# ---- block 1 ----
--- src/rtl/apb_sram_completer_pkg.sv ---
// Shared types and constants for the APB SRAM completer.
// Provides the FSM state enum, default bus widths and error read data.
package apb_pkg;

  typedef enum logic {
    IDLE,
    ACCESS
  } state_t;

  localparam int APB_ADDR_W    = 8;
  localparam int APB_DATA_W    = 8;
  localparam int APB_ERR_RDATA = 0;

endpackage

--- src/rtl/apb_sram_completer_if.sv ---
// APB3 bus bundle between the requester (master) and completer (slave).
// Signals: PSEL PENABLE PWRITE PADDR PWDATA / PREADY PRDATA PSLVERR.
interface apb_sram_completer_if
  import apb_pkg::*;
#(
  parameter int ADDR_W = APB_ADDR_W,
  parameter int DATA_W = APB_DATA_W
) ();

  logic              PSEL;
  logic              PENABLE;
  logic              PWRITE;
  logic [ADDR_W-1:0] PADDR;
  logic [DATA_W-1:0] PWDATA;
  logic              PREADY;
  logic [DATA_W-1:0] PRDATA;
  logic              PSLVERR;

  modport master (
    output PSEL, PENABLE, PWRITE, PADDR, PWDATA,
    input  PREADY, PRDATA, PSLVERR
  );

  modport slave (
    input  PSEL, PENABLE, PWRITE, PADDR, PWDATA,
    output PREADY, PRDATA, PSLVERR
  );

endinterface

--- src/rtl/apb_sram_completer_sram_array.sv ---
// DEPTH x DATA_W storage: one synchronous write port, one combinational
// read port. Ports: clk, we, waddr, wdata, raddr, rdata. Not reset.
module apb_sram_array #(
  parameter int ADDR_W = 8,
  parameter int DATA_W = 8,
  parameter int DEPTH  = 64
) (
  input  logic              clk,
  input  logic              we,
  input  logic [ADDR_W-1:0] waddr,
  input  logic [DATA_W-1:0] wdata,
  input  logic [ADDR_W-1:0] raddr,
  output logic [DATA_W-1:0] rdata
);

  localparam int IDX_W = (DEPTH > 1) ? $clog2(DEPTH) : 1;
  localparam logic [ADDR_W:0] DEPTH_L = (ADDR_W+1)'(DEPTH);

  logic [DATA_W-1:0] mem [DEPTH];

  always_ff @(posedge clk) begin
    if (we) begin
      mem[waddr[IDX_W-1:0]] <= wdata;
    end
  end

  // Out-of-range reads return zero instead of aliasing a real word.
  always_comb begin
    rdata = '0;
    if ({1'b0, raddr} < DEPTH_L) begin
      rdata = mem[raddr[IDX_W-1:0]];
    end
  end

endmodule

--- src/rtl/apb_sram_completer.sv ---
// APB3 SRAM completer with optional wait states (macro APB_WAIT_EN).
// Ports: PCLK, PRESET (async high), apb (slave modport), busy.
module apb_sram_completer
  import apb_pkg::*;
#(
  parameter int ADDR_W      = APB_ADDR_W,
  parameter int DATA_W      = APB_DATA_W,
  parameter int DEPTH       = 64,
  parameter int WAIT_CYCLES = 2
) (
  input  logic                 PCLK,
  input  logic                 PRESET,
  apb_sram_completer_if.slave  apb,
  output logic                 busy
);

  localparam logic [ADDR_W:0] DEPTH_L = (ADDR_W+1)'(DEPTH);
  localparam logic [DATA_W-1:0] ERR_D = DATA_W'(APB_ERR_RDATA);
`ifdef APB_WAIT_EN
  localparam logic [3:0] WAIT_L = 4'(WAIT_CYCLES);
  localparam bit ZERO_WAIT = (WAIT_CYCLES == 0);
`else
  // Without the counter every access completes in its first cycle.
  localparam bit ZERO_WAIT = 1'b1 | (WAIT_CYCLES == 0);
`endif

  state_t            state;
  logic [ADDR_W-1:0] addr_q;
  logic              wr_q;
  logic [DATA_W-1:0] wdata_q;
  logic              err_q;
  logic              pready;
  logic              pslverr;
  logic [DATA_W-1:0] prdata;
`ifdef APB_WAIT_EN
  logic [3:0]        cnt;
`endif

  logic              setup;
  logic              err_in;
  logic              done;
  logic              we;
  logic [ADDR_W-1:0] raddr;
  logic [DATA_W-1:0] rdata;

  assign setup  = apb.PSEL & ~apb.PENABLE;
  assign err_in = ({1'b0, apb.PADDR} >= DEPTH_L);
  // A zero-wait setup edge loads read data, so look at the live address.
  assign raddr  = setup ? apb.PADDR : addr_q;
  assign done   = (state == ACCESS) & apb.PSEL
                & apb.PENABLE & pready;
  assign we     = done & wr_q & ~err_q;

  apb_sram_array #(
    .ADDR_W (ADDR_W),
    .DATA_W (DATA_W),
    .DEPTH  (DEPTH)
  ) u_array (
    .clk   (PCLK),
    .we    (we),
    .waddr (addr_q),
    .wdata (wdata_q),
    .raddr (raddr),
    .rdata (rdata)
  );

  always_ff @(posedge PCLK or posedge PRESET) begin
    if (PRESET) begin
      state   <= IDLE;
      addr_q  <= '0;
      wr_q    <= 1'b0;
      wdata_q <= '0;
      err_q   <= 1'b0;
      pready  <= 1'b0;
      pslverr <= 1'b0;
      prdata  <= '0;
      busy    <= 1'b0;
`ifdef APB_WAIT_EN
      cnt     <= '0;
`endif
    end else if (setup) begin
      // Setup from IDLE, or a restart while in ACCESS.
      state   <= ACCESS;
      addr_q  <= apb.PADDR;
      wr_q    <= apb.PWRITE;
      wdata_q <= apb.PWDATA;
      err_q   <= err_in;
      busy    <= 1'b1;
      pready  <= ZERO_WAIT;
      pslverr <= ZERO_WAIT & err_in;
      if (ZERO_WAIT && !apb.PWRITE) begin
        prdata <= err_in ? ERR_D : rdata;
      end
`ifdef APB_WAIT_EN
      cnt     <= WAIT_L;
`endif
    end else if (state == ACCESS) begin
      // Here PSEL=1 implies PENABLE=1, so pready means completion.
      if (!apb.PSEL || pready) begin
        state   <= IDLE;
        pready  <= 1'b0;
        pslverr <= 1'b0;
        busy    <= 1'b0;
      end
`ifdef APB_WAIT_EN
      else begin
        cnt <= cnt - 4'd1;
        if (cnt == 4'd1) begin
          pready  <= 1'b1;
          pslverr <= err_q;
          if (!wr_q) begin
            prdata <= err_q ? ERR_D : rdata;
          end
        end
      end
`endif
    end
  end

  assign apb.PREADY  = pready;
  assign apb.PSLVERR = pslverr;
  assign apb.PRDATA  = prdata;

endmodule
--- src/flat_wrapper.sv ---
// flat-port wrapper written by rule: the top's interface ports become plain ports
module apb_sram_completer_flat import apb_pkg::*;
#(
  parameter int ADDR_W      = APB_ADDR_W,
  parameter int DATA_W      = APB_DATA_W,
  parameter int DEPTH       = 64,
  parameter int WAIT_CYCLES = 2
)
  (PCLK, PRESET, busy, apb_PSEL, apb_PENABLE, apb_PWRITE, apb_PADDR, apb_PWDATA, apb_PREADY, apb_PRDATA, apb_PSLVERR);
  apb_sram_completer_if #(.ADDR_W(ADDR_W), .DATA_W(DATA_W)) apb_i ();
  input  logic PCLK;
  input  logic PRESET;
  output logic busy;
  input wire logic [$bits(apb_i.PSEL)-1:0] apb_PSEL;
  input wire logic [$bits(apb_i.PENABLE)-1:0] apb_PENABLE;
  input wire logic [$bits(apb_i.PWRITE)-1:0] apb_PWRITE;
  input wire logic [$bits(apb_i.PADDR)-1:0] apb_PADDR;
  input wire logic [$bits(apb_i.PWDATA)-1:0] apb_PWDATA;
  output wire logic [$bits(apb_i.PREADY)-1:0] apb_PREADY;
  output wire logic [$bits(apb_i.PRDATA)-1:0] apb_PRDATA;
  output wire logic [$bits(apb_i.PSLVERR)-1:0] apb_PSLVERR;
  assign apb_i.PSEL = apb_PSEL;
  assign apb_i.PENABLE = apb_PENABLE;
  assign apb_i.PWRITE = apb_PWRITE;
  assign apb_i.PADDR = apb_PADDR;
  assign apb_i.PWDATA = apb_PWDATA;
  assign apb_PREADY = apb_i.PREADY;
  assign apb_PRDATA = apb_i.PRDATA;
  assign apb_PSLVERR = apb_i.PSLVERR;
  apb_sram_completer #(.ADDR_W(ADDR_W), .DATA_W(DATA_W), .DEPTH(DEPTH), .WAIT_CYCLES(WAIT_CYCLES)) u_core (.PCLK(PCLK), .PRESET(PRESET), .apb(apb_i), .busy(busy));
endmodule
--- config.mk ---
export PLATFORM = sky130hd
export DESIGN_NAME = apb_sram_completer_flat
export DESIGN_NICKNAME = d
export VERILOG_FILES = /design/src/rtl/apb_sram_completer_pkg.sv /design/src/rtl/apb_sram_completer_if.sv /design/src/rtl/apb_sram_completer_sram_array.sv /design/src/rtl/apb_sram_completer.sv /design/src/flat_wrapper.sv
export SDC_FILE = /design/constraint.sdc
export NUM_CORES = 1
export LEC_CHECK = 0
export CORE_ASPECT_RATIO = 0.9
export CORE_MARGIN = 2
export CORE_UTILIZATION = 40
export CTS_CLUSTER_SIZE = 8
export DETAILED_ROUTE_END_ITERATION = 10
export PLACE_DENSITY = 0.65
export SLEW_MARGIN = 25
export SYNTH_ARGS = -nofsm -noshare
export SYNTH_HDL_FRONTEND = slang
export SYNTH_HIERARCHICAL = 1
export SYNTH_SLANG_ARGS = --single-unit
--- constraint.sdc ---
create_clock -name PCLK -period 2.3 [get_ports PCLK]
set_input_delay 0.575 -clock PCLK [delete_from_list [all_inputs] [get_ports PCLK]]
set_output_delay 0.575 -clock PCLK [all_outputs]
set_load 0.05 [all_outputs]
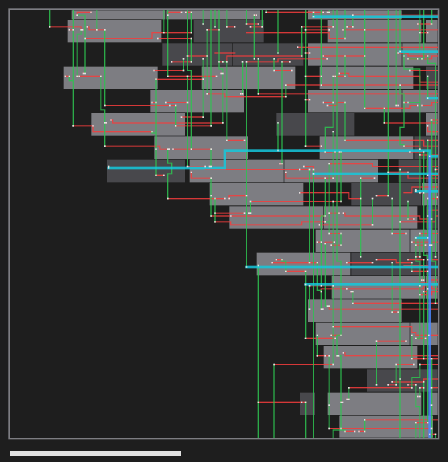
(block_1/detail.png)
Scale bar: 20 um. Region (37, 30) to (87, 80) um. Cells in grey, sequential cells in the stronger grey; small squares are vias.
layer	colour
metal 2	green
metal 1	red
metal 3	cyan
metal 4	blue
cells with their middle in the window	36
most frequent	edfxtp_1 (24), mux4_2 (6)
netlist names of flops here include	u_core/u_array/mem (24)
sequential cells in the window	24

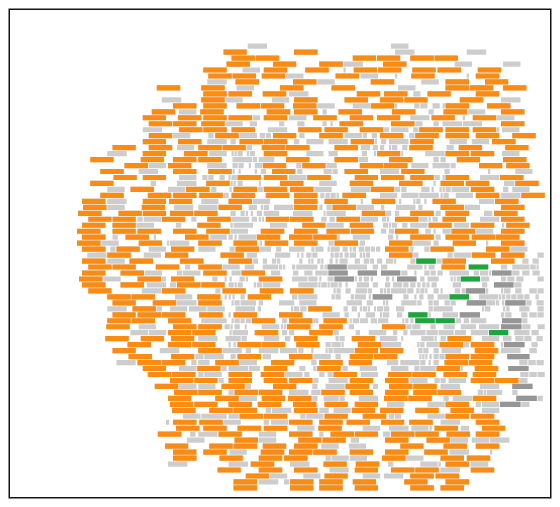
(block_1/flops_by_reg.png)
Other sequential cells in the stronger grey, the rest of the logic in the fainter grey.
signal	colour	flops	where
u_core/addr_q	green	8	right middle
u_core/u_array/mem	orange	512	all over the die
not coloured	21

==> run summary <==
Notes on the flow outputs.

- The flow ran to the end, but the final reports show violations.
- The final reports fail on setup timing.
- The worst path setup slack after routing is -0.1488 ns.
- The final tally of setup violations is 8.
- The core area is a little over 0.05 sq mm.
- The cell at the slowest stage of the critical path is sky130_fd_sc_hd__mux4_2.
- The total number of vias reads 11370.
- The number of global-route vias before repair is 11560.
- The total number of H-tree levels reads 3.
- The number of resized instances in the post-cts repair step is between 50 and 60.
- For reference, the top cells by count after synthesis are sky130_fd_sc_hd__edfxtp_1, sky130_fd_sc_hd__mux4_2, sky130_fd_sc_hd__nor2_1.
- The startpoint of the lowest-slack register-to-register path reads u_core/addr_q[0]$_DFF_PP0_.
- In this run the post-CTS setup repair buffer count came out at 6.
- The first element of the critical path reads apb_PSEL.
- Buffers placed on the I/O ports in this run total 31.
- The proportion of synthesized chip area in sequential cells is around 76%.
- The sequential cell power reads ~11 mW.
- Of the total standard cell area in the layout, the multi-input combinational portion is a little under a fifth.
- The met2 wire length reads 24.02 mm.
- The area of placed instances is between 0.02 and 0.025 sq mm.
- The combinational gate area reads between 0.005 and 0.006 sq mm.
- The area share of the largest cell type after synthesis reads around 73%.
- The dominant cell type by count on the critical path reads sky130_fd_sc_hd__o21ai_2.
- The share of power burned in registers reads between 40% and 50%.
- The total number of yosys warnings reads 6.
- Measured along the y axis, the die boundary spans around 220 um.
- Per the area breakdown, the dominant cell category is registers.
- The worst setup slack after placement is -1.195 ns.
- Summing the areas of all compound-gate instances in the mapped netlist gives 2.409% of the synthesized area.
- Of the cells placed in the final design, the portion with a size suffix greater than 1 is between 30 and 40%.
- The critical path required time is roughly 2.8 ns.
- The share of flip-flops with an asynchronous set or reset reads 5.360%.
- The worst setup path is launched from an input pin.
- The leading cell type by number of instances after synthesis is sky130_fd_sc_hd__edfxtp_1.
- The layer flagged by global routing as most heavily used is met2.
- The leakage power figure is between 8 and 9 nW.
- The dominant synthesized flop cell is sky130_fd_sc_hd__edfxtp_1.
- The global routing report lists met3 layer usage as 4.490%.
- Yosys attributes the largest share of cell area to sky130_fd_sc_hd__edfxtp_1, sky130_fd_sc_hd__mux4_2, sky130_fd_sc_hd__dfrtp_1.
- The net load switching power reads around 5.7 mW.
- The worst-case headroom to the max-slew limit is approximately 50%.
- The source of the worst hold timing path is apb_PENABLE.
- Global routing finished with a remaining overflow of 0.
- The uppermost layer routed is met4.
- The share of the core filled with cells reads around half.
- The fraction of area in clock buffers and inverters reads between 7 and 8%.
- The synthesized netlist was found by Yosys to have 1021 cells.
- The clock edge transition at the registers on the reported setup and hold paths reads approximately 0.060 ns.

# ---- block 2 ----
==> block_2/metal_density.png <==
Scale bar: 50 um. The die is cut into 39 by 31 equal tiles; black is low, pale yellow is high, scaled to the fullest tile. Values are wire area over tile area, all layers added.
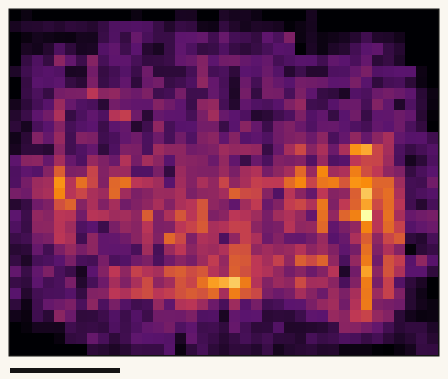
==> block_2/detail.png <==
Scale bar: 20 um. Region (24, 14) to (74, 64) um. Cells in grey, sequential cells in the stronger grey; small squares are vias.
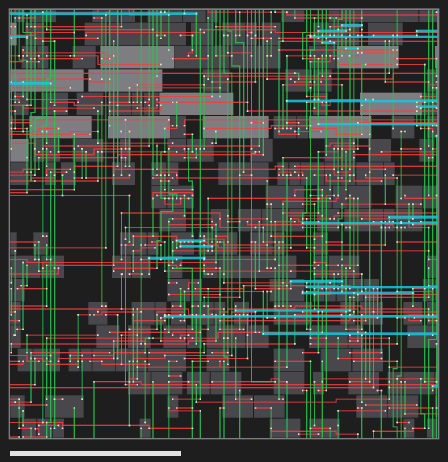
--- src/rtl/pc_ras_pkg.sv ---
// Shared defaults and jump-mux encodings for the PLP program counter.
package pc_ras_pkg;
    localparam int          W_DATA_DEF       = 32;
    localparam int          W_JADDR_DEF      = 26;
    localparam int          RAS_DEPTH_DEF    = 4;
    localparam logic [31:0] RESET_VECTOR_DEF = 32'h0000_0000;
    localparam logic [31:0] IRQ_VECTOR_DEF   = 32'h0000_0004;

    // c_jjr selects the register-jump source
    localparam logic MUX_JADDR = 1'b0;
    localparam logic MUX_JRA   = 1'b1;
endpackage

--- src/rtl/pc_ras_ras_stack.sv ---
// Circular return-address stack. push/pop arrive already qualified
// (no stall, no interrupt taken); push+pop together replaces the top.
module ras_stack #(
    parameter int W     = 32,
    parameter int DEPTH = 4
) (
    input  logic         clk,
    input  logic         rst,
    input  logic         push,
    input  logic         pop,
    input  logic [W-1:0] wdata,
    output logic [W-1:0] top,
    output logic         empty,
    output logic         full,
    output logic         uflow
);
    localparam int PW = $clog2(DEPTH);
    localparam int CW = $clog2(DEPTH + 1);

    logic [DEPTH-1:0][W-1:0] mem;
    logic [PW-1:0]           tp;
    logic [PW-1:0]           tp_inc;
    logic [CW-1:0]           cnt;

    assign tp_inc = tp + 1'b1;
    assign empty  = (cnt == '0);
    assign full   = (cnt == CW'(DEPTH));
    // An empty stack returns 0 so a stray return lands on a known address
    assign top    = empty ? '0 : mem[tp];

    // Pointer, count, entries and the one-cycle underflow pulse
    always_ff @(posedge clk) begin
        if (rst) begin
            mem   <= '0;
            tp    <= '0;
            cnt   <= '0;
            uflow <= 1'b0;
        end else begin
            uflow <= 1'b0;
            if (push && pop) begin
                mem[tp] <= wdata;
            end else if (push) begin
                // When full the oldest entry is overwritten and cnt saturates
                mem[tp_inc] <= wdata;
                tp          <= tp_inc;
                if (!full) cnt <= cnt + 1'b1;
            end else if (pop) begin
                if (empty) begin
                    uflow <= 1'b1;
                end else begin
                    tp  <= tp - 1'b1;
                    cnt <= cnt - 1'b1;
                end
            end
        end
    end
endmodule

--- src/rtl/pc_ras.sv ---
// PLP program counter with return-address stack, branch condition input
// and a single-level interrupt return path.
module pc_ras
    import pc_ras_pkg::*;
#(
    parameter int                W_DATA       = W_DATA_DEF,
    parameter int                W_JADDR      = W_JADDR_DEF,
    parameter int                RAS_DEPTH    = RAS_DEPTH_DEF,
    parameter logic [W_DATA-1:0] RESET_VECTOR = W_DATA'(RESET_VECTOR_DEF),
    parameter logic [W_DATA-1:0] IRQ_VECTOR   = W_DATA'(IRQ_VECTOR_DEF)
) (
    input  logic               clk,
    input  logic               rst,
    input  logic               stall,
    input  logic [W_DATA-3:0]  imm,
    input  logic [W_DATA-1:0]  jra,
    input  logic [W_JADDR-1:0] jaddr,
    input  logic               c_b,
    input  logic               br_cond,
    input  logic               c_j,
    input  logic               c_jjr,
    input  logic               c_call,
    input  logic               c_ret,
    input  logic               c_eret,
    input  logic               irq,
    output logic [W_DATA-1:0]  imem_addr,
    output logic [W_DATA-1:0]  jalra,
    output logic [W_DATA-1:0]  epc,
    output logic               ie,
    output logic               ras_empty,
    output logic               ras_full,
    output logic               ras_uflow
);
    logic [W_DATA-1:0] pc;
    logic [W_DATA-1:0] pc_4;
    logic [W_DATA-1:0] baddr;
    logic [W_DATA-1:0] jtarget;
    logic [W_DATA-1:0] ras_top;
    logic [W_DATA-1:0] next_pc;
    logic              irq_take;
    logic              ras_upd;

    assign pc_4    = pc + W_DATA'(4);
    assign jalra   = pc + W_DATA'(8);
    assign baddr   = {imm, 2'b00} + pc_4;
    assign jtarget = {pc_4[W_DATA-1:W_JADDR+2], jaddr, 2'b00};

    // eret wins over irq so the handler always gets one instruction back
    assign irq_take = irq && ie && !stall && !c_eret;
    assign ras_upd  = !stall && !irq_take;

    // Next-PC priority mux
    always_comb begin
        next_pc = pc_4;
        if (c_eret)             next_pc = epc;
        else if (c_ret)         next_pc = ras_top;
        else if (c_b && br_cond) next_pc = baddr;
        else if (c_j)           next_pc = (c_jjr == MUX_JRA) ? jra : jtarget;
    end

    // PC, exception return address and interrupt enable
    always_ff @(posedge clk) begin
        if (rst) begin
            pc  <= RESET_VECTOR;
            epc <= '0;
            ie  <= 1'b1;
        end else if (!stall) begin
            if (irq_take) begin
                pc  <= IRQ_VECTOR;
                epc <= next_pc;
                ie  <= 1'b0;
            end else begin
                pc <= next_pc;
                if (c_eret) ie <= 1'b1;
            end
        end
    end

    ras_stack #(
        .W     (W_DATA),
        .DEPTH (RAS_DEPTH)
    ) u_ras (
        .clk   (clk),
        .rst   (rst),
        .push  (ras_upd && c_call),
        .pop   (ras_upd && c_ret),
        .wdata (jalra),
        .top   (ras_top),
        .empty (ras_empty),
        .full  (ras_full),
        .uflow (ras_uflow)
    );

    assign imem_addr = pc;
endmodule
--- config.mk ---
export PLATFORM = sky130hd
export DESIGN_NAME = pc_ras
export DESIGN_NICKNAME = d
export VERILOG_FILES = /design/src/rtl/pc_ras_pkg.sv /design/src/rtl/pc_ras_ras_stack.sv /design/src/rtl/pc_ras.sv
export SDC_FILE = /design/constraint.sdc
export NUM_CORES = 1
export LEC_CHECK = 0
export CAP_MARGIN = 0
export CORE_ASPECT_RATIO = 0.8
export CORE_MARGIN = 3
export CORE_UTILIZATION = 42
export CTS_BUF_LIST = sky130_fd_sc_hd__clkbuf_16
export DETAILED_ROUTE_END_ITERATION = 8
export PLACE_DENSITY_LB_ADDON = 0.05
export SYNTH_ARGS = -nofsm -noshare
export SYNTH_HDL_FRONTEND = slang
export SYNTH_SLANG_ARGS = --single-unit
export TNS_END_PERCENT = 50
--- constraint.sdc ---
create_clock -name clk -period 3.6 [get_ports clk]
set_input_delay 0.54 -clock clk [delete_from_list [all_inputs] [get_ports clk]]
set_output_delay 0.54 -clock clk [all_outputs]
set_load 0.05 [all_outputs]
==> run summary <==
Notes on the flow outputs.

- The run finished with clean final reports.
- The detailed-routed wire length on met3 reads roughly 3.2 mm.
- The initial antenna violation count is 0.
- Of the total synthesized cell area, the portion taken by AND-OR and OR-AND cells is 22.85%.
- The leakage power figure is ~6.3 nW.
- The combinational gate count is 1077.
- The floorplan step set the die width to a little under 200 um.
- The number of top-level pins is about 200.
- The dominant cell type by count on the critical path is sky130_fd_sc_hd__a21o_1.
- The dominant kind of combinational cell is AND-OR/OR-AND gates.
- Of the total standard cell area in the layout, the sequential portion is about a quarter.
- Hold timing on the final database bottoms out at a slack of ~0.49 ns.
- The DRC marker count from the first detailed-route iteration is about 830.
- The required time at the worst endpoint is listed as slightly below 4 ns.
- The routing usage on met3 reads 6.013%.
- The signed area change from the synthesized netlist to the final layout is 35.56%.
- The arrival time at the worst endpoint reads ~3.8 ns.
- For this run, the chip area from Yosys synthesis comes to roughly 0.012 sq mm.
- Looking at the reg2reg group, the worst path ends at epc[28]$_SDFFE_PP0P_.
- The power in the clock group reads 1.98 mW.
- The time the final worst path needs with I/O delays and setup reads ~3.5 ns.
About block_2/metal_density.png:
nearly empty tiles	6.5%
tiles over half the peak	11%
emptiest ninth of the die	top right
densest ninth of the die	right middle

About block_2/detail.png:
layer	colour
metal 3	cyan
metal 1	red
metal 2	green
metal 4	blue
most frequent	buf_4 (19), nor2_1 (18), o21ai_0 (15)
netlist names of flops here include	epc (5), imem_addr (5)
cells with their middle in the window	180
sequential cells in the window	10


# ---- block 3 ----
==> block_3/placement_by_type.png <==
Fill, decap, tap and diode cells in grey.
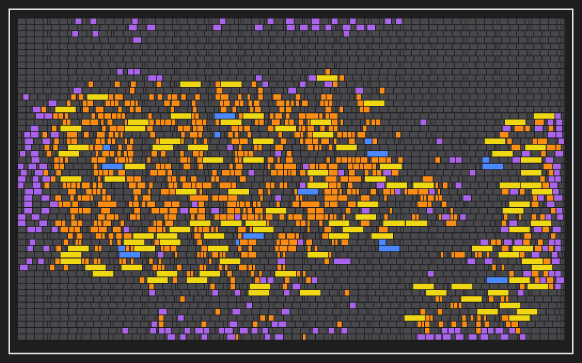
==> block_3/metal_density.png <==
Scale bar: 50 um. The die is cut into 24 by 15 equal tiles; black is low, pale yellow is high, scaled to the fullest tile. Values are wire area over tile area, all layers added.
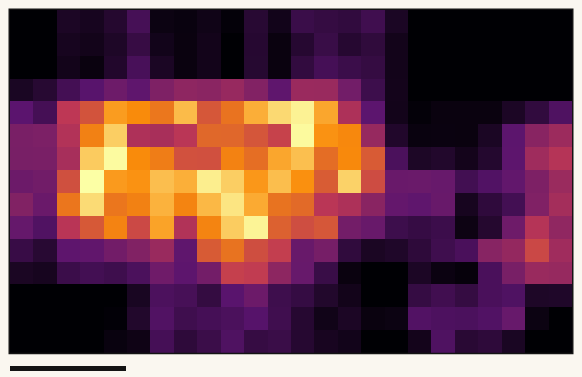
`src/rtl/lsu_rmw.sv`:
```
// rtl/lsu_rmw.sv - load/store unit with sub-word extract, sign-extend and read-modify-write stores
// Optional bus watchdog enabled by defining LSU_TIMEOUT_EN.
module lsu_rmw #(
  parameter int XLEN        = 32,
  parameter int ADDR_W      = 32,
  parameter int ALIGN_FAULT = 0,
  parameter int TIMEOUT_CYC = 16
) (
  input  logic              clk,
  input  logic              rst,
  input  logic              req_valid,
  output logic              req_ready,
  input  logic              req_we,
  input  logic [2:0]        req_fn,
  input  logic [ADDR_W-1:0] req_addr,
  input  logic [XLEN-1:0]   req_wdata,
  output logic              resp_valid,
  output logic [XLEN-1:0]   resp_rdata,
  output logic              resp_err,
  output logic              bus_req,
  output logic              bus_we,
  output logic [ADDR_W-1:0] bus_addr,
  output logic [XLEN-1:0]   bus_wdata,
  input  logic [XLEN-1:0]   bus_rdata,
  input  logic              bus_ack,
  output logic              busy
);
  localparam int NB = XLEN / 8;
  localparam int LB = $clog2(NB);

  typedef enum logic [1:0] {IDLE, RD, WR, RESP} state_e;

  state_e            state_q, state_d;
  logic              we_q, we_d;
  logic [2:0]        fn_q, fn_d;
  logic [ADDR_W-1:0] addr_q, addr_d;
  logic [XLEN-1:0]   wdata_q, wdata_d;
  logic [XLEN-1:0]   rdata_q, rdata_d;
  logic              err_q, err_d;

  logic [ADDR_W-1:0] req_mask, req_eff;
  logic              req_err, req_full;
  logic [LB-1:0]     lane;
  logic [6:0]        fbits;
  logic [XLEN-1:0]   ones, rd_shl, ld_val, lane_mask, wd_pos, st_merge;
  logic              tmo;

  assign req_mask = ADDR_W'((4'd1 << req_fn[1:0]) - 4'd1);
  assign req_eff  = req_addr & ~req_mask;
  assign req_full = (req_fn[1:0] == 2'(LB));
  assign req_err  = (req_fn[1:0] == 2'd3 && XLEN == 32) ||
                    (ALIGN_FAULT != 0 && (req_addr & req_mask) != '0);

  // Big-endian lanes: shifting left by the lane puts the addressed field at the MSB end.
  assign lane      = addr_q[LB-1:0];
  assign fbits     = 7'd8 << fn_q[1:0];
  assign ones      = '1;
  assign rd_shl    = bus_rdata << {lane, 3'b000};
  assign lane_mask = ~(ones >> fbits) >> {lane, 3'b000};
  assign wd_pos    = (wdata_q << (7'(XLEN) - fbits)) >> {lane, 3'b000};
  assign st_merge  = (bus_rdata & ~lane_mask) | (wd_pos & lane_mask);

  always_comb begin
    ld_val = rd_shl >> (7'(XLEN) - fbits);
    if (fn_q[2]) ld_val = $signed(rd_shl) >>> (7'(XLEN) - fbits);
  end

`ifdef LSU_TIMEOUT_EN
  localparam int CW = $clog2(TIMEOUT_CYC + 1);
  logic [CW-1:0] cnt_q, cnt_d;

  always_comb begin
    cnt_d = '0;
    if (bus_req && !bus_ack) cnt_d = cnt_q + 1'b1;
  end

  always_ff @(posedge clk or posedge rst) begin
    if (rst) cnt_q <= '0;
    else     cnt_q <= cnt_d;
  end

  assign tmo = bus_req && !bus_ack && (cnt_q == CW'(TIMEOUT_CYC - 1));
`else
  assign tmo = 1'b0;
`endif

  always_comb begin
    state_d = state_q;
    we_d    = we_q;
    fn_d    = fn_q;
    addr_d  = addr_q;
    wdata_d = wdata_q;
    rdata_d = rdata_q;
    err_d   = err_q;
    case (state_q)
      IDLE: begin
        if (req_valid) begin
          we_d    = req_we;
          fn_d    = req_fn;
          addr_d  = req_eff;
          wdata_d = req_wdata;
          rdata_d = '0;
          err_d   = req_err;
          if (req_err)               state_d = RESP;
          else if (req_we && req_full) state_d = WR;
          else                       state_d = RD;
        end
      end
      RD: begin
        if (tmo) begin
          err_d   = 1'b1;
          rdata_d = '0;
          state_d = RESP;
        end else if (bus_ack) begin
          if (we_q) begin
            wdata_d = st_merge;
            state_d = WR;
          end else begin
            rdata_d = ld_val;
            state_d = RESP;
          end
        end
      end
      WR: begin
        if (tmo) begin
          err_d   = 1'b1;
          state_d = RESP;
        end else if (bus_ack) begin
          state_d = RESP;
        end
      end
      RESP:    state_d = IDLE;
      default: state_d = IDLE;
    endcase
  end

  always_ff @(posedge clk or posedge rst) begin
    if (rst) begin
      state_q <= IDLE;
      we_q    <= 1'b0;
      fn_q    <= '0;
      addr_q  <= '0;
      wdata_q <= '0;
      rdata_q <= '0;
      err_q   <= 1'b0;
    end else begin
      state_q <= state_d;
      we_q    <= we_d;
      fn_q    <= fn_d;
      addr_q  <= addr_d;
      wdata_q <= wdata_d;
      rdata_q <= rdata_d;
      err_q   <= err_d;
    end
  end

  assign req_ready  = (state_q == IDLE);
  assign busy       = (state_q != IDLE);
  assign resp_valid = (state_q == RESP);
  assign resp_rdata = resp_valid ? rdata_q : '0;
  assign resp_err   = resp_valid & err_q;
  assign bus_req    = (state_q == RD) || (state_q == WR);
  assign bus_we     = (state_q == WR);
  assign bus_addr   = bus_req ? (addr_q & ~ADDR_W'(NB - 1)) : '0;
  assign bus_wdata  = bus_we ? wdata_q : '0;
endmodule

```
`config.mk`:
```
export PLATFORM = sky130hd
export DESIGN_NAME = lsu_rmw
export DESIGN_NICKNAME = d
export VERILOG_FILES = /design/src/rtl/lsu_rmw.sv
export SDC_FILE = /design/constraint.sdc
export NUM_CORES = 1
export LEC_CHECK = 0
export ABC_AREA = 0
export CAP_MARGIN = 20
export CORE_ASPECT_RATIO = 0.6
export CORE_MARGIN = 3
export CORE_UTILIZATION = 23
export CTS_CLUSTER_SIZE = 8
export DETAILED_ROUTE_END_ITERATION = 6
export SYNTH_ARGS = -nofsm -noshare
export SYNTH_HDL_FRONTEND = slang
export SYNTH_SLANG_ARGS = --single-unit
export TNS_END_PERCENT = 5
```
`constraint.sdc`:
```
create_clock -name clk -period 4.3 [get_ports clk]
set_input_delay 1.29 -clock clk [delete_from_list [all_inputs] [get_ports clk]]
set_output_delay 1.29 -clock clk [all_outputs]
set_load 0.1 [all_outputs]
```
==> run summary <==
Notes on the flow outputs.

- The total number of H-tree levels reads 3.
- The most utilized layer in the global route result reads met2.
- The time the final worst path needs with I/O delays and setup reads roughly 3.6 ns.
- Synthesis inferred 103 register bits.
- After clock tree synthesis, the setup repair step added 0 buffers.
- Clock tree synthesis inserted a total of 9 buffers.
- The finished design was reported to have a net count of between 1000 and 1500.
- By area the synthesized netlist is led by sky130_fd_sc_hd__dfrtp_1, sky130_fd_sc_hd__and2_1, sky130_fd_sc_hd__mux2i_1.
- The total number of cells along the worst setup path is 4.
- The worst setup slack after placement is between 0.8 and 0.9 ns.
- The timing report gives the worst reg2reg path a setup slack of approximately 1.4 ns.
- Walking the worst path, the cells encountered are inv_1, ha_1, and2_1, buf_4.
- sky130_fd_sc_hd__dfrtp_1 is the most common cell in the netlist.
- The chip area in the Yosys report is 0.007686 sq mm.
- In the synthesized netlist the async set-or-reset flop fraction comes to 100.0%.
- The number of distinct library cell variants in the gate-level netlist after synthesis reads ~69.
- The share of cells above drive strength 1 reads 17.03%.
- By instance count after routing, the leading logic cell types are sky130_fd_sc_hd__buf_4, sky130_fd_sc_hd__clkdlybuf4s50_1, sky130_fd_sc_hd__dfrtp_1.
- The per-instance average area after synthesis reads between 8 and 9 sq um.
- The combinational gate area is approximately 0.0046 sq mm.
- The reported max-cap violation count is 0.
- The compound-gate portion of the synthesized area is 24.84%.
- The number of clock-tree buffers in the layout reads 9.
- The die is around 240 um wide.
- The routed design uses roughly 2.9 mm of met3 wire.
- The signed area change from the synthesized netlist to the final layout reads 30.67%.
- The die is around 150 um tall.
- The clock tree from TritonCTS reads built.
- The worst setup path is captured at an output pin.
- The cell area after synthesis reads 0.007686 sq mm.
- The worst path setup slack after routing is ~0.74 ns.
- The flow ran to the end, and the final reports show no timing, DRC or antenna violations.
- The total cells reported by yosys after synthesis is roughly 900.
## Picture notes: block_3/placement_by_type.png
class	colour	cells	share of their area
combinational and other logic	orange	711	49%
other buffers and delay cells	purple	221	20%
clock drivers and dummy loads	blue	16	3.0%
flops	yellow	103	27%
CORE AREA: 0.03267 sq mm
number of rows created at floorplan: 51

## Picture notes: block_3/metal_density.png
emptiest ninth of the die	top right
fullest tile	0.53
densest ninth of the die	middle
nearly empty tiles	17%
tiles over half the peak	21%
mean over tiles	0.15
all-layer global routing usage: 17.43%
wire length after detailed routing: 31.96 mm
Wirelength per Cell: 21.28 um
number of vias after detailed routing: 7784


# ---- block 4 ----
--- config.mk ---
export PLATFORM = sky130hd
export DESIGN_NAME = cmp_flag_gen
export DESIGN_NICKNAME = d
export VERILOG_FILES = /design/src/rtl/cmp_flag_gen.sv
export SDC_FILE = /design/constraint.sdc
export NUM_CORES = 1
export LEC_CHECK = 0
export CAP_MARGIN = 15
export CORE_ASPECT_RATIO = 1.25
export CORE_UTILIZATION = 42
export DETAILED_ROUTE_END_ITERATION = 8
export PLACE_DENSITY_LB_ADDON = 0.25
export SLEW_MARGIN = 25
export SYNTH_ARGS = -nofsm -noshare
export SYNTH_HDL_FRONTEND = slang
export SYNTH_SLANG_ARGS = --single-unit
--- constraint.sdc ---
create_clock -name clk -period 3.85 [get_ports clk]
set_clock_uncertainty 0.2 [all_clocks]
set_input_delay 0.77 -clock clk [delete_from_list [all_inputs] [get_ports clk]]
set_output_delay 0.77 -clock clk [all_outputs]
set_load 0.05 [all_outputs]
--- src/rtl/cmp_flag_gen.sv ---
// Qualified compare-flag generator: registered raw compare result plus a
// run-length qualified (optionally sticky) flag.
module cmp_flag_gen #(
  parameter int WIDTH = 32,
  parameter int HOLD  = 4,
  parameter int CNT_W = 8
) (
  input  logic             clk,
  input  logic             reset,
  input  logic             en,
  input  logic [WIDTH-1:0] a,
  input  logic [WIDTH-1:0] b,
  input  logic [2:0]       mode,
  input  logic             sticky,
  input  logic             clr,
  output logic             raw,
  output logic             out,
  output logic [CNT_W-1:0] run_cnt
);

  typedef enum logic [1:0] {
    IDLE    = 2'd0,
    QUAL    = 2'd1,
    ACTIVE  = 2'd2,
    LATCHED = 2'd3
  } state_t;

  localparam logic [CNT_W-1:0] CNT_MAX  = '1;
  localparam logic [CNT_W-1:0] HOLD_C   = CNT_W'(HOLD);
  localparam bit               HOLD_ONE = (HOLD == 1);

  state_t           r_state;
  state_t           w_state_nxt;
  logic             r_raw;
  logic             r_out;
  logic [CNT_W-1:0] r_cnt;
  logic [CNT_W-1:0] w_cnt_sat;
  logic             w_cond;
  logic             w_reached;
  logic             w_out_nxt;

  always_comb begin
    w_cond = 1'b0;
    unique case (mode)
      3'd0: w_cond = (a == b);
      3'd1: w_cond = (a != b);
      3'd2: w_cond = (a < b);
      3'd3: w_cond = ($signed(a) < $signed(b));
      3'd4: w_cond = (a >= b);
      3'd5: w_cond = ($signed(a) >= $signed(b));
      3'd6: w_cond = (a == '0);
      3'd7: w_cond = (a != '0);
    endcase
  end

  // Saturating increment: the counter parks at all-ones instead of wrapping
  assign w_cnt_sat = (r_cnt == CNT_MAX) ? CNT_MAX : r_cnt + 1'b1;
  assign w_reached = (w_cnt_sat >= HOLD_C);

  always_comb begin
    w_state_nxt = r_state;
    unique case (r_state)
      IDLE: begin
        if (w_cond && HOLD_ONE) w_state_nxt = ACTIVE;
        else if (w_cond)        w_state_nxt = QUAL;
      end
      QUAL: begin
        if (!w_cond)        w_state_nxt = IDLE;
        else if (w_reached) w_state_nxt = ACTIVE;
      end
      ACTIVE: begin
        if (!w_cond && sticky)  w_state_nxt = LATCHED;
        else if (!w_cond)       w_state_nxt = IDLE;
      end
      LATCHED: w_state_nxt = LATCHED;
    endcase
  end

  assign w_out_nxt = (w_state_nxt == ACTIVE) ||
                     (w_state_nxt == LATCHED);

  always_ff @(posedge clk) begin
    if (reset || clr) begin
      r_state <= IDLE;
      r_cnt   <= '0;
      r_raw   <= 1'b0;
      r_out   <= 1'b0;
    end else if (en) begin
      r_state <= w_state_nxt;
      r_cnt   <= w_cond ? w_cnt_sat : '0;
      r_raw   <= w_cond;
      r_out   <= w_out_nxt;
    end
  end

  assign raw     = r_raw;
  assign out     = r_out;
  assign run_cnt = r_cnt;

endmodule

==> run summary <==
Notes on the flow outputs.

- The combinational gate count is roughly 180.
- The transition time at the pin with the least slew margin reads between 0.7 and 0.8 ns.
- The switching power as a share of total power reads roughly 31%.
- Clock tree synthesis selected as its root buffer the cell sky130_fd_sc_hd__clkbuf_8.
- The run finished with clean final reports.
- The setup check on the worst reg-to-reg path leaves a slack of ~1.7 ns.
- The overall power reads around 0.49 mW.
- Looking at the power breakdown, the clock network takes a little under a quarter of the total.
- Synthesis produced a netlist whose cell count is roughly 230.
- The met1 capacity usage during global routing is about a quarter.
- The top cell type by total area after synthesis is sky130_fd_sc_hd__ha_1.
- The cell at the slowest stage of the critical path is sky130_fd_sc_hd__or4_4.
- The first detailed-routing pass took 4 iterations.
- The area share of the largest cell type after synthesis reads approximately 24%.
- Per the detail_route report, routed wire per instance is ~13 um.
- The placed cell count is between 300 and 400.
- TritonCTS built the clock tree.
- The total number of vias reads 2069.
- The hold violation count in the final report is 0.
- The depth of the most critical reg-to-reg path reads 8.
- The number of hold buffers added after CTS was 0.
- The top logic cell by instance count in the layout reads sky130_fd_sc_hd__clkdlybuf4s50_1.
- The post-synthesis share of cell area spent on xor and xnor gates is between 1.5 and 2%.
- The source of the worst hold timing path is run_cnt[1]$_SDFFE_PP0P_.
- The number of clock-tree buffers in the layout is 3.
- The first global-routing pass estimated 7.631 mm of wire.
- Buffers inserted during clock tree synthesis total 3.
- The layout net count is roughly 430.
- In this run the critical path is formed by clkdlybuf4s50_1, ha_4, nand4_1, or4_4, or3b_4, xnor2_2, o22ai_1, a31oi_1, mux2_4, a222oi_1, nor3_1.
- Counting every net in the synthesized netlist gives about 340.
- The detailed-routed wire length on met3 is roughly 280 um.
- Together, buffers and inverters on the worst path number 1.
- The number of distinct library cell variants in the gate-level netlist after synthesis is 49.
- The proportion of synthesized chip area in sequential cells reads approximately 14%.
- The most utilized layer in the global route result is met2.
- Per the timing report, the achievable frequency comes out to 269.5 MHz.
- Per the synthesis report, the AND-OR/OR-AND share of the synthesized area is 23.41%.
- The vertical die dimension reported for this design is 73.35 um.
- The critical path required time is around 3.8 ns.
- The number of flip-flops and latches in the synthesized netlist is 12.
- The insertion delay at the late pin of the worst-skew pair is roughly 0.24 ns.
- The number of sequential cells reads 12.
- The total number of yosys warnings is 0.
- Sorting the synthesized cells by how often they occur yields sky130_fd_sc_hd__inv_1, sky130_fd_sc_hd__ha_1, sky130_fd_sc_hd__nand2_1.
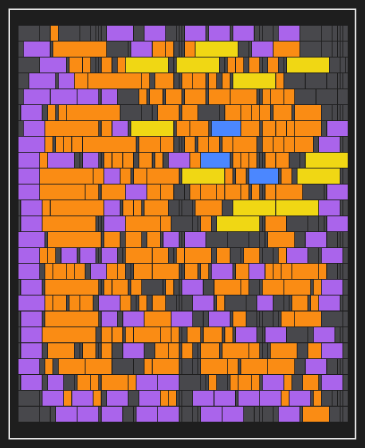
(block_4/placement_by_type.png)
Fill, decap, tap and diode cells in grey.
class	colour	cells	share of their area
clock drivers	blue	3	1.5%
combinational and other logic	orange	214	57%
flops	yellow	12	8.4%
other buffers and delay cells	purple	96	33%
number of rows created at floorplan: 25
share of the final layout cell area in sequential cells: 8.247%
Final Core Density: 75.71%
CORE AREA: 0.003847 sq mm


# ---- block 5 ----
==> block_5/placement.png <==
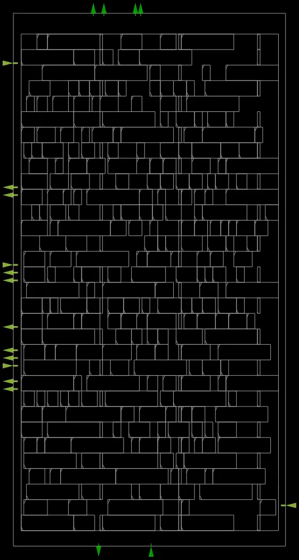
==> block_5/metal_density.png <==
Scale bar: 10 um. The die is cut into 10 by 19 equal tiles; black is low, pale yellow is high, scaled to the fullest tile. Values are wire area over tile area, all layers added.
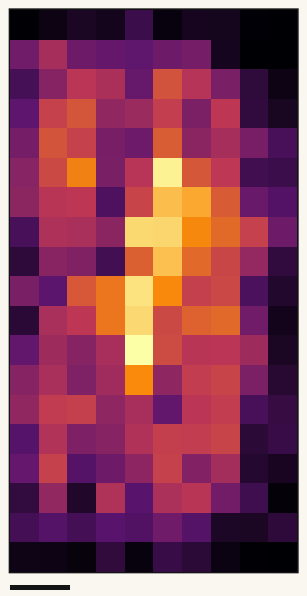
$ cat src/rtl/round_sequencer.sv
// Round sequencer: BCD countdown timer with LFSR challenge digits.
// Option: ROUND_SEQUENCER_NO_REPEAT_EN forces consecutive digits to differ.
module round_sequencer #(
  parameter int          CLK_HZ     = 50000000,
  parameter int          ROUND_SECS = 60,
  parameter logic [7:0]  LFSR_SEED  = 8'hA5
) (
  input  logic       clk,
  input  logic       rst,
  input  logic       reconfig,
  input  logic       enable,
  input  logic       next_req,
  output logic [3:0] morse_number,
  output logic       number_valid,
  output logic       timeout,
  output logic [3:0] secs_tens,
  output logic [3:0] secs_ones
);

  localparam int PW = (CLK_HZ > 1) ? $clog2(CLK_HZ) : 1;
  localparam logic [PW-1:0] PMAX = PW'(CLK_HZ - 1);
  localparam logic [3:0] TENS0 = 4'(ROUND_SECS / 10);
  localparam logic [3:0] ONES0 = 4'(ROUND_SECS % 10);

  typedef enum logic [1:0] {
    IDLE,
    ARMED,
    RUNNING,
    EXPIRED
  } state_t;

  state_t          state;
  state_t          state_nx;
  logic [PW-1:0]   presc;
  logic [7:0]      lfsr;
  logic            fb;
  logic            tick;
  logic            last_sec;
  logic            live;
  logic [3:0]      cand;
  logic [3:0]      pick;

  assign live     = (state == ARMED) || (state == RUNNING);
  assign tick     = (state == RUNNING) && enable && (presc == PMAX);
  assign last_sec = (secs_tens == 4'd0) && (secs_ones == 4'd1);
  assign fb       = lfsr[7] ^ lfsr[5] ^ lfsr[4] ^ lfsr[3];
  assign cand     = (lfsr[3:0] > 4'd9) ? lfsr[3:0] - 4'd6 : lfsr[3:0];

`ifdef ROUND_SEQUENCER_NO_REPEAT_EN
  assign pick = (cand != morse_number) ? cand :
                (cand == 4'd9) ? 4'd0 : cand + 4'd1;
`else
  assign pick = cand;
`endif

  // State register
  always_ff @(posedge clk or negedge rst) begin
    if (!rst) state <= IDLE;
    else      state <= state_nx;
  end

  // Next-state and status decode; reconfig overrides everything
  always_comb begin
    state_nx     = state;
    timeout      = 1'b0;
    number_valid = 1'b0;
    case (state)
      IDLE: ;
      ARMED: begin
        number_valid = 1'b1;
        if (enable) state_nx = RUNNING;
      end
      RUNNING: begin
        number_valid = 1'b1;
        if (tick && last_sec) state_nx = EXPIRED;
      end
      EXPIRED: timeout = 1'b1;
      default: state_nx = IDLE;
    endcase
    if (reconfig) state_nx = ARMED;
  end

  // Prescaler: runs only in RUNNING with enable, wraps on tick
  always_ff @(posedge clk or negedge rst) begin
    if (!rst)                            presc <= '0;
    else if (reconfig)                   presc <= '0;
    else if (state == RUNNING && enable) presc <= tick ? '0 : presc + 1'b1;
  end

  // BCD seconds countdown, digit-wise borrow
  always_ff @(posedge clk or negedge rst) begin
    if (!rst) begin
      secs_tens <= 4'd0;
      secs_ones <= 4'd0;
    end else if (reconfig) begin
      secs_tens <= TENS0;
      secs_ones <= ONES0;
    end else if (tick) begin
      if (last_sec) begin
        secs_ones <= 4'd0;
      end else if (secs_ones == 4'd0) begin
        secs_ones <= 4'd9;
        secs_tens <= secs_tens - 4'd1;
      end else begin
        secs_ones <= secs_ones - 4'd1;
      end
    end
  end

  // Free-running LFSR, taps 8,6,5,4
  always_ff @(posedge clk or negedge rst) begin
    if (!rst) lfsr <= LFSR_SEED;
    else      lfsr <= {lfsr[6:0], fb};
  end

  // Challenge digit: issued on arm and on requests during a live round
  always_ff @(posedge clk or negedge rst) begin
    if (!rst)                        morse_number <= 4'd0;
    else if (reconfig)               morse_number <= pick;
    else if (next_req && live)       morse_number <= pick;
  end

endmodule

$ cat config.mk
export PLATFORM = sky130hd
export DESIGN_NAME = round_sequencer
export DESIGN_NICKNAME = d
export VERILOG_FILES = /design/src/rtl/round_sequencer.sv
export SDC_FILE = /design/constraint.sdc
export NUM_CORES = 1
export LEC_CHECK = 0
export CAP_MARGIN = 20
export CORE_ASPECT_RATIO = 2
export CORE_UTILIZATION = 63
export CTS_CLUSTER_DIAMETER = 200
export DETAILED_ROUTE_END_ITERATION = 8
export PLACE_DENSITY = 0.85
export SLEW_MARGIN = 20
export SYNTH_ARGS = -nofsm -noshare
export SYNTH_HDL_FRONTEND = slang
export SYNTH_SLANG_ARGS = --single-unit
export TNS_END_PERCENT = 100
$ cat constraint.sdc
create_clock -name clk -period 4.05 [get_ports clk]
set_input_delay 0.405 -clock clk [delete_from_list [all_inputs] [get_ports clk]]
set_output_delay 0.405 -clock clk [all_outputs]
set_load 0.05 [all_outputs]
==> run summary <==
Notes on the flow outputs.

- The number of vias per cell after detailed routing reads about 6.1.
- The die span in x is roughly 48 um.
- At the worst endpoint, the arrival time is roughly 2.5 ns.
- The DRC violation count after routing reads 0.
- The upper clock frequency limit is 428.5 MHz.
- The routability congestion estimate from global placement reads approximately 0.87.
- Counting both buffers and inverters, the worst setup path holds a total of 1.
- The kind of cell with the highest combined delay on the critical path is simple AND/OR/NAND/NOR gates.
- The half-perimeter wire length after detailed placement is a little under 4 mm.
- TritonCTS built the clock tree.
- Summed over the clock group, the power is about 0.30 mW.
- The worst setup slack after placement is 1.459 ns.
- In this run, the synthesized area fraction spent on AND-OR/OR-AND gates is recorded as between 10% and 20%.
- The number of flip-flops under the largest register name reads 26.
- The vertical die dimension reported for this design is roughly 93 um.
- The startpoint of the lowest-slack register-to-register path reads state[0]$_DFFE_PN0P_.
- The total number of vias reads 2069.
- The library cells used most frequently in the layout, excluding fill and tap cells, are sky130_fd_sc_hd__dfrtp_1, sky130_fd_sc_hd__nor2_1, sky130_fd_sc_hd__nand2_1.
- The termination of the worst setup path is presc[13]$_DFFE_PN0P_.
- For reference, the final report shows the hold violation count at 0.
- The main area contributors are sky130_fd_sc_hd__dfrtp_1, sky130_fd_sc_hd__nor2_1, sky130_fd_sc_hd__ha_1.
- The fraction of area in registers reads 41.30%.
- In the final layout, the registers with the most flip-flops are presc (26), lfsr (8).
- The area share of the largest cell type after synthesis reads between 40% and 50%.
- During synthesis, Yosys emitted a total of 0 warnings.
- Per the layout report, the design carries 10 non-clock inverters.
- The final max-slew violation count reads 0.
- The number of top-level pins is 19.
- The critical path is of the reg2reg type.
- After clock tree synthesis, the clock-pin slew on the worst setup and hold paths is 0.09 ns.
- The uppermost layer routed reads met4.
- Detailed routing placed a total of about 130 um of wire on met3.
- The leakage power in the latest report is approximately 1.2 nW.
- In this run, flip-flops and latches consume between 50% and 60% of the power.
- The routed length on met1 reads just over 2 mm.
- The switching power as a share of total power reads 24.40%.
- The number of buffers created by CTS reads 5.
- The most flop-heavy register reads presc.
- For flop-to-flop paths, the worst setup slack is roughly 1.7 ns.
- The DRC marker count from the first detailed-route iteration reads 33.
- The report lists the cells along the critical path as inv_1, ha_1, nand3_1, or3_4, or3_4, nand2b_1, nor2_1.
- The report puts the cell count of the worst reg-to-reg path at 7.
- The layout report gives the multi-input gate share of total cell area as 45.59%.
- STA puts the critical path data required time at about 4.2 ns.
- Per the layout report, the design carries 19 non-clock buffers.
- The aggregate global-route resource usage reads between 20% and 30%.
- The die covers approximately 0.0045 sq mm.
- The peak fanout along the critical path reads 16.
- The count of antenna-violating nets left after detailed routing reads 0.
- The chip area in the Yosys report reads about 0.0026 sq mm.
- The post-synthesis share of cell area spent on xor and xnor gates reads 6.324%.
- The number of clock-tree buffers in the layout reads 6.
- The worst-case headroom to the max-slew limit is 49.28%.
- The proportion of synthesized chip area in sequential cells is around 46%.
- The flow ran to the end, and the final reports show no timing, DRC or antenna violations.
- The first global-routing pass estimated around 9.1 mm of wire.
## Picture notes: block_5/placement.png
Final Core Density: 74.43%
Flops: 48
post-layout instance count excluding filler cells: 338
CORE AREA: 0.003924 sq mm
number of rows created at floorplan: 32

## Picture notes: block_5/metal_density.png
densest ninth of the die	middle
mean over tiles	0.19
fullest tile	0.53
nearly empty tiles	4.7%
tiles over half the peak	26%


# ---- block 6 ----
File: src/rtl/alu_operand_stage.sv
// alu_operand_stage: ID->EX stage in front of the 16-bit ALU.
// Decodes the instruction word, builds operands A/B (sign-extended imm6 for
// I-type), and holds them in a two-entry skid buffer with valid/ready on both
// sides and a synchronous flush for branch redirects.
// Optional feature: define ALU_OPERAND_FWD_EN to let a same-cycle writeback
// (wb_valid/wb_dest/wb_data) override the register-file read at accept time.

// Combinational operand builder: one decoded instruction -> one buffer entry.
module alu_operand_build #(
    parameter int W      = 16,
    parameter int IMM_W  = 6,
    parameter int REG_AW = 3
) (
    input  logic [15:0]       instr,
    input  logic [W-1:0]      rs_data,
    input  logic [W-1:0]      rt_data,
    input  logic              wb_valid,
    input  logic [REG_AW-1:0] wb_dest,
    input  logic [W-1:0]      wb_data,
    output logic [W-1:0]      a,
    output logic [W-1:0]      b,
    output logic [3:0]        op,
    output logic [REG_AW-1:0] dest
);
    logic              itype;
    logic [REG_AW-1:0] rs;
    logic [REG_AW-1:0] rt;
    logic [IMM_W-1:0]  imm;
    logic [W-1:0]      imm_sext;
    logic [W-1:0]      rs_val;
    logic [W-1:0]      rt_val;

    // Fixed 16-bit instruction layout: [15:12] op, [11:9] rs, [8:6] rt, [5:0] imm6
    assign op       = instr[15:12];
    assign itype    = instr[15];
    assign rs       = instr[9 +: REG_AW];
    assign rt       = instr[6 +: REG_AW];
    assign imm      = instr[IMM_W-1:0];
    assign imm_sext = {{(W-IMM_W){imm[IMM_W-1]}}, imm};

`ifdef ALU_OPERAND_FWD_EN
    // A writeback landing this cycle is newer than the regfile read port.
    assign rs_val = (wb_valid && (wb_dest == rs)) ? wb_data : rs_data;
    assign rt_val = (wb_valid && (wb_dest == rt)) ? wb_data : rt_data;
`else
    logic unused_wb;
    assign unused_wb = ^{wb_valid, wb_dest, wb_data};
    assign rs_val    = rs_data;
    assign rt_val    = rt_data;
`endif

    // r0 is hardwired zero; this also keeps a stray writeback to r0 from leaking in.
    assign a    = (rs == '0) ? '0 : rs_val;
    assign b    = itype ? imm_sext : ((rt == '0) ? '0 : rt_val);
    // I-type writes rt; R-type carries its destination in imm6[5:3].
    assign dest = itype ? rt : imm[5:3];
endmodule

module alu_operand_stage #(
    parameter int W      = 16,
    parameter int IMM_W  = 6,
    parameter int REG_AW = 3
) (
    input  logic              clk,
    input  logic              rst,
    input  logic              flush,
    input  logic              in_valid,
    output logic              in_ready,
    input  logic [15:0]       instr,
    input  logic [W-1:0]      rs_data,
    input  logic [W-1:0]      rt_data,
    output logic              out_valid,
    input  logic              out_ready,
    output logic [W-1:0]      A,
    output logic [W-1:0]      B,
    output logic [3:0]        alu_op,
    output logic [REG_AW-1:0] dest,
    input  logic              wb_valid,
    input  logic [REG_AW-1:0] wb_dest,
    input  logic [W-1:0]      wb_data
);
    typedef struct packed {
        logic [W-1:0]      a;
        logic [W-1:0]      b;
        logic [3:0]        op;
        logic [REG_AW-1:0] dest;
    } entry_t;

    typedef enum logic [1:0] {ST_EMPTY, ST_ONE, ST_TWO} state_t;

    state_t state;
    entry_t m;          // main entry, drives the ALU
    entry_t s;          // skid entry, only valid in ST_TWO
    entry_t incoming;
    logic   accept;
    logic   issue;

    alu_operand_build #(.W(W), .IMM_W(IMM_W), .REG_AW(REG_AW)) u_build (
        .instr    (instr),
        .rs_data  (rs_data),
        .rt_data  (rt_data),
        .wb_valid (wb_valid),
        .wb_dest  (wb_dest),
        .wb_data  (wb_data),
        .a        (incoming.a),
        .b        (incoming.b),
        .op       (incoming.op),
        .dest     (incoming.dest)
    );

    assign accept    = in_valid && in_ready;
    assign issue     = out_valid && out_ready;
    assign out_valid = (state != ST_EMPTY);

    assign A      = m.a;
    assign B      = m.b;
    assign alu_op = m.op;
    assign dest   = m.dest;

    // Skid-buffer FSM; in_ready is registered alongside state so upstream
    // never sees a combinational path from out_ready.
    always_ff @(posedge clk) begin
        if (rst) begin
            state    <= ST_EMPTY;
            in_ready <= 1'b1;
            m        <= '0;
            s        <= '0;
        end else if (flush) begin
            // Entries are dropped by state alone; data regs keep stale values.
            state    <= ST_EMPTY;
            in_ready <= 1'b1;
        end else begin
            unique case (state)
                ST_EMPTY: begin
                    if (accept) begin
                        m     <= incoming;
                        state <= ST_ONE;
                    end
                end
                ST_ONE: begin
                    if (accept && issue) begin
                        m <= incoming;
                    end else if (accept) begin
                        s        <= incoming;
                        state    <= ST_TWO;
                        in_ready <= 1'b0;
                    end else if (issue) begin
                        state <= ST_EMPTY;
                    end
                end
                ST_TWO: begin
                    if (issue) begin
                        m        <= s;
                        state    <= ST_ONE;
                        in_ready <= 1'b1;
                    end
                end
                default: begin
                    state    <= ST_EMPTY;
                    in_ready <= 1'b1;
                end
            endcase
        end
    end

    // Registered in_ready must always mirror the state encoding.
    a_ready_tracks_state: assert property (@(posedge clk) disable iff (rst)
        in_ready == (state != ST_TWO));

    // A stalled output must not change under the consumer.
    a_hold_when_stalled: assert property (@(posedge clk) disable iff (rst)
        (out_valid && !out_ready && !flush) |=>
            (out_valid && $stable(A) && $stable(B) && $stable(alu_op) && $stable(dest)));
endmodule
File: config.mk
export PLATFORM = sky130hd
export DESIGN_NAME = alu_operand_stage
export DESIGN_NICKNAME = d
export VERILOG_FILES = /design/src/rtl/alu_operand_stage.sv
export SDC_FILE = /design/constraint.sdc
export NUM_CORES = 1
export LEC_CHECK = 0
export CORE_ASPECT_RATIO = 1.1
export CORE_MARGIN = 1
export CORE_UTILIZATION = 49
export DETAILED_ROUTE_END_ITERATION = 6
export PLACE_DENSITY_LB_ADDON = 0.08
export SLEW_MARGIN = 20
export SYNTH_ARGS = -nofsm -noshare
export SYNTH_HDL_FRONTEND = slang
export SYNTH_SLANG_ARGS = --single-unit
File: constraint.sdc
create_clock -name clk -period 4.1 [get_ports clk]
set_input_delay 0.82 -clock clk [delete_from_list [all_inputs] [get_ports clk]]
set_output_delay 0.82 -clock clk [all_outputs]
set_load 0.01 [all_outputs]
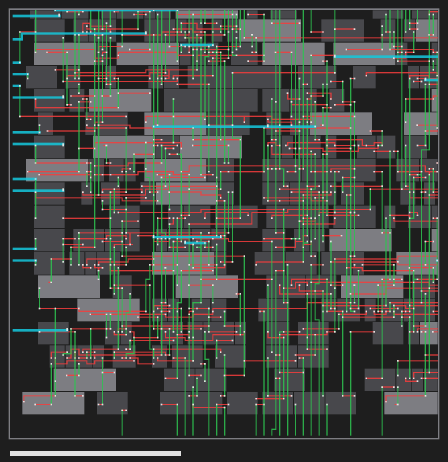
(block_6/detail.png)
Scale bar: 20 um. Region (0, 0) to (50, 50) um. Cells in grey, sequential cells in the stronger grey; small squares are vias.
layer	colour
metal 1	red
metal 2	green
metal 3	cyan
cells with their middle in the window	170
sequential cells in the window	24
most frequent	clkdlybuf4s50_1 (30), dfxtp_1 (24), nand2_1 (19)
netlist names of flops here include	s (11), B (5), A (4)

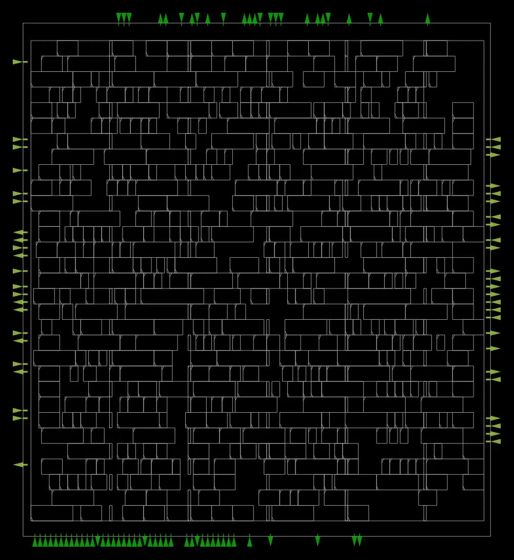
(block_6/placement.png)
post-layout instance count excluding filler cells: 585
Flops: 81

==> run summary <==
Notes on the flow outputs.

- The flow ran to the end, and the final reports show no timing, DRC or antenna violations.
- Per the detail_route report, the via count comes to 3313.
- The startpoint of the lowest-slack register-to-register path is state[1]$_SDFFE_PP0P_.
- The share of flip-flops with an asynchronous set or reset reads 0%.
- The tap cell count reads between 80 and 90.
- Pins over their slew limit in the final report were tallied at 0.
- The worst path setup slack after routing reads approximately 1.3 ns.
- The internal power of the cells totals 1.353 mW.
- The cell class ranked first by area is multi-input combinational cells.
- The number of vias per cell after detailed routing reads approximately 5.7.
- No sink is reached through more buffers than the 2 on the longest clock path.
- The DRC marker count from the first detailed-route iteration is 216.
- Setup repair after global routing left no endpoint under its margin.
- After Yosys synthesis, full adders, half adders and majority gates account for 0% of the synthesized area.
- After synthesis, the largest family of logic cells by area is simple AND/OR/NAND/NOR gates.
- The combinational gate area is about 0.0017 sq mm.
- The hold violation count in the final report reads 0.
- The combinational gate count is between 300 and 400.
- The power in the clock group is 0.683 mW.
- In this run, the synthesized area fraction spent on xor and xnor cells is recorded as 0.2533%.
- The power in combinational cells reads between 0.2 and 0.25 mW.
- The top logic cell by instance count in the layout reads sky130_fd_sc_hd__clkdlybuf4s50_1.
- The worst-case headroom to the max-slew limit is 28.43%.
- The total die size reads 0.007398 sq mm.
- For the worst min-delay path, the startpoint reported by OpenROAD is dest[0]$_SDFFE_PP0P_.
- The buffer share of cell area reads around a fifth.
- The routing usage on met3 is about 3.8%.
- The worst hold path class is reg2reg.
- The timing report gives the biggest stage delay along the critical path as between 0.8 and 0.9 ns.
- The repair_antennas step left the layout with diodes totalling 0.
- The kind of cell with the highest combined delay on the critical path is AND-OR/OR-AND gates.
- The number of buffers created by CTS reads 9.
- The first-pass GRT wire length is between 10 and 15 mm.
- In this run the critical path is formed by clkdlybuf4s50_1, and4bb_2, a31oi_2, a31oi_1, a311oi_1.
- Fill cells in the final layout number 556.
- The worst setup skew after layout reads 0.009965 ns.
- The clock tree from TritonCTS reads built.
- The routability congestion estimate from global placement is approximately 0.79.
- The synthesis report lists the most area-consuming cells as sky130_fd_sc_hd__dfxtp_1, sky130_fd_sc_hd__nand2_1, sky130_fd_sc_hd__a311oi_1.
- The sum of negative setup slack is 0 ns.
- The cell at the slowest stage of the critical path reads sky130_fd_sc_hd__a31oi_1.
- Subtracting the final worst setup slack from the clock period gives about 2.8 ns.
- The area of placed instances reads roughly 0.0044 sq mm.
- The number of flip-flops under the largest register name reads 39.
- In the final layout, multi-input gates take up a little over a third of the cell area.
- The initial core utilization is just over 50%.
- The routed design uses ~4.3 mm of met2 wire.
- The proportion of synthesized chip area in sequential cells reads a little under half.
- The final tally of setup violations is 0.
- The insertion delay at the late pin of the worst-skew pair reads 0.34 ns.
- The remaining global-route overflow is 0.
- The most common cell in the synthesized netlist is sky130_fd_sc_hd__nand2_1.
- The number of core rows reads 31.
- The detailed-routed wire length on met3 is around 430 um.
- The die extent in y is 90.11 um.
- The top cell type by total area after synthesis is sky130_fd_sc_hd__dfxtp_1.
- The number of gates resized after CTS was 0.
- The most utilized layer in the global route result is met2.
- The report puts the hold buffer count at CTS at 0.
- The endpoint of the worst hold path is reported as dest[0]$_SDFFE_PP0P_.
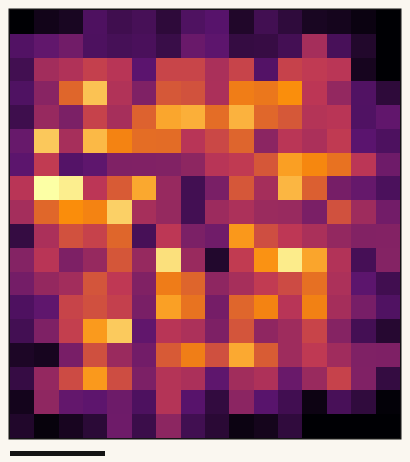
(block_6/metal_density.png)
Scale bar: 20 um. The die is cut into 16 by 18 equal tiles; black is low, pale yellow is high, scaled to the fullest tile. Values are wire area over tile area, all layers added.
fullest tile	0.45
tiles over half the peak	31%
nearly empty tiles	3.5%


# ---- block 7 ----
==> block_7/placement_by_type.png <==
Fill, decap, tap and diode cells in grey.
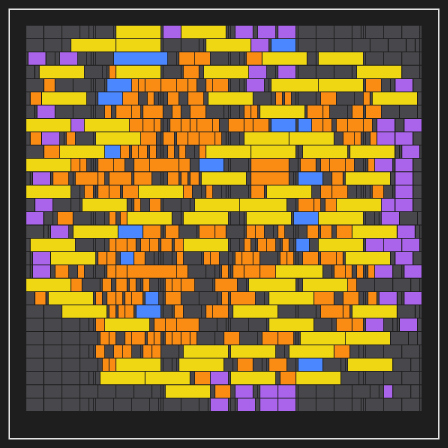
==> block_7/detail.png <==
Scale bar: 20 um. Region (0, 0) to (50, 50) um. Cells in grey, sequential cells in the stronger grey; small squares are vias.
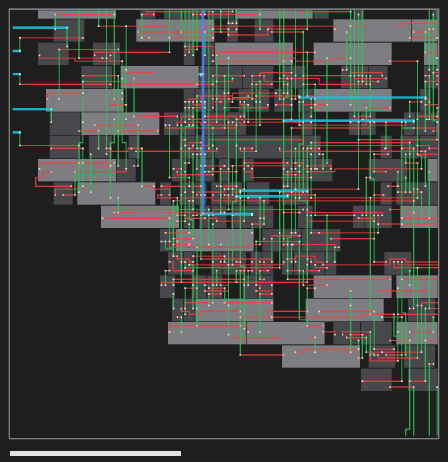
==> block_7/placement.png <==
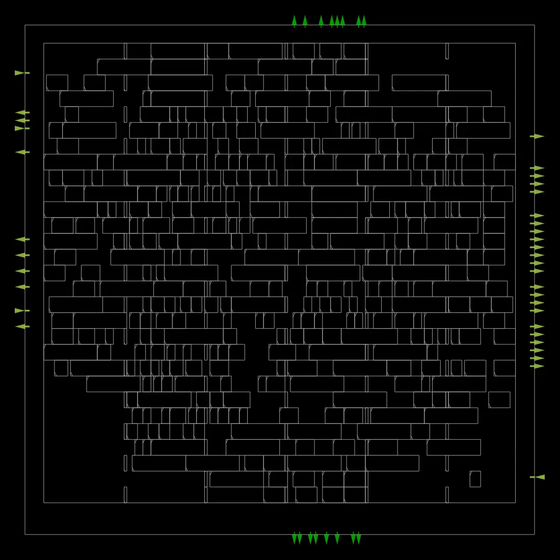
===== src/rtl/video_timing_gen.sv =====
// Parametrised raster timing generator for the pixel clock domain: h/v counters,
// registered sync/blank/position decode, line/frame strobes, frame counter and resync.
module video_timing_gen #(
  parameter int unsigned CW       = 12,
  parameter int unsigned FC_W     = 16,
  parameter int unsigned H_ACTIVE = 640,
  parameter int unsigned H_FP     = 16,
  parameter int unsigned H_SYNC   = 96,
  parameter int unsigned H_BP     = 48,
  parameter int unsigned V_ACTIVE = 480,
  parameter int unsigned V_FP     = 10,
  parameter int unsigned V_SYNC   = 2,
  parameter int unsigned V_BP     = 33,
  parameter logic        HS_POL   = 1'b0,
  parameter logic        VS_POL   = 1'b0
) (
  input  logic            clk_pixel,
  input  logic            rst_pixel_n,
  input  logic            ce,
  input  logic            resync,
  output logic            hsync,
  output logic            vsync,
  output logic            de,
  output logic            blank,
  output logic            vblank,
  output logic [CW-1:0]   pixel_x,
  output logic [CW-1:0]   pixel_y,
  output logic            line_start,
  output logic            frame_start,
  output logic [FC_W-1:0] frame_count
);

  localparam int unsigned H_TOTAL      = H_ACTIVE + H_FP + H_SYNC + H_BP;
  localparam int unsigned V_TOTAL      = V_ACTIVE + V_FP + V_SYNC + V_BP;
  localparam int unsigned H_SYNC_START = H_ACTIVE + H_FP;
  localparam int unsigned H_SYNC_END   = H_SYNC_START + H_SYNC;
  localparam int unsigned V_SYNC_START = V_ACTIVE + V_FP;
  localparam int unsigned V_SYNC_END   = V_SYNC_START + V_SYNC;

  // Reject geometries the counters cannot represent or that make no sense.
  if (64'(H_TOTAL) > (64'd1 << CW) || 64'(V_TOTAL) > (64'd1 << CW)) begin : g_bad_total
    $error("video_timing_gen: H_TOTAL or V_TOTAL exceeds 2**CW");
  end
  if (H_ACTIVE == 0 || V_ACTIVE == 0 || H_SYNC == 0 || V_SYNC == 0) begin : g_bad_zero
    $error("video_timing_gen: H_ACTIVE, V_ACTIVE, H_SYNC and V_SYNC must be non-zero");
  end

  logic [CW-1:0] hc;
  logic [CW-1:0] vc;
  logic [CW-1:0] hc_nxt;
  logic [CW-1:0] vc_nxt;
  logic          pending;
  int unsigned   hc_u;
  int unsigned   vc_u;
  logic          h_act;
  logic          v_act;
  logic          h_sync_on;
  logic          v_sync_on;
  logic          h_last;
  logic          v_last;
  logic          at_origin;

  // Position decode of the current counter values.
  always_comb begin
    hc_u      = 32'(hc);
    vc_u      = 32'(vc);
    h_act     = hc_u < H_ACTIVE;
    v_act     = vc_u < V_ACTIVE;
    h_sync_on = (hc_u >= H_SYNC_START) && (hc_u < H_SYNC_END);
    v_sync_on = (vc_u >= V_SYNC_START) && (vc_u < V_SYNC_END);
    h_last    = hc_u == H_TOTAL - 1;
    v_last    = vc_u == V_TOTAL - 1;
    at_origin = (hc == '0) && (vc == '0);
  end

  // Counter advance; a pending resync overrides the natural step with a restart.
  always_comb begin
    hc_nxt = hc + CW'(1);
    vc_nxt = vc;
    if (pending) begin
      hc_nxt = '0;
      vc_nxt = '0;
    end else if (h_last) begin
      hc_nxt = '0;
      vc_nxt = v_last ? '0 : vc + CW'(1);
    end
  end

  always_ff @(posedge clk_pixel or negedge rst_pixel_n) begin
    if (!rst_pixel_n) begin
      hc          <= '0;
      vc          <= '0;
      pending     <= 1'b0;
      hsync       <= ~HS_POL;
      vsync       <= ~VS_POL;
      de          <= 1'b0;
      blank       <= 1'b1;
      vblank      <= 1'b1;
      pixel_x     <= '0;
      pixel_y     <= '0;
      line_start  <= 1'b0;
      frame_start <= 1'b0;
      frame_count <= '0;
    end else begin
      line_start  <= 1'b0;
      frame_start <= 1'b0;
      if (ce) begin
        hsync       <= h_sync_on ? HS_POL : ~HS_POL;
        vsync       <= v_sync_on ? VS_POL : ~VS_POL;
        de          <= h_act && v_act;
        blank       <= !(h_act && v_act);
        vblank      <= !v_act;
        pixel_x     <= h_act ? hc : '0;
        pixel_y     <= v_act ? vc : '0;
        line_start  <= hc == '0;
        frame_start <= at_origin;
        if (at_origin) frame_count <= frame_count + FC_W'(1);
        hc          <= hc_nxt;
        vc          <= vc_nxt;
      end
      // A new request wins over the clear so a held resync keeps restarting.
      if (resync)  pending <= 1'b1;
      else if (ce) pending <= 1'b0;
    end
  end

endmodule


===== config.mk =====
export PLATFORM = sky130hd
export DESIGN_NAME = video_timing_gen
export DESIGN_NICKNAME = d
export VERILOG_FILES = /design/src/rtl/video_timing_gen.sv
export SDC_FILE = /design/constraint.sdc
export NUM_CORES = 1
export LEC_CHECK = 0
export CORE_MARGIN = 3
export CORE_UTILIZATION = 50
export DETAILED_ROUTE_END_ITERATION = 10
export PLACE_DENSITY = 0.75
export REMOVE_ABC_BUFFERS = 1
export SYNTH_ARGS = -nofsm -noshare
export SYNTH_HDL_FRONTEND = slang
export SYNTH_SLANG_ARGS = --single-unit

===== constraint.sdc =====
create_clock -name clk_pixel -period 4.2 [get_ports clk_pixel]
set_clock_uncertainty 0.15 [all_clocks]
set_input_delay 0.42 -clock clk_pixel [delete_from_list [all_inputs] [get_ports clk_pixel]]
set_output_delay 0.42 -clock clk_pixel [all_outputs]
set_load 0.02 [all_outputs]

==> run summary <==
Notes on the flow outputs.

- Yosys reports that the most numerous cell types are sky130_fd_sc_hd__dfrtp_1, sky130_fd_sc_hd__nor2_1, sky130_fd_sc_hd__nand2_1.
- In the final layout, multi-input gates take up about a third of the cell area.
- The filler cell count is roughly 510.
- The classification of the worst setup path is reg2reg.
- The final wirelength is roughly 7 mm.
- The die span in x reads 87.45 um.
- The power in the clock group is between 0.5 and 0.6 mW.
- The area of placed instances is ~0.0038 sq mm.
- The DRC violation count after routing reads 0.
- The relative contribution of combinational cells to total power reads 15.3%.
- The post-CTS setup-driven buffer insertion count is 0.
- For this run, the script counts the antenna cells in the layout as 0.
- The largest power group reads registers.
- Setup slack on the worst path after placement came out at between 1 and 1.5 ns.
- Of the total power, registers draw between 40 and 50%.
- The critical path required time reads 4.27 ns.
- The proportion of synthesized chip area in sequential cells reads ~54%.
- The worst path setup slack after routing is between 1 and 1.5 ns.
- In the global route stage, met1 resource usage came out at 28.20%.
- The registers of the reported paths see a clock transition of 0.08 ns.
- The most utilized layer in the global route result reads met2.
- Per the detail_route log, the uppermost layer with routed signals is met4.
- The net load switching power reads 0.4481 mW.
- The final tally of setup violations is 0.
- The first-pass GRT wire length reads ~12 mm.
- The internal power of the cells is roughly 1.1 mW.
- The pin count of the biggest net entering global routing is 44.
- The insertion delay at the late pin of the worst-skew pair reads about 0.35 ns.
- Per the detail_route log, met2 wirelength is ~3.2 mm.
- The dominant synthesized flop cell is sky130_fd_sc_hd__dfrtp_1.
- The multiplexer share of the synthesized area is 0.6413%.
- The critical path ends at vc[10]$_DFFE_PN0P_.
- The worst ir drop on vdd reads around 0.28 mV.
- The portion of total power attributed to the clock network is between 30% and 40%.
- The initial antenna violation count reads 0.
- The share of cells above drive strength 1 reads under 10%.
- The peak fanout along the critical path reads 14.
- The run finished with clean final reports.
About block_7/placement_by_type.png:
class	colour	cells	share of their area
flops	yellow	72	46%
other buffers and delay cells	purple	52	13%
combinational and other logic	orange	223	36%
clock drivers and dummy loads	blue	16	5.2%

About block_7/detail.png:
layer	colour
metal 4	blue
metal 1	red
metal 2	green
metal 3	cyan
sequential cells in the window	20
most frequent	dfrtp_1 (20), nand2_1 (15), o21ai_0 (13)
cells with their middle in the window	117
netlist names of flops here include	vc (11), pixel_y (6)

About block_7/placement.png:
number of tap cells added at floorplan: 77
post-layout instance count excluding filler cells: 440
number of rows created at floorplan: 29


# ---- block 8 ----
==> block_8/detail.png <==
Scale bar: 20 um. Region (13, 13) to (63, 63) um. Cells in grey, sequential cells in the stronger grey; small squares are vias.
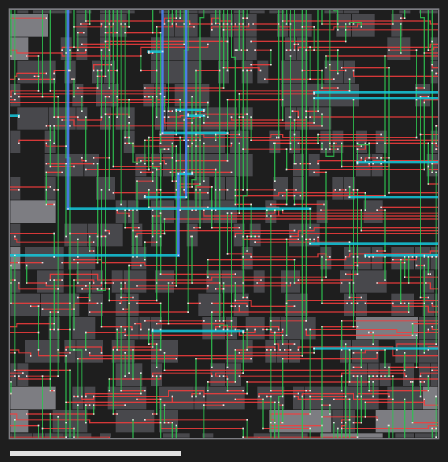
==> block_8/placement.png <==
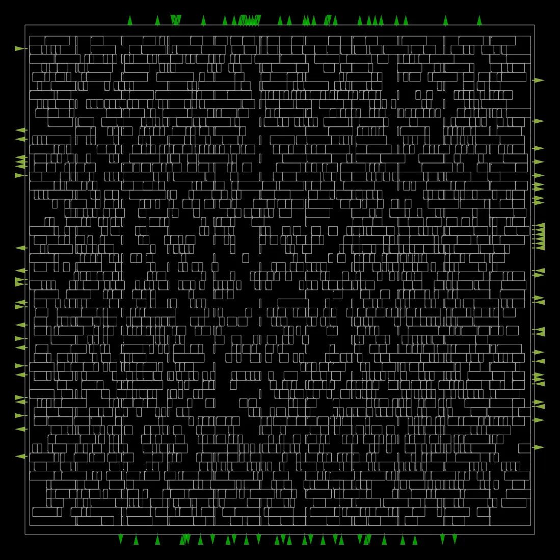
[config.mk]
export PLATFORM = sky130hd
export DESIGN_NAME = sop_accum
export DESIGN_NICKNAME = d
export VERILOG_FILES = /design/src/rtl/sop_pkg.sv /design/src/rtl/sop_tag_pipe.sv /design/src/rtl/sop_accum.sv
export SDC_FILE = /design/constraint.sdc
export NUM_CORES = 1
export LEC_CHECK = 0
export ABC_AREA = 1
export ABC_CLOCK_PERIOD_IN_PS = 3300
export CAP_MARGIN = 15
export CORE_UTILIZATION = 42
export CTS_BUF_LIST = sky130_fd_sc_hd__clkbuf_16
export DETAILED_ROUTE_END_ITERATION = 7
export HOLD_SLACK_MARGIN = 0.03
export SYNTH_ARGS = -nofsm -noshare
export SYNTH_HDL_FRONTEND = slang
export SYNTH_SLANG_ARGS = --single-unit
[constraint.sdc]
create_clock -name clk -period 3.3 [get_ports clk]
set_input_delay 0.66 -clock clk [delete_from_list [all_inputs] [get_ports clk]]
set_output_delay 0.66 -clock clk [all_outputs]
set_load 0.005 [all_outputs]
[src/rtl/sop_pkg.sv]
// Shared widths, tag type and saturation limits for the sum-of-products accumulator.
package sop_pkg;
   localparam int SOP_IN_W  = 37;
   localparam int SOP_ACC_W = 48;
   localparam int SOP_LAT   = 2;

   localparam logic [SOP_ACC_W-1:0] ACC_MAX = {1'b0, {(SOP_ACC_W-1){1'b1}}};
   localparam logic [SOP_ACC_W-1:0] ACC_MIN = {1'b1, {(SOP_ACC_W-1){1'b0}}};

   typedef struct packed {
      logic valid;
      logic last;
   } sop_tag_t;
endpackage

[src/rtl/sop_tag_pipe.sv]
// Enable-gated LAT-deep shift register of beat tags.
// Its tail lines up with the DSP result for the same beat.
module sop_tag_pipe
   import sop_pkg::*;
#(
   parameter int LAT = SOP_LAT
) (
   input  logic     clk,
   input  logic     reset,
   input  logic     i_en,
   input  sop_tag_t i_tag,
   output sop_tag_t o_tag
);

   sop_tag_t r_stage [LAT];

   // NOTE: the stage array is reset on purpose, because a stale valid bit would retire a phantom beat.
   always_ff @(posedge clk) begin
      if (reset) begin
         for (int i = 0; i < LAT; i++) r_stage[i] <= '0;
      end else if (i_en) begin
         r_stage[0] <= i_tag;
         for (int i = 1; i < LAT; i++) r_stage[i] <= r_stage[i-1];
      end
   end

   assign o_tag = r_stage[LAT-1];

endmodule

[src/rtl/sop_accum.sv]
// Saturating group accumulator behind the sum-of-products DSP.
// It owns the DSP clock-enable, so output backpressure freezes the whole pipeline.
module sop_accum
   import sop_pkg::*;
#(
   parameter int IN_W  = SOP_IN_W,
   parameter int ACC_W = SOP_ACC_W,
   parameter int LAT   = SOP_LAT,
   parameter int CNT_W = 16
) (
   input  logic              clk,
   input  logic              reset,
   input  logic              in_valid,
   input  logic              in_last,
   output logic              in_ready,
   output logic [2:0]        dsp_ena,
   input  logic [IN_W-1:0]   resulta,
   output logic              out_valid,
   input  logic              out_ready,
   output logic [ACC_W-1:0]  out_sum,
   output logic [CNT_W-1:0]  out_count,
   output logic              out_ovf
);

   localparam logic [ACC_W-1:0] SAT_MAX = {1'b0, {(ACC_W-1){1'b1}}};
   localparam logic [ACC_W-1:0] SAT_MIN = {1'b1, {(ACC_W-1){1'b0}}};

   logic [ACC_W-1:0] r_acc;
   logic [CNT_W-1:0] r_cnt;
   logic             r_ovf;
   logic             r_out_valid;
   logic [ACC_W-1:0] r_out_sum;
   logic [CNT_W-1:0] r_out_count;
   logic             r_out_ovf;

   logic             w_stall;
   sop_tag_t         w_tag_in;
   sop_tag_t         w_tag_al;
   logic [ACC_W:0]   w_sum_ext;
   logic             w_ovf_now;
   logic [ACC_W-1:0] w_sum_sat;
   logic [CNT_W-1:0] w_cnt_inc;

   assign w_stall  = r_out_valid & ~out_ready;
   assign dsp_ena  = {3{~w_stall}};
   assign in_ready = ~w_stall & ~reset;

   // NOTE: every signal gets a value on every path here, so no latch is inferred.
   always_comb begin
      w_tag_in.valid = in_valid & in_ready;
      w_tag_in.last  = in_last & in_valid;
      w_sum_ext = {r_acc[ACC_W-1], r_acc} + {{(ACC_W+1-IN_W){resulta[IN_W-1]}}, resulta};
      // Sign of the wide sum differs from the narrow MSB exactly on signed overflow.
      w_ovf_now = w_sum_ext[ACC_W] ^ w_sum_ext[ACC_W-1];
      w_sum_sat = w_sum_ext[ACC_W-1:0];
      if (w_ovf_now) w_sum_sat = w_sum_ext[ACC_W] ? SAT_MIN : SAT_MAX;
      w_cnt_inc = (&r_cnt) ? r_cnt : r_cnt + 1'b1;
   end

   sop_tag_pipe #(.LAT(LAT)) u_tag_pipe (
      .clk   (clk),
      .reset (reset),
      .i_en  (~w_stall),
      .i_tag (w_tag_in),
      .o_tag (w_tag_al)
   );

   // NOTE: sequential state uses <= so all registers sample pre-edge values.
   always_ff @(posedge clk) begin
      if (reset) begin
         r_acc       <= '0;
         r_cnt       <= '0;
         r_ovf       <= 1'b0;
         r_out_valid <= 1'b0;
         r_out_sum   <= '0;
         r_out_count <= '0;
         r_out_ovf   <= 1'b0;
      end else if (!w_stall) begin
         // Not stalled with a valid output means it is being consumed this cycle.
         if (r_out_valid) r_out_valid <= 1'b0;
         if (w_tag_al.valid) begin
            if (w_tag_al.last) begin
               r_out_sum   <= w_sum_sat;
               r_out_count <= w_cnt_inc;
               r_out_ovf   <= r_ovf | w_ovf_now;
               r_out_valid <= 1'b1;
               r_acc       <= '0;
               r_cnt       <= '0;
               r_ovf       <= 1'b0;
            end else begin
               r_acc <= w_sum_sat;
               r_cnt <= w_cnt_inc;
               r_ovf <= r_ovf | w_ovf_now;
            end
         end
      end
   end

   assign out_valid = r_out_valid;
   assign out_sum   = r_out_sum;
   assign out_count = r_out_count;
   assign out_ovf   = r_out_ovf;

endmodule

==> run summary <==
Notes on the flow outputs.

- The total die size is ~0.023 sq mm.
- According to the report, the first pass of detailed routing completed in 5 iterations.
- The instance count along the most critical hold path reads 2.
- The area share of fa/ha/maj cells after synthesis reads 6.615%.
- The number of warnings in the stage logs is 26.
- The number of sequential cells reads around 140.
- The depth of the most critical reg-to-reg path reads 18.
- The met2 wire length is between 10 and 15 mm.
- The transition time at the pin with the least slew margin reads about 0.56 ns.
- The critical path runs through a total of 19 cells.
- The proportion of synthesized chip area in sequential cells reads approximately 29%.
- The classification of the worst setup path reads in2reg.
- The peak fanout along the critical path is 4.
- The worst hold path class reads reg2reg.
- The critical path required time reads about 3.7 ns.
- TritonRoute reported its final design rule violation total as 0.
- The hold violation count in the final report reads 0.
- The count of flip-flops with a built-in enable after synthesis is 4.
- The remaining global-route overflow reads 0.
- The run finished with clean final reports.
- After its last routability iteration, the placer logged a weighted congestion of around 0.95.
- The multi-input combinational cells in the finished layout cover a total of slightly below 0.006 sq mm.
- The sum of negative setup slack reads 0 ns.
- STA classifies the critical path endpoint as a register.
- The internal power of the cells reads approximately 3.3 mW.
- The number of core rows reads approximately 54.
- The net count of the mapped netlist is about 1600.
- The signed area change from the synthesized netlist to the final layout is 31.57%.
- The share of flip-flops with an asynchronous set or reset reads 0%.
- For this run, the top clock speed supported by timing is about 330 MHz.
- The largest total area in the synthesized netlist belongs to sky130_fd_sc_hd__dfxtp_1.
- The DRC marker count from the first detailed-route iteration reads around 570.
- The worst path setup slack after routing is ~0.27 ns.
- The register area is 0.002743 sq mm.
- Yosys attributes the largest share of cell area to sky130_fd_sc_hd__dfxtp_1, sky130_fd_sc_hd__nand2_1, sky130_fd_sc_hd__inv_1.
- Leaving out the clock tree, the finished layout contains a buffer count of about 250.
- The leakage power figure is around 6.1 nW.
- The signal on the critical path passes through clkdlybuf4s50_1, ha_1, inv_1, fa_1, inv_1, nand3_1, nand2_1, nand2_1, nand2_2, nand2_1, nand2_1, inv_1, o21ai_0, buf_4, xor2_1, nand2_1, nand2_4, nand2_2, a21oi_2.
- Clock skew on the completed layout was measured at ~0.022 ns.
- The power in combinational cells reads roughly 1.2 mW.
- The placed cell count reads 1993.
- TritonCTS built the clock tree.
- The half-perimeter wire length after detailed placement reads 24.61 mm.
- The number of clock-tree buffers in the layout reads 17.
- The portion of the clock cycle consumed by the worst path in the final layout reads 91.90%.
- The top logic cell by instance count in the layout is sky130_fd_sc_hd__nand2_1.
- The startpoint type of the worst setup path reads an input pin.
- The synthesis stats list as the most numerous cell sky130_fd_sc_hd__nand2_1.
Notes on block_8/detail.png above:
layer	colour
metal 4	blue
metal 2	green
metal 3	cyan
metal 1	red
cells with their middle in the window	203
most frequent	nand2_1 (64), inv_1 (23), nor2_1 (19)
sequential cells in the window	6
netlist names of flops here include	r_acc (4), out_sum (2)

Notes on block_8/placement.png above:
number of tap cells added at floorplan: 280
post-layout instance count excluding filler cells: 2025
share of the final layout cell area in sequential cells: 21.78%


# ---- block 9 ----
==> block_9/placement_by_type.png <==
Fill, decap, tap and diode cells in grey.
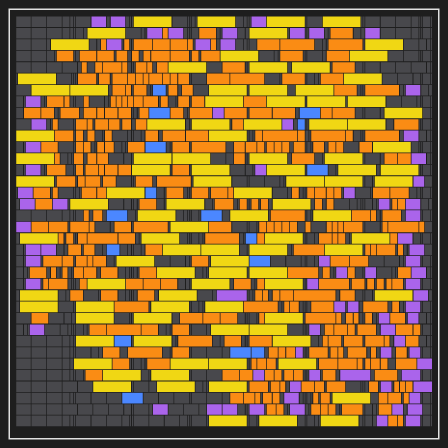
==> block_9/placement.png <==
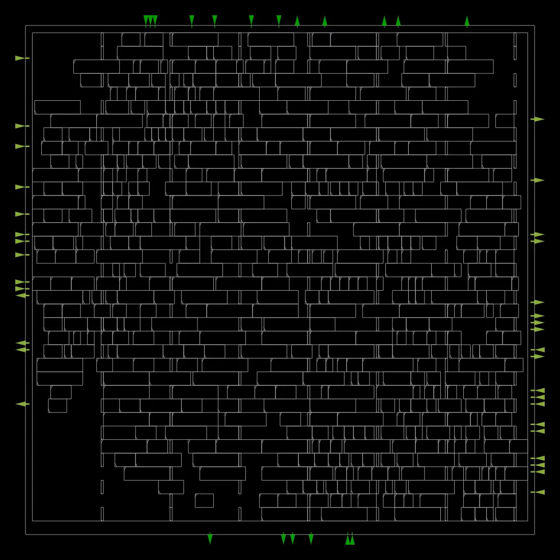
$ cat src/rtl/accum_pkg.sv
// Shared types for the accumulator window sampler: FSM states and the
// FIFO entry layout (first-window flag above the window sum).
package accum_pkg;

   localparam int ACC_W = 16;

   typedef enum logic {
      ST_PRIME = 1'b0,
      ST_RUN   = 1'b1
   } state_t;

   typedef struct packed {
      logic             first;
      logic [ACC_W-1:0] data;
   } entry_t;

endpackage

$ cat src/rtl/accum_window_sampler_if.sv
// Valid/ready result stream carrying one window sum per transfer.
interface accum_window_sampler_if #(
   parameter int WIDTH = 16
);
   logic [WIDTH-1:0] m_data;
   logic             m_first;
   logic             m_valid;
   logic             m_ready;

   modport master (output m_data, output m_first, output m_valid, input m_ready);
   modport slave  (input m_data, input m_first, input m_valid, output m_ready);
endinterface

$ cat src/rtl/accum_fifo.sv
// Synchronous FIFO addressed by read/write pointers that carry one extra
// wrap bit. A push into a full FIFO is accepted when a pop happens in the same cycle.
module accum_fifo #(
   parameter int W     = 17,
   parameter int DEPTH = 4,
   localparam int AW   = $clog2(DEPTH)
) (
   input  logic         clk,
   input  logic         rst,
   input  logic         push_i,
   input  logic [W-1:0] din_i,
   input  logic         pop_i,
   output logic [W-1:0] dout_o,
   output logic         full_o,
   output logic         empty_o,
   output logic [AW:0]  level_o
);

   logic [W-1:0] mem_q [DEPTH];
   logic [AW:0]  wr_ptr_q, rd_ptr_q;
   logic         pop_ok, push_ok;

   assign empty_o = (wr_ptr_q == rd_ptr_q);
   assign full_o  = (wr_ptr_q[AW] != rd_ptr_q[AW]) &&
                    (wr_ptr_q[AW-1:0] == rd_ptr_q[AW-1:0]);
   assign level_o = wr_ptr_q - rd_ptr_q;
   assign dout_o  = mem_q[rd_ptr_q[AW-1:0]];

   assign pop_ok  = pop_i && !empty_o;
   assign push_ok = push_i && (!full_o || pop_ok);

   always_ff @(posedge clk or negedge rst) begin
      if (!rst) begin
         wr_ptr_q <= '0;
         rd_ptr_q <= '0;
         for (int i = 0; i < DEPTH; i++) mem_q[i] <= '0;
      end else begin
         // When full, the written slot is the one being popped this cycle.
         if (push_ok) begin
            mem_q[wr_ptr_q[AW-1:0]] <= din_i;
            wr_ptr_q                <= wr_ptr_q + 1'b1;
         end
         if (pop_ok) rd_ptr_q <= rd_ptr_q + 1'b1;
      end
   end

endmodule

$ cat src/rtl/accum_window_sampler.sv
// Samples the running accumulator on enabled cycles and emits, once every
// decim samples, the modular difference between the closing and opening values.
module accum_window_sampler
   import accum_pkg::*;
#(
   parameter int WIDTH   = ACC_W,
   parameter int DEPTH   = 4,
   parameter int DECIM_W = 8,
   localparam int LVL_W  = $clog2(DEPTH) + 1
) (
   input  logic                 clk,
   input  logic                 rst,
   input  logic [WIDTH-1:0]     acc_in,
   input  logic                 en,
   input  logic                 acc_clr,
   input  logic [DECIM_W-1:0]   decim,
   accum_window_sampler_if.master m,
   output logic                 ovf,
   output logic [LVL_W-1:0]     level
);

   // state    | meaning
   // ST_PRIME | waiting for the first enabled sample to latch the base value
   // ST_RUN   | counting samples; close the window when cnt reaches dm1

   state_t             state_q, state_d;
   logic [DECIM_W-1:0] cnt_q, cnt_d, dm1;
   logic [WIDTH-1:0]   base_q, base_d, diff;
   logic               first_q, first_d;
   logic               ovf_q, ovf_d;
   logic               push;
   logic               fifo_full, fifo_empty;
   logic [WIDTH:0]     fifo_dout;

   assign dm1  = (decim == '0) ? '0 : decim - 1'b1;
   assign diff = acc_in - base_q;

   always_comb begin
      state_d = state_q;
      cnt_d   = cnt_q;
      base_d  = base_q;
      first_d = first_q;
      ovf_d   = ovf_q;
      push    = 1'b0;
      if (acc_clr) begin
         state_d = ST_PRIME;
         cnt_d   = '0;
         first_d = 1'b0;
         ovf_d   = 1'b0;
      end else if (en) begin
         case (state_q)
            ST_PRIME: begin
               base_d  = acc_in;
               cnt_d   = '0;
               first_d = 1'b1;
               state_d = ST_RUN;
            end
            ST_RUN: begin
               if (cnt_q >= dm1) begin
                  push    = 1'b1;
                  base_d  = acc_in;
                  cnt_d   = '0;
                  first_d = 1'b0;
                  // Dropped window: base still advances so the next sum stays correct.
                  if (fifo_full && !(m.m_valid && m.m_ready)) ovf_d = 1'b1;
               end else begin
                  cnt_d = cnt_q + 1'b1;
               end
            end
            default: state_d = ST_PRIME;
         endcase
      end
   end

   always_ff @(posedge clk or negedge rst) begin
      if (!rst) begin
         state_q <= ST_PRIME;
         cnt_q   <= '0;
         base_q  <= '0;
         first_q <= 1'b0;
         ovf_q   <= 1'b0;
      end else begin
         state_q <= state_d;
         cnt_q   <= cnt_d;
         base_q  <= base_d;
         first_q <= first_d;
         ovf_q   <= ovf_d;
      end
   end

   accum_fifo #(.W(WIDTH + 1), .DEPTH(DEPTH)) u_fifo (
      .clk     (clk),
      .rst     (rst),
      .push_i  (push),
      .din_i   ({first_q, diff}),
      .pop_i   (m.m_ready),
      .dout_o  (fifo_dout),
      .full_o  (fifo_full),
      .empty_o (fifo_empty),
      .level_o (level)
   );

   assign m.m_valid = !fifo_empty;
   assign m.m_first = fifo_dout[WIDTH];
   assign m.m_data  = fifo_dout[WIDTH-1:0];
   assign ovf       = ovf_q;

endmodule
$ cat src/flat_wrapper.sv
// flat-port wrapper written by rule: the top's interface ports become plain ports
module accum_window_sampler_flat import accum_pkg::*;
#(
   parameter int WIDTH   = ACC_W,
   parameter int DEPTH   = 4,
   parameter int DECIM_W = 8,
   localparam int LVL_W  = $clog2(DEPTH) + 1
)
  (clk, rst, acc_in, en, acc_clr, decim, ovf, level, m_m_data, m_m_first, m_m_valid, m_m_ready);
  accum_window_sampler_if #(.WIDTH(WIDTH)) m_i ();
  input  logic clk;
  input  logic rst;
  input  logic [WIDTH-1:0] acc_in;
  input  logic en;
  input  logic acc_clr;
  input  logic [DECIM_W-1:0] decim;
  output logic ovf;
  output logic [LVL_W-1:0] level;
  output wire logic [$bits(m_i.m_data)-1:0] m_m_data;
  output wire logic [$bits(m_i.m_first)-1:0] m_m_first;
  output wire logic [$bits(m_i.m_valid)-1:0] m_m_valid;
  input wire logic [$bits(m_i.m_ready)-1:0] m_m_ready;
  assign m_m_data = m_i.m_data;
  assign m_m_first = m_i.m_first;
  assign m_m_valid = m_i.m_valid;
  assign m_i.m_ready = m_m_ready;
  accum_window_sampler #(.WIDTH(WIDTH), .DEPTH(DEPTH), .DECIM_W(DECIM_W)) u_core (.clk(clk), .rst(rst), .acc_in(acc_in), .en(en), .acc_clr(acc_clr), .decim(decim), .m(m_i), .ovf(ovf), .level(level));
endmodule
$ cat config.mk
export PLATFORM = sky130hd
export DESIGN_NAME = accum_window_sampler_flat
export DESIGN_NICKNAME = d
export VERILOG_FILES = /design/src/rtl/accum_pkg.sv /design/src/rtl/accum_window_sampler_if.sv /design/src/rtl/accum_fifo.sv /design/src/rtl/accum_window_sampler.sv /design/src/flat_wrapper.sv
export SDC_FILE = /design/constraint.sdc
export NUM_CORES = 1
export LEC_CHECK = 0
export CORE_MARGIN = 1
export CORE_UTILIZATION = 58
export DETAILED_ROUTE_END_ITERATION = 7
export PLACE_DENSITY = 0.78
export SYNTH_ARGS = -nofsm -noshare
export SYNTH_HDL_FRONTEND = slang
export SYNTH_SLANG_ARGS = --single-unit
$ cat constraint.sdc
create_clock -name clk -period 3.55 [get_ports clk]
set_input_delay 0.71 -clock clk [delete_from_list [all_inputs] [get_ports clk]]
set_output_delay 0.71 -clock clk [all_outputs]
set_load 0.02 [all_outputs]
==> run summary <==
Notes on the flow outputs.

- The kind of cell with the highest combined delay on the critical path reads simple AND/OR/NAND/NOR gates.
- OpenSTA lists the critical path startpoint as decim[2].
- Traced cell by cell, the critical path runs through clkdlybuf4s50_1, nor2b_4, nand3b_1, or3_4, and2_1, ha_1, nand2b_4, a21oi_2, o21ai_2, buf_4, a21o_4, nand2_8, mux2_2.
- The pin count of the biggest net entering global routing reads about 57.
- Among all stages on the critical path, the maximum delay recorded is 0.49 ns.
- The area share of fa/ha/maj cells after synthesis reads 7.578%.
- The run finished with clean final reports.
- The cell class ranked first by area is multi-input combinational cells.
- The count of cells in the finished layout, fillers not included, comes to around 680.
- The worst ir drop on vdd is between 0.2 and 0.3 mV.
- The first detailed-routing pass took 5 iterations.
- The net load switching power reads around 1.0 mW.
- The routed design uses about 5.9 mm of met2 wire.
- Summing the sequential cell areas from Yosys gives a little over two fifths of the chip area.
- The transition time at the pin with the least slew margin is around 0.62 ns.
- The area share of the largest cell type after synthesis reads 43.49%.
- The count of antenna-violating nets left after detailed routing reads 0.
- The half-perimeter wire length after detailed placement reads approximately 8.4 mm.
- The total die size reads roughly 0.010 sq mm.
- The power in the clock group reads 0.697 mW.
- Using the TritonRoute via totals, the vias-per-cell ratio works out to roughly 5.8.
- The post-synthesis share of cell area spent on and, or, nand and nor gates is under 10%.
- The highest layer touched by signal routing is met4.
- The final wirelength is between 10 and 15 mm.
- The top cell type by total area after synthesis reads sky130_fd_sc_hd__dfrtp_1.
- The multi-input gate share of total cell area reads between 40% and 50%.
- Measured along the x axis, the die boundary spans between 100 and 150 um.
- The DRC violation count after routing is 0.
- Per report_power, the combinational group accounts for ~34% of the total.
- Leaving out fill and tap cells, the most frequent cell in the layout is sky130_fd_sc_hd__dfrtp_1.
- The overall power is 2.972 mW.
- TritonCTS built the clock tree.
- The number of flip-flops and latches in the synthesized netlist is slightly above 100.
- The final max-slew violation count reads 0.
- The largest power group reads registers.
- The total cells reported by yosys after synthesis is roughly 470.
- The met2 capacity usage during global routing reads a little over 40%.
- The die extent in y is between 100 and 150 um.
- The dominant synthesized flop cell is sky130_fd_sc_hd__dfrtp_1.
- The layout net count reads roughly 610.
- The peak fanout along the critical path reads 17.
- The worst path setup slack after routing reads around 0.23 ns.
- The number of top-level pins is approximately 51.
- For reference, the critical path is captured by u_core.u_fifo.mem_q[54]$_DFFE_PN0P_.
- The share of power burned in registers is between 40% and 50%.
- The sequential cell power is 1.26 mW.
- The buffer depth of the longest clock path reads 2.
- The final antenna diode count reads 0.
- The time the final worst path needs with I/O delays and setup is 3.319 ns.
- The average routed wire per standard cell reads 17.19 um.
- Overall routing resource usage recorded by global route was approximately a quarter.
- The main area contributors are sky130_fd_sc_hd__dfrtp_1, sky130_fd_sc_hd__mux2_2, sky130_fd_sc_hd__ha_1.
- The arrival time at the worst endpoint is ~3.6 ns.
- In this run, placement finished with an instance count of 664.
- The worst hold slack is between 0.3 and 0.4 ns.
About block_9/placement_by_type.png:
class	colour	cells	share of their area
combinational and other logic	orange	356	48%
clock drivers and dummy loads	blue	16	2.7%
other buffers and delay cells	purple	77	11%
flops	yellow	101	38%

About block_9/placement.png:
share of the final layout cell area in sequential cells: 37.18%
Final Core Density: 69.87%


# ---- block 10 ----
### src/rtl/mac_pkg.sv
// Shared definitions for the multiply-accumulate stage: FSM states,
// default widths and the operand-pair payload.
package mac_pkg;

  localparam int unsigned ACC_W_DEF = 40;
  localparam int unsigned LEN_W_DEF = 16;
  localparam int unsigned OP_W      = 16;
  localparam int unsigned PROD_W    = 32;

  typedef enum logic [1:0] {
    IDLE  = 2'd0,
    ACCUM = 2'd1,
    DRAIN = 2'd2,
    DONE  = 2'd3
  } state_t;

  typedef struct packed {
    logic [OP_W-1:0] a;
    logic [OP_W-1:0] b;
  } op_pair_t;

endpackage

### src/rtl/mac_accum_16_mult.sv
// Combinational 16x16 unsigned multiplier feeding the product register.
//   a, b    : unsigned 16-bit operands
//   prod_c  : full 32-bit product (combinational)
module mult_16x16_Ca
  import mac_pkg::*;
(
  input  logic [OP_W-1:0]   a,
  input  logic [OP_W-1:0]   b,
  output logic [PROD_W-1:0] prod_c
);

  assign prod_c = PROD_W'(a) * PROD_W'(b);

endmodule

### src/rtl/mac_accum_16.sv
// Sequential multiply-accumulate stage. Takes a programmed number of
// unsigned 16-bit operand pairs over a valid/ready stream, multiplies each
// pair and sums the products into an ACC_W-bit accumulator, returning one
// result per run over a valid/ready output.
//   clk, rst_n          : clock, asynchronous active-low reset
//   start, len          : begin a run of len pairs (sampled in IDLE only)
//   in_valid/in_ready   : operand stream handshake, in_a/in_b operands
//   out_valid/out_ready : result handshake, out_acc result
//   ovf                 : sticky carry-out of the accumulator for this run
//   busy                : high whenever the FSM is not IDLE
module mac_accum_16
  import mac_pkg::*;
#(
  parameter int unsigned ACC_W = ACC_W_DEF,
  parameter int unsigned LEN_W = LEN_W_DEF
) (
  input  logic             clk,
  input  logic             rst_n,
  input  logic             start,
  input  logic [LEN_W-1:0] len,
  input  logic             in_valid,
  output logic             in_ready,
  input  logic [OP_W-1:0]  in_a,
  input  logic [OP_W-1:0]  in_b,
  output logic             out_valid,
  input  logic             out_ready,
  output logic [ACC_W-1:0] out_acc,
  output logic             ovf,
  output logic             busy
);

  localparam int unsigned SUM_W = ACC_W + 1;

  state_t             state_q, state_nxt;
  logic [LEN_W-1:0]   len_q, len_nxt;
  logic [LEN_W-1:0]   cnt_q, cnt_nxt;
  logic               clear_c;
  logic               accept_c;

  op_pair_t           op_q;
  logic               s1_valid_q;
  logic [PROD_W-1:0]  prod_c;
  logic [PROD_W-1:0]  prod_q;
  logic               s2_valid_q;
  logic [ACC_W-1:0]   acc_q;
  logic               ovf_q;
  logic [SUM_W-1:0]   sum_c;

  assign accept_c = in_valid & in_ready;

  // Next-state, run-length latch and issue counter
  always_comb begin
    state_nxt = state_q;
    len_nxt   = len_q;
    cnt_nxt   = cnt_q;
    clear_c   = 1'b0;
    case (state_q)
      IDLE: begin
        if (start) begin
          clear_c   = 1'b1;
          len_nxt   = len;
          cnt_nxt   = '0;
          state_nxt = (len == '0) ? DONE : ACCUM;
        end
      end
      ACCUM: begin
        if (accept_c) cnt_nxt = cnt_q + LEN_W'(1);
        if (cnt_q == len_q) state_nxt = DRAIN;
      end
      DRAIN: begin
        if (!s1_valid_q && !s2_valid_q) state_nxt = DONE;
      end
      DONE: begin
        if (out_ready) state_nxt = IDLE;
      end
      default: state_nxt = IDLE;
    endcase
  end

  // State register; handshake/status outputs are registered from next state
  always_ff @(posedge clk or negedge rst_n) begin
    if (!rst_n) begin
      state_q   <= IDLE;
      len_q     <= '0;
      cnt_q     <= '0;
      in_ready  <= 1'b0;
      out_valid <= 1'b0;
      busy      <= 1'b0;
    end else begin
      state_q   <= state_nxt;
      len_q     <= len_nxt;
      cnt_q     <= cnt_nxt;
      in_ready  <= (state_nxt == ACCUM) && (cnt_nxt != len_nxt);
      out_valid <= (state_nxt == DONE);
      busy      <= (state_nxt != IDLE);
    end
  end

  mult_16x16_Ca u_mult (
    .a      (op_q.a),
    .b      (op_q.b),
    .prod_c (prod_c)
  );

  // Extra top bit captures the carry-out of the accumulate
  assign sum_c = {1'b0, acc_q} + SUM_W'(prod_q);

  // Three-stage datapath: operands, product, accumulator
  always_ff @(posedge clk or negedge rst_n) begin
    if (!rst_n) begin
      op_q       <= '0;
      s1_valid_q <= 1'b0;
      prod_q     <= '0;
      s2_valid_q <= 1'b0;
      acc_q      <= '0;
      ovf_q      <= 1'b0;
    end else begin
      s1_valid_q <= accept_c;
      if (accept_c) begin
        op_q.a <= in_a;
        op_q.b <= in_b;
      end
      s2_valid_q <= s1_valid_q;
      if (s1_valid_q) prod_q <= prod_c;
      if (clear_c) begin
        acc_q <= '0;
        ovf_q <= 1'b0;
      end else if (s2_valid_q) begin
        acc_q <= sum_c[ACC_W-1:0];
        if (sum_c[ACC_W]) ovf_q <= 1'b1;
      end
    end
  end

  assign out_acc = acc_q;
  assign ovf     = ovf_q;

endmodule

### config.mk
export PLATFORM = sky130hd
export DESIGN_NAME = mac_accum_16
export DESIGN_NICKNAME = d
export VERILOG_FILES = /design/src/rtl/mac_pkg.sv /design/src/rtl/mac_accum_16_mult.sv /design/src/rtl/mac_accum_16.sv
export SDC_FILE = /design/constraint.sdc
export NUM_CORES = 1
export LEC_CHECK = 0
export ABC_AREA = 1
export CORE_MARGIN = 2
export CORE_UTILIZATION = 44
export CTS_BUF_LIST = sky130_fd_sc_hd__clkbuf_8
export CTS_CLUSTER_DIAMETER = 120
export DETAILED_ROUTE_END_ITERATION = 8
export SKIP_LAST_GASP = 1
export SYNTH_ARGS = -nofsm -noshare
export SYNTH_HDL_FRONTEND = slang
export SYNTH_HIERARCHICAL = 1
export SYNTH_SLANG_ARGS = --single-unit
### constraint.sdc
create_clock -name clk -period 12.3 [get_ports clk]
set_input_delay 3.075 -clock clk [delete_from_list [all_inputs] [get_ports clk]]
set_output_delay 3.075 -clock clk [all_outputs]
set_load 0.02 [all_outputs]
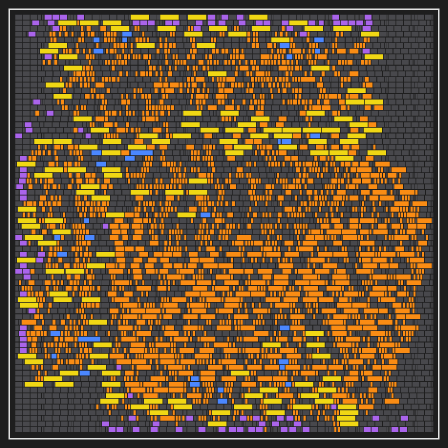
(block_10/placement_by_type.png)
Fill, decap, tap and diode cells in grey.
class	colour	cells	share of their area
flops	yellow	144	19%
combinational and other logic	orange	2264	74%
clock drivers and dummy loads	blue	32	2.1%
other buffers and delay cells	purple	103	5.3%
share of the final layout cell area in sequential cells: 18.32%
Final Core Density: 48.50%

==> run summary <==
Notes on the flow outputs.

- The flow ran to the end, and the final reports show no timing, DRC or antenna violations.
- The cell class ranked first by area is multi-input combinational cells.
- After synthesis, the netlist uses between 40 and 50 different library cells.
- The most utilized layer in the global route result is met2.
- The number of flip-flops and latches in the synthesized netlist reads between 100 and 150.
- For reference, the placement row count at floorplan is about 74.
- The area share of the largest cell type after synthesis reads a little over a fifth.
- Per the timing report, the most critical flop-to-flop path finishes at prod_q[31]$_DFFE_PN0P_.
- The dominant kind of combinational cell reads adder cells.
- The routed length on met1 is 21.94 mm.
- Global routing used a little over two fifths of the available met2 tracks.
- The root cell of the clock tree is sky130_fd_sc_hd__clkbuf_8.
- Per Yosys stat, the portion of area used by sequential elements is about a fifth.
- Per the OpenROAD floorplan log, the width of the die is between 200 and 250 um.
- The per-instance average area after synthesis reads around 7.2 sq um.
- The combinational gate area reads ~0.012 sq mm.
- The remaining global-route overflow reads 0.
- Global routing consumed, on the met3 layer, around 3% of the routing resources.
- The termination of the worst setup path reads prod_q[31]$_DFFE_PN0P_.
- Entering global routing, the biggest net connects ~56 pins.
- The report shows a maximum critical-path fanout of 17.
- In this design, the stage delay of the slowest critical-path cell is about 0.86 ns.
- The final non-filler cell area is about 0.020 sq mm.
- The count of flip-flops with a built-in enable after synthesis is 0.
- Leaving out fill and tap cells, the most frequent cells in the layout are sky130_fd_sc_hd__nand2_1, sky130_fd_sc_hd__inv_1, sky130_fd_sc_hd__fa_1.
- The number of detailed-route iterations in the first pass reads 5.
- The sum of negative setup slack reads 0 ns.
- The count of antenna-violating nets left after detailed routing is 0.
- The number of buffers inserted for hold repair after clock tree synthesis is 0.
- The DRC marker count from the first detailed-route iteration is 921.
- The number of sequential cells is approximately 140.
- The number of cells on the worst hold path is listed as 1.
- The register area reads between 0.003 and 0.004 sq mm.
- The clock drives ~140 sinks.
- Sorting the synthesized cells by area gives the leading types as sky130_fd_sc_hd__fa_1, sky130_fd_sc_hd__dfrtp_1, sky130_fd_sc_hd__nand2_1.
- The detailed-routed wire length on met3 is about 2.1 mm.
- The worst-case headroom to the max-slew limit reads approximately two fifths.
- The number of global-route vias before repair came to ~16000.
- The number of buffers created by CTS reads 17.
- Listed in order, past its start point the critical path passes nand2_1, fa_1, inv_1, fa_1, inv_1, fa_1, inv_1, fa_1, fa_1, inv_1, fa_1, inv_1, ha_1, nand2_1, nor2_2, nand3_1, nand3_2, nand2_1, nand3_1, nand2_1, mux2_2.
- The buffer depth of the longest clock path reads 2.
- The final max-slew violation count is 0.
- The worst hold path class reads reg2reg.
- The compound-gate portion of the synthesized area is 5.484%.
- The top cell type by total area after synthesis is sky130_fd_sc_hd__fa_1.
- The total number of vias reads around 15000.

# ---- block 11 ----
[src/rtl/ula_arbiter_if.sv]
// Bundle of client-side request/response and ULA-side handshake signals for ula_arbiter.
// master = the arbiter, slave = clients plus the ULA instance.
interface ula_arbiter_if #(
    parameter int N_REQ = 4
);
    logic [N_REQ-1:0]    req;
    logic [16*N_REQ-1:0] req_A;
    logic [16*N_REQ-1:0] req_B;
    logic [2*N_REQ-1:0]  req_instru;
    logic [N_REQ-1:0]    gnt;
    logic [N_REQ-1:0]    resp_valid;
    logic [31:0]         resp_data;
    logic                resp_err;
    logic                busy;
    logic [15:0]         ula_A;
    logic [15:0]         ula_B;
    logic [1:0]          ula_instru;
    logic                ula_valid;
    logic [31:0]         ula_data_out;
    logic                ula_valid_out;

    modport master (
        input  req, req_A, req_B, req_instru, ula_data_out, ula_valid_out,
        output gnt, resp_valid, resp_data, resp_err, busy,
               ula_A, ula_B, ula_instru, ula_valid
    );

    modport slave (
        output req, req_A, req_B, req_instru, ula_data_out, ula_valid_out,
        input  gnt, resp_valid, resp_data, resp_err, busy,
               ula_A, ula_B, ula_instru, ula_valid
    );
endinterface

[src/rtl/ula_arbiter.sv]
// Round-robin scheduler sharing one ULA between N_REQ clients, one operation in flight,
// with a watchdog that aborts an operation whose result never arrives.
module ula_arbiter #(
    parameter int N_REQ   = 4,
    parameter int TIMEOUT = 8
) (
    input  logic          clk_ula,
    input  logic          rst,
    ula_arbiter_if.master bus
);
    localparam int IDW = $clog2(N_REQ);
    localparam int WDW = $clog2(TIMEOUT + 1);

    localparam logic [1:0] ST_IDLE  = 2'd0;
    localparam logic [1:0] ST_ISSUE = 2'd1;
    localparam logic [1:0] ST_WAIT  = 2'd2;
    localparam logic [1:0] ST_RESP  = 2'd3;

    logic [1:0]     state_q, state_d;
    logic [IDW-1:0] rr_ptr_q, rr_ptr_d;
    logic [IDW-1:0] id_q, id_d;
    logic [15:0]    a_q, a_d;
    logic [15:0]    b_q, b_d;
    logic [1:0]     instru_q, instru_d;
    logic [31:0]    data_q, data_d;
    logic           err_q, err_d;
    logic [WDW-1:0] wdog_q, wdog_d;

    logic [IDW-1:0] cand [N_REQ];
    logic           win_found;
    logic [IDW-1:0] win_id;

    // cand[k] is the client examined k-th, starting from rr_ptr and wrapping at N_REQ
    genvar gi;
    generate
        for (gi = 0; gi < N_REQ; gi++) begin : g_cand
            logic [IDW:0] sum;
            assign sum      = {1'b0, rr_ptr_q} + (IDW+1)'(gi);
            assign cand[gi] = (sum >= (IDW+1)'(N_REQ)) ? IDW'(sum - (IDW+1)'(N_REQ))
                                                       : sum[IDW-1:0];
        end
    endgenerate

    always_comb begin
        win_found = 1'b0;
        win_id    = '0;
        for (int k = N_REQ - 1; k >= 0; k--) begin
            if (bus.req[cand[k]]) begin
                win_found = 1'b1;
                win_id    = cand[k];
            end
        end
    end

    always_comb begin
        state_d  = state_q;
        rr_ptr_d = rr_ptr_q;
        id_d     = id_q;
        a_d      = a_q;
        b_d      = b_q;
        instru_d = instru_q;
        data_d   = data_q;
        err_d    = err_q;
        wdog_d   = wdog_q;
        case (state_q)
            ST_IDLE: begin
                if (win_found) begin
                    a_d      = bus.req_A[16*win_id +: 16];
                    b_d      = bus.req_B[16*win_id +: 16];
                    instru_d = bus.req_instru[2*win_id +: 2];
                    id_d     = win_id;
                    state_d  = ST_ISSUE;
                end
            end
            ST_ISSUE: begin
                err_d  = 1'b0;
                wdog_d = '0;
                if (bus.ula_valid_out) begin
                    data_d  = bus.ula_data_out;
                    state_d = ST_RESP;
                end else begin
                    state_d = ST_WAIT;
                end
            end
            ST_WAIT: begin
                // abort lands RESP exactly TIMEOUT cycles after the ISSUE cycle
                if (bus.ula_valid_out) begin
                    data_d  = bus.ula_data_out;
                    state_d = ST_RESP;
                end else if (wdog_q == WDW'(TIMEOUT - 2)) begin
                    data_d  = '0;
                    err_d   = 1'b1;
                    state_d = ST_RESP;
                end else begin
                    wdog_d = wdog_q + WDW'(1);
                end
            end
            default: begin
                rr_ptr_d = (id_q == IDW'(N_REQ - 1)) ? '0 : id_q + IDW'(1);
                state_d  = ST_IDLE;
            end
        endcase
    end

    always_ff @(posedge clk_ula) begin
        if (!rst) begin
            state_q  <= ST_IDLE;
            rr_ptr_q <= '0;
            id_q     <= '0;
            a_q      <= '0;
            b_q      <= '0;
            instru_q <= '0;
            data_q   <= '0;
            err_q    <= 1'b0;
            wdog_q   <= '0;
        end else begin
            state_q  <= state_d;
            rr_ptr_q <= rr_ptr_d;
            id_q     <= id_d;
            a_q      <= a_d;
            b_q      <= b_d;
            instru_q <= instru_d;
            data_q   <= data_d;
            err_q    <= err_d;
            wdog_q   <= wdog_d;
        end
    end

    // gnt is suppressed while reset is held so no client sees a phantom accept
    always_comb begin
        bus.gnt = '0;
        if (rst && (state_q == ST_IDLE) && win_found) begin
            bus.gnt[win_id] = 1'b1;
        end
    end

    always_comb begin
        bus.resp_valid = '0;
        if (state_q == ST_RESP) begin
            bus.resp_valid[id_q] = 1'b1;
        end
    end

    assign bus.resp_data  = (state_q == ST_RESP) ? data_q : '0;
    assign bus.resp_err   = (state_q == ST_RESP) && err_q;
    assign bus.busy       = (state_q != ST_IDLE);
    assign bus.ula_A      = a_q;
    assign bus.ula_B      = b_q;
    assign bus.ula_instru = instru_q;
    assign bus.ula_valid  = (state_q == ST_ISSUE);
endmodule
[src/flat_wrapper.sv]
// flat-port wrapper written by rule: the top's interface ports become plain ports
module ula_arbiter_flat 
#(
    parameter int N_REQ   = 4,
    parameter int TIMEOUT = 8
)
  (clk_ula, rst, bus_req, bus_req_A, bus_req_B, bus_req_instru, bus_ula_data_out, bus_ula_valid_out, bus_gnt, bus_resp_valid, bus_resp_data, bus_resp_err, bus_busy, bus_ula_A, bus_ula_B, bus_ula_instru, bus_ula_valid);
  ula_arbiter_if #(.N_REQ(N_REQ)) bus_i ();
  input  logic clk_ula;
  input  logic rst;
  input wire logic [$bits(bus_i.req)-1:0] bus_req;
  input wire logic [$bits(bus_i.req_A)-1:0] bus_req_A;
  input wire logic [$bits(bus_i.req_B)-1:0] bus_req_B;
  input wire logic [$bits(bus_i.req_instru)-1:0] bus_req_instru;
  input wire logic [$bits(bus_i.ula_data_out)-1:0] bus_ula_data_out;
  input wire logic [$bits(bus_i.ula_valid_out)-1:0] bus_ula_valid_out;
  output wire logic [$bits(bus_i.gnt)-1:0] bus_gnt;
  output wire logic [$bits(bus_i.resp_valid)-1:0] bus_resp_valid;
  output wire logic [$bits(bus_i.resp_data)-1:0] bus_resp_data;
  output wire logic [$bits(bus_i.resp_err)-1:0] bus_resp_err;
  output wire logic [$bits(bus_i.busy)-1:0] bus_busy;
  output wire logic [$bits(bus_i.ula_A)-1:0] bus_ula_A;
  output wire logic [$bits(bus_i.ula_B)-1:0] bus_ula_B;
  output wire logic [$bits(bus_i.ula_instru)-1:0] bus_ula_instru;
  output wire logic [$bits(bus_i.ula_valid)-1:0] bus_ula_valid;
  assign bus_i.req = bus_req;
  assign bus_i.req_A = bus_req_A;
  assign bus_i.req_B = bus_req_B;
  assign bus_i.req_instru = bus_req_instru;
  assign bus_i.ula_data_out = bus_ula_data_out;
  assign bus_i.ula_valid_out = bus_ula_valid_out;
  assign bus_gnt = bus_i.gnt;
  assign bus_resp_valid = bus_i.resp_valid;
  assign bus_resp_data = bus_i.resp_data;
  assign bus_resp_err = bus_i.resp_err;
  assign bus_busy = bus_i.busy;
  assign bus_ula_A = bus_i.ula_A;
  assign bus_ula_B = bus_i.ula_B;
  assign bus_ula_instru = bus_i.ula_instru;
  assign bus_ula_valid = bus_i.ula_valid;
  ula_arbiter #(.N_REQ(N_REQ), .TIMEOUT(TIMEOUT)) u_core (.clk_ula(clk_ula), .rst(rst), .bus(bus_i));
endmodule
[config.mk]
export PLATFORM = sky130hd
export DESIGN_NAME = ula_arbiter_flat
export DESIGN_NICKNAME = d
export VERILOG_FILES = /design/src/rtl/ula_arbiter_if.sv /design/src/rtl/ula_arbiter.sv /design/src/flat_wrapper.sv
export SDC_FILE = /design/constraint.sdc
export NUM_CORES = 1
export LEC_CHECK = 0
export CAP_MARGIN = 30
export CORE_UTILIZATION = 39
export CTS_CLUSTER_DIAMETER = 50
export DETAILED_ROUTE_END_ITERATION = 8
export PLACE_DENSITY = 0.82
export SYNTH_ARGS = -nofsm -noshare
export SYNTH_HDL_FRONTEND = slang
export SYNTH_SLANG_ARGS = --single-unit
[constraint.sdc]
create_clock -name clk_ula -period 1.87 [get_ports clk_ula]
set_input_delay 0.187 -clock clk_ula [delete_from_list [all_inputs] [get_ports clk_ula]]
set_output_delay 0.187 -clock clk_ula [all_outputs]
set_load 0.05 [all_outputs]
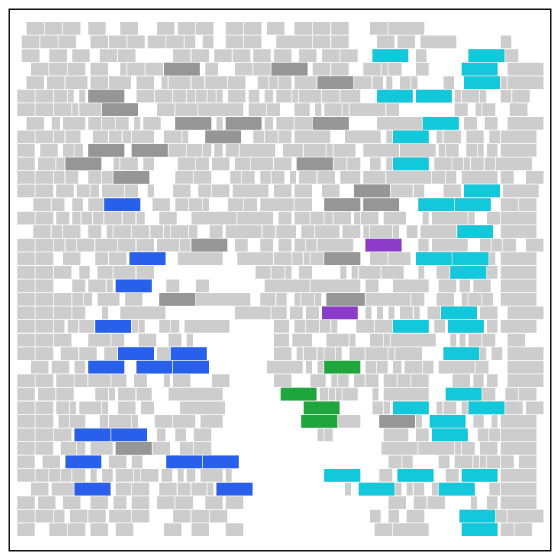
(block_11/flops_by_reg.png)
Other sequential cells in the stronger grey, the rest of the logic in the fainter grey.
signal	colour	flops
u_core.wdog_q	green	4
u_core.bus.ula_A	blue	16
u_core.state_q	purple	2
u_core.data_q	cyan	32

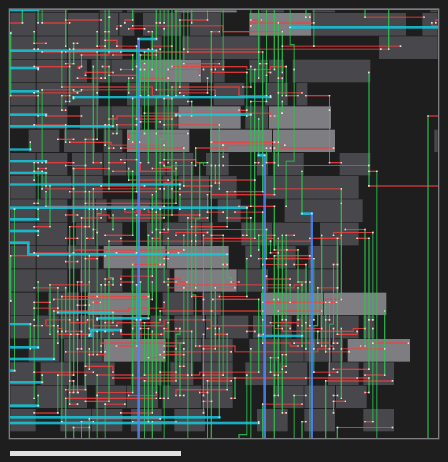
(block_11/detail.png)
Scale bar: 20 um. Region (2, 2) to (52, 52) um. Cells in grey, sequential cells in the stronger grey; small squares are vias.
layer	colour
metal 3	cyan
metal 2	green
metal 4	blue
metal 1	red
most frequent	clkdlybuf4s50_1 (63), dfxtp_1 (15), nand2_1 (14)
sequential cells in the window	15
cells with their middle in the window	164
netlist names of flops here include	u_core.bus.ula_A (13)

==> run summary <==
Notes on the flow outputs.

- The critical path in the final layout is reported with a setup slack of -0.1602 ns.
- The time the final worst path needs with I/O delays and setup is 2.030 ns.
- The number of global-route vias before repair is roughly 4800.
- The uppermost layer routed reads met4.
- The number of antenna diodes in the final layout is 0.
- The core region is 0.01094 sq mm.
- The final tally of setup violations reads 4.
- Summing the areas of all fa, ha and maj instances in the mapped netlist gives ~3.1% of the synthesized area.
- The first element of the critical path is u_core.rr_ptr_q[0]$_SDFFE_PN0N_.
- The number of distinct library cell variants in the gate-level netlist after synthesis is about 40.
- The upper clock frequency limit is around 490 MHz.
- In this run the tools logged warnings totalling 37.
- The startpoint of the lowest-slack register-to-register path is u_core.rr_ptr_q[0]$_SDFFE_PN0N_.
- The met1 capacity usage during global routing is a little over a quarter.
- The number of buffers created by CTS reads 9.
- The tap cell count reads 140.
- The flow ran to the end, but the final reports show violations.
- The largest stage delay on the critical path is about 0.35 ns.
- The final wirelength is 15.16 mm.
- The kind of cell with the highest combined delay on the critical path is simple AND/OR/NAND/NOR gates.
- The relative contribution of combinational cells to total power is between 50 and 60%.
- Summing the areas of all compound-gate instances in the mapped netlist gives a little over a quarter of the synthesized area.
- As logged by OpenROAD, the buffers inserted on ports number between 200 and 300.
- For reference, the placement row count at floorplan is 38.
- The total cells reported by yosys after synthesis reads approximately 500.
- The arrival time at the worst endpoint reads approximately 1.8 ns.
- The pin count of the biggest net entering global routing is approximately 42.
- The H-tree was split into 3 levels.
- The sum of negative setup slack is -0.5545 ns.
- The post-synthesis share of cell area spent on xor and xnor gates reads less than 1%.
- The clock sink total is 77.
- The net load switching power reads ~3.7 mW.
- The number of buffers inserted for hold repair after clock tree synthesis reads 0.
- In the log, the iteration count for the first detailed-route pass is 5.
- Summing every instance area after synthesis gives ~0.0044 sq mm.
- Yosys mapped a number of flops with a built-in enable equal to 0.
- The count of antenna-violating nets left after detailed routing is 0.
- Ranked by instance count, the synthesized netlist is headed by sky130_fd_sc_hd__dfxtp_1, sky130_fd_sc_hd__nor2_1, sky130_fd_sc_hd__and2_1.
- RePlAce ended its routability-driven mode at a weighted congestion of about 0.9.
- The sequential cell power is ~2.5 mW.
- The classification of the worst setup path is reg2out.
- The reported max-cap violation count reads 0.
- By instance count after routing, the leading logic cell types are sky130_fd_sc_hd__clkdlybuf4s50_1, sky130_fd_sc_hd__dfxtp_1, sky130_fd_sc_hd__buf_12.
- For this run the detailed placement stage logged an HPWL of 11.50 mm.
- The total number of yosys warnings reads 0.
- Per the layout area report, the combinational fraction of cell area is approximately a third.
- The DRC violation count after routing reads 0.
- The final reports fail on setup timing.
- The layout summary lists the proportion of cells stronger than drive strength 1 as about a fifth.
- The cell at the slowest stage of the critical path is sky130_fd_sc_hd__dfxtp_2.
- The filler-free cell count of the finished design reads approximately 910.
- The number of resized instances in the post-cts repair step reads 12.
- The number of nets in the synthesized netlist is 692.
- The switching power as a share of total power is about two fifths.
- The number of top-level pins reads 252.
- The portion of the clock cycle consumed by the worst path in the final layout reads 108.6%.
- The biggest slice of the area belongs to non-clock buffers.
- The detailed placer reported the number of placed instances as around 900.
- Per the hold report, the tightest min-delay path originates at u_core.bus.ula_A[3]$_SDFFE_PN0P_.
- The top logic cell by instance count in the layout reads sky130_fd_sc_hd__clkdlybuf4s50_1.
- On met2, the global router reports a usage of about 48%.
- In the final layout, the multi-input gates occupy roughly 0.0027 sq mm.
- The first-pass GRT wire length reads between 20 and 25 mm.
- The aggregate global-route resource usage is around 25%.


==> notes/layouts.md <==
Pictures saved along the way, in no particular order.

Wire density map.
Plate I
Scale bar: 50 um. The die is cut into 21 by 21 equal tiles; black is low, pale yellow is high, scaled to the fullest tile. Values are wire area over tile area, all layers added.
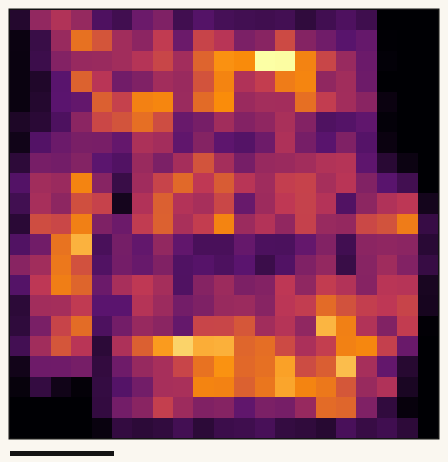
Plate II
Scale bar: 20 um. The die is cut into 20 by 20 equal tiles; black is low, pale yellow is high, scaled to the fullest tile. Values are wire area over tile area, all layers added.
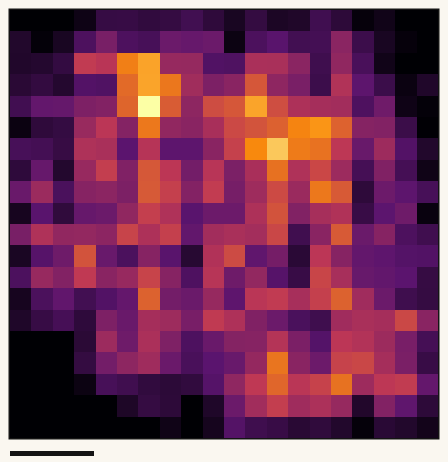
Plate III
Scale bar: 20 um. The die is cut into 22 by 22 equal tiles; black is low, pale yellow is high, scaled to the fullest tile. Values are wire area over tile area, all layers added.
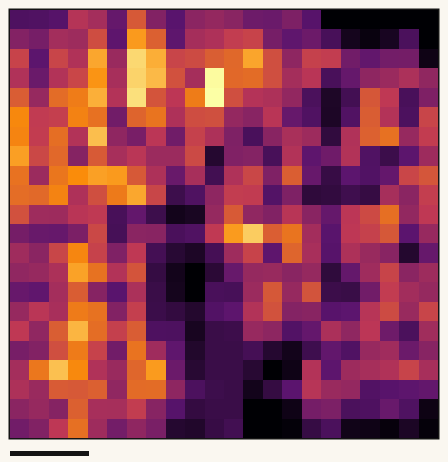
Plate IV
Scale bar: 50 um. The die is cut into 25 by 22 equal tiles; black is low, pale yellow is high, scaled to the fullest tile. Values are wire area over tile area, all layers added.
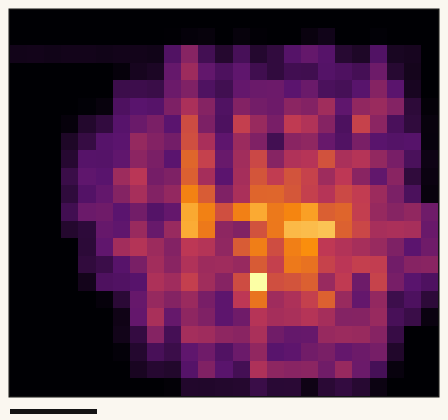
Plate V
Scale bar: 20 um. The die is cut into 12 by 15 equal tiles; black is low, pale yellow is high, scaled to the fullest tile. Values are wire area over tile area, all layers added.
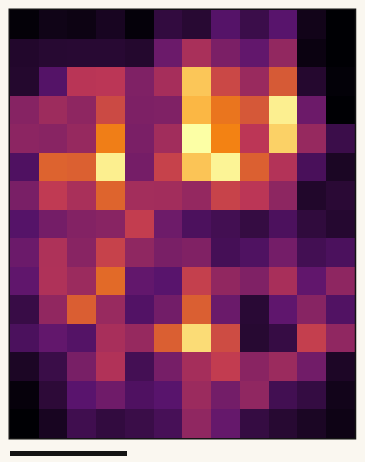
Plate VI
Scale bar: 20 um. The die is cut into 17 by 17 equal tiles; black is low, pale yellow is high, scaled to the fullest tile. Values are wire area over tile area, all layers added.
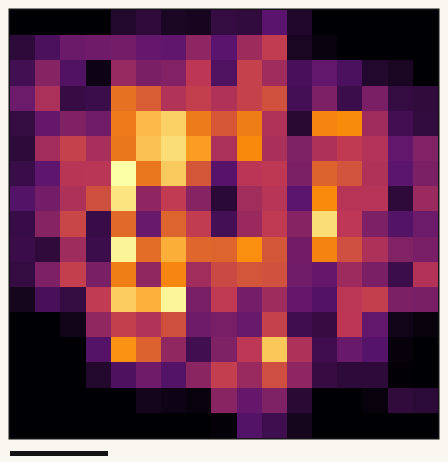
Plate IV comes from block 1.
Plate I comes from block 10.
Plate III comes from block 11.
Plate II comes from block 9.
Plate VI comes from block 7.
Plate V comes from block 4.
- largest die: Plate IV
- smallest die: Plate V

Key to Plate V:
tiles over half the peak	18%
nearly empty tiles	4.4%
fullest tile	0.56
mean over tiles	0.19


## Gallery

Cell classes on the final placement.
Fill, decap, tap and diode cells in grey.
image #1
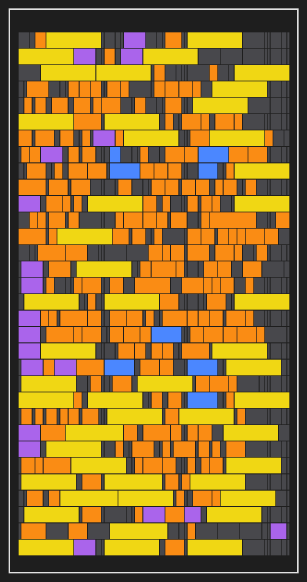
image #2
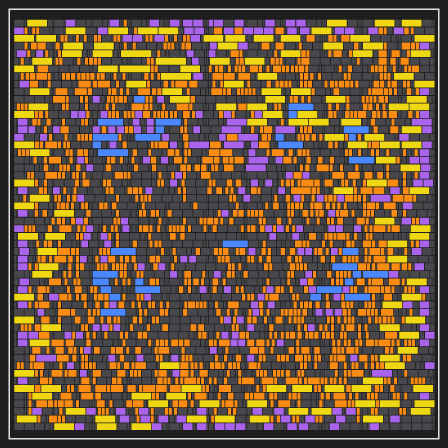
image #3
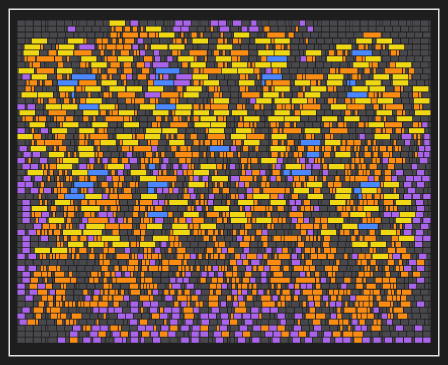
image #4
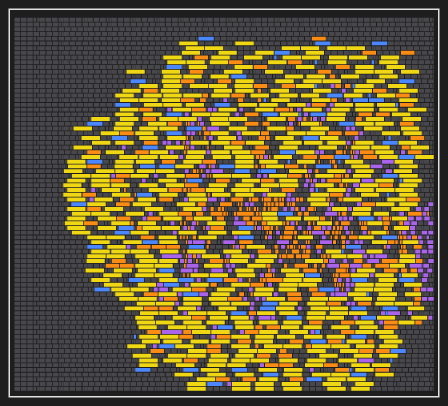
image #5
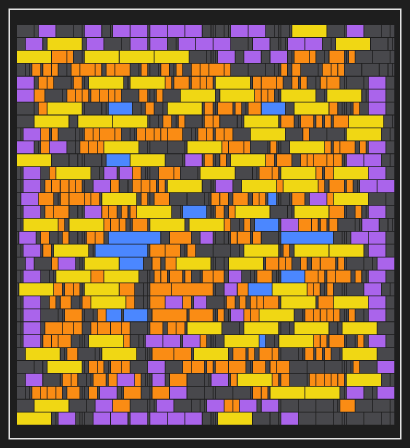
image #6
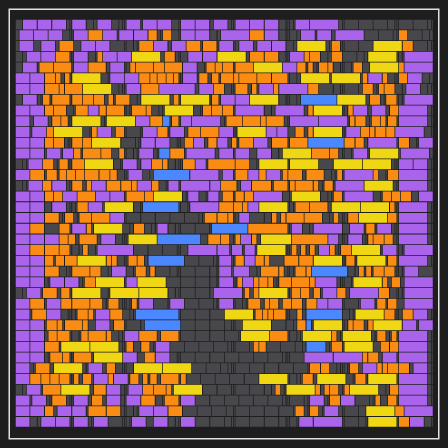
The one with the most sequential cells is image #4.
The one with the fewest sequential cells is image #1.
| from | picture |
|---|---|
| block 2 | image #3 |
| block 6 | image #5 |
| block 5 | image #1 |
| block 11 | image #6 |
| block 1 | image #4 |
| block 8 | image #2 |

No activity file was given, so power comes from the tool's default toggle rates.
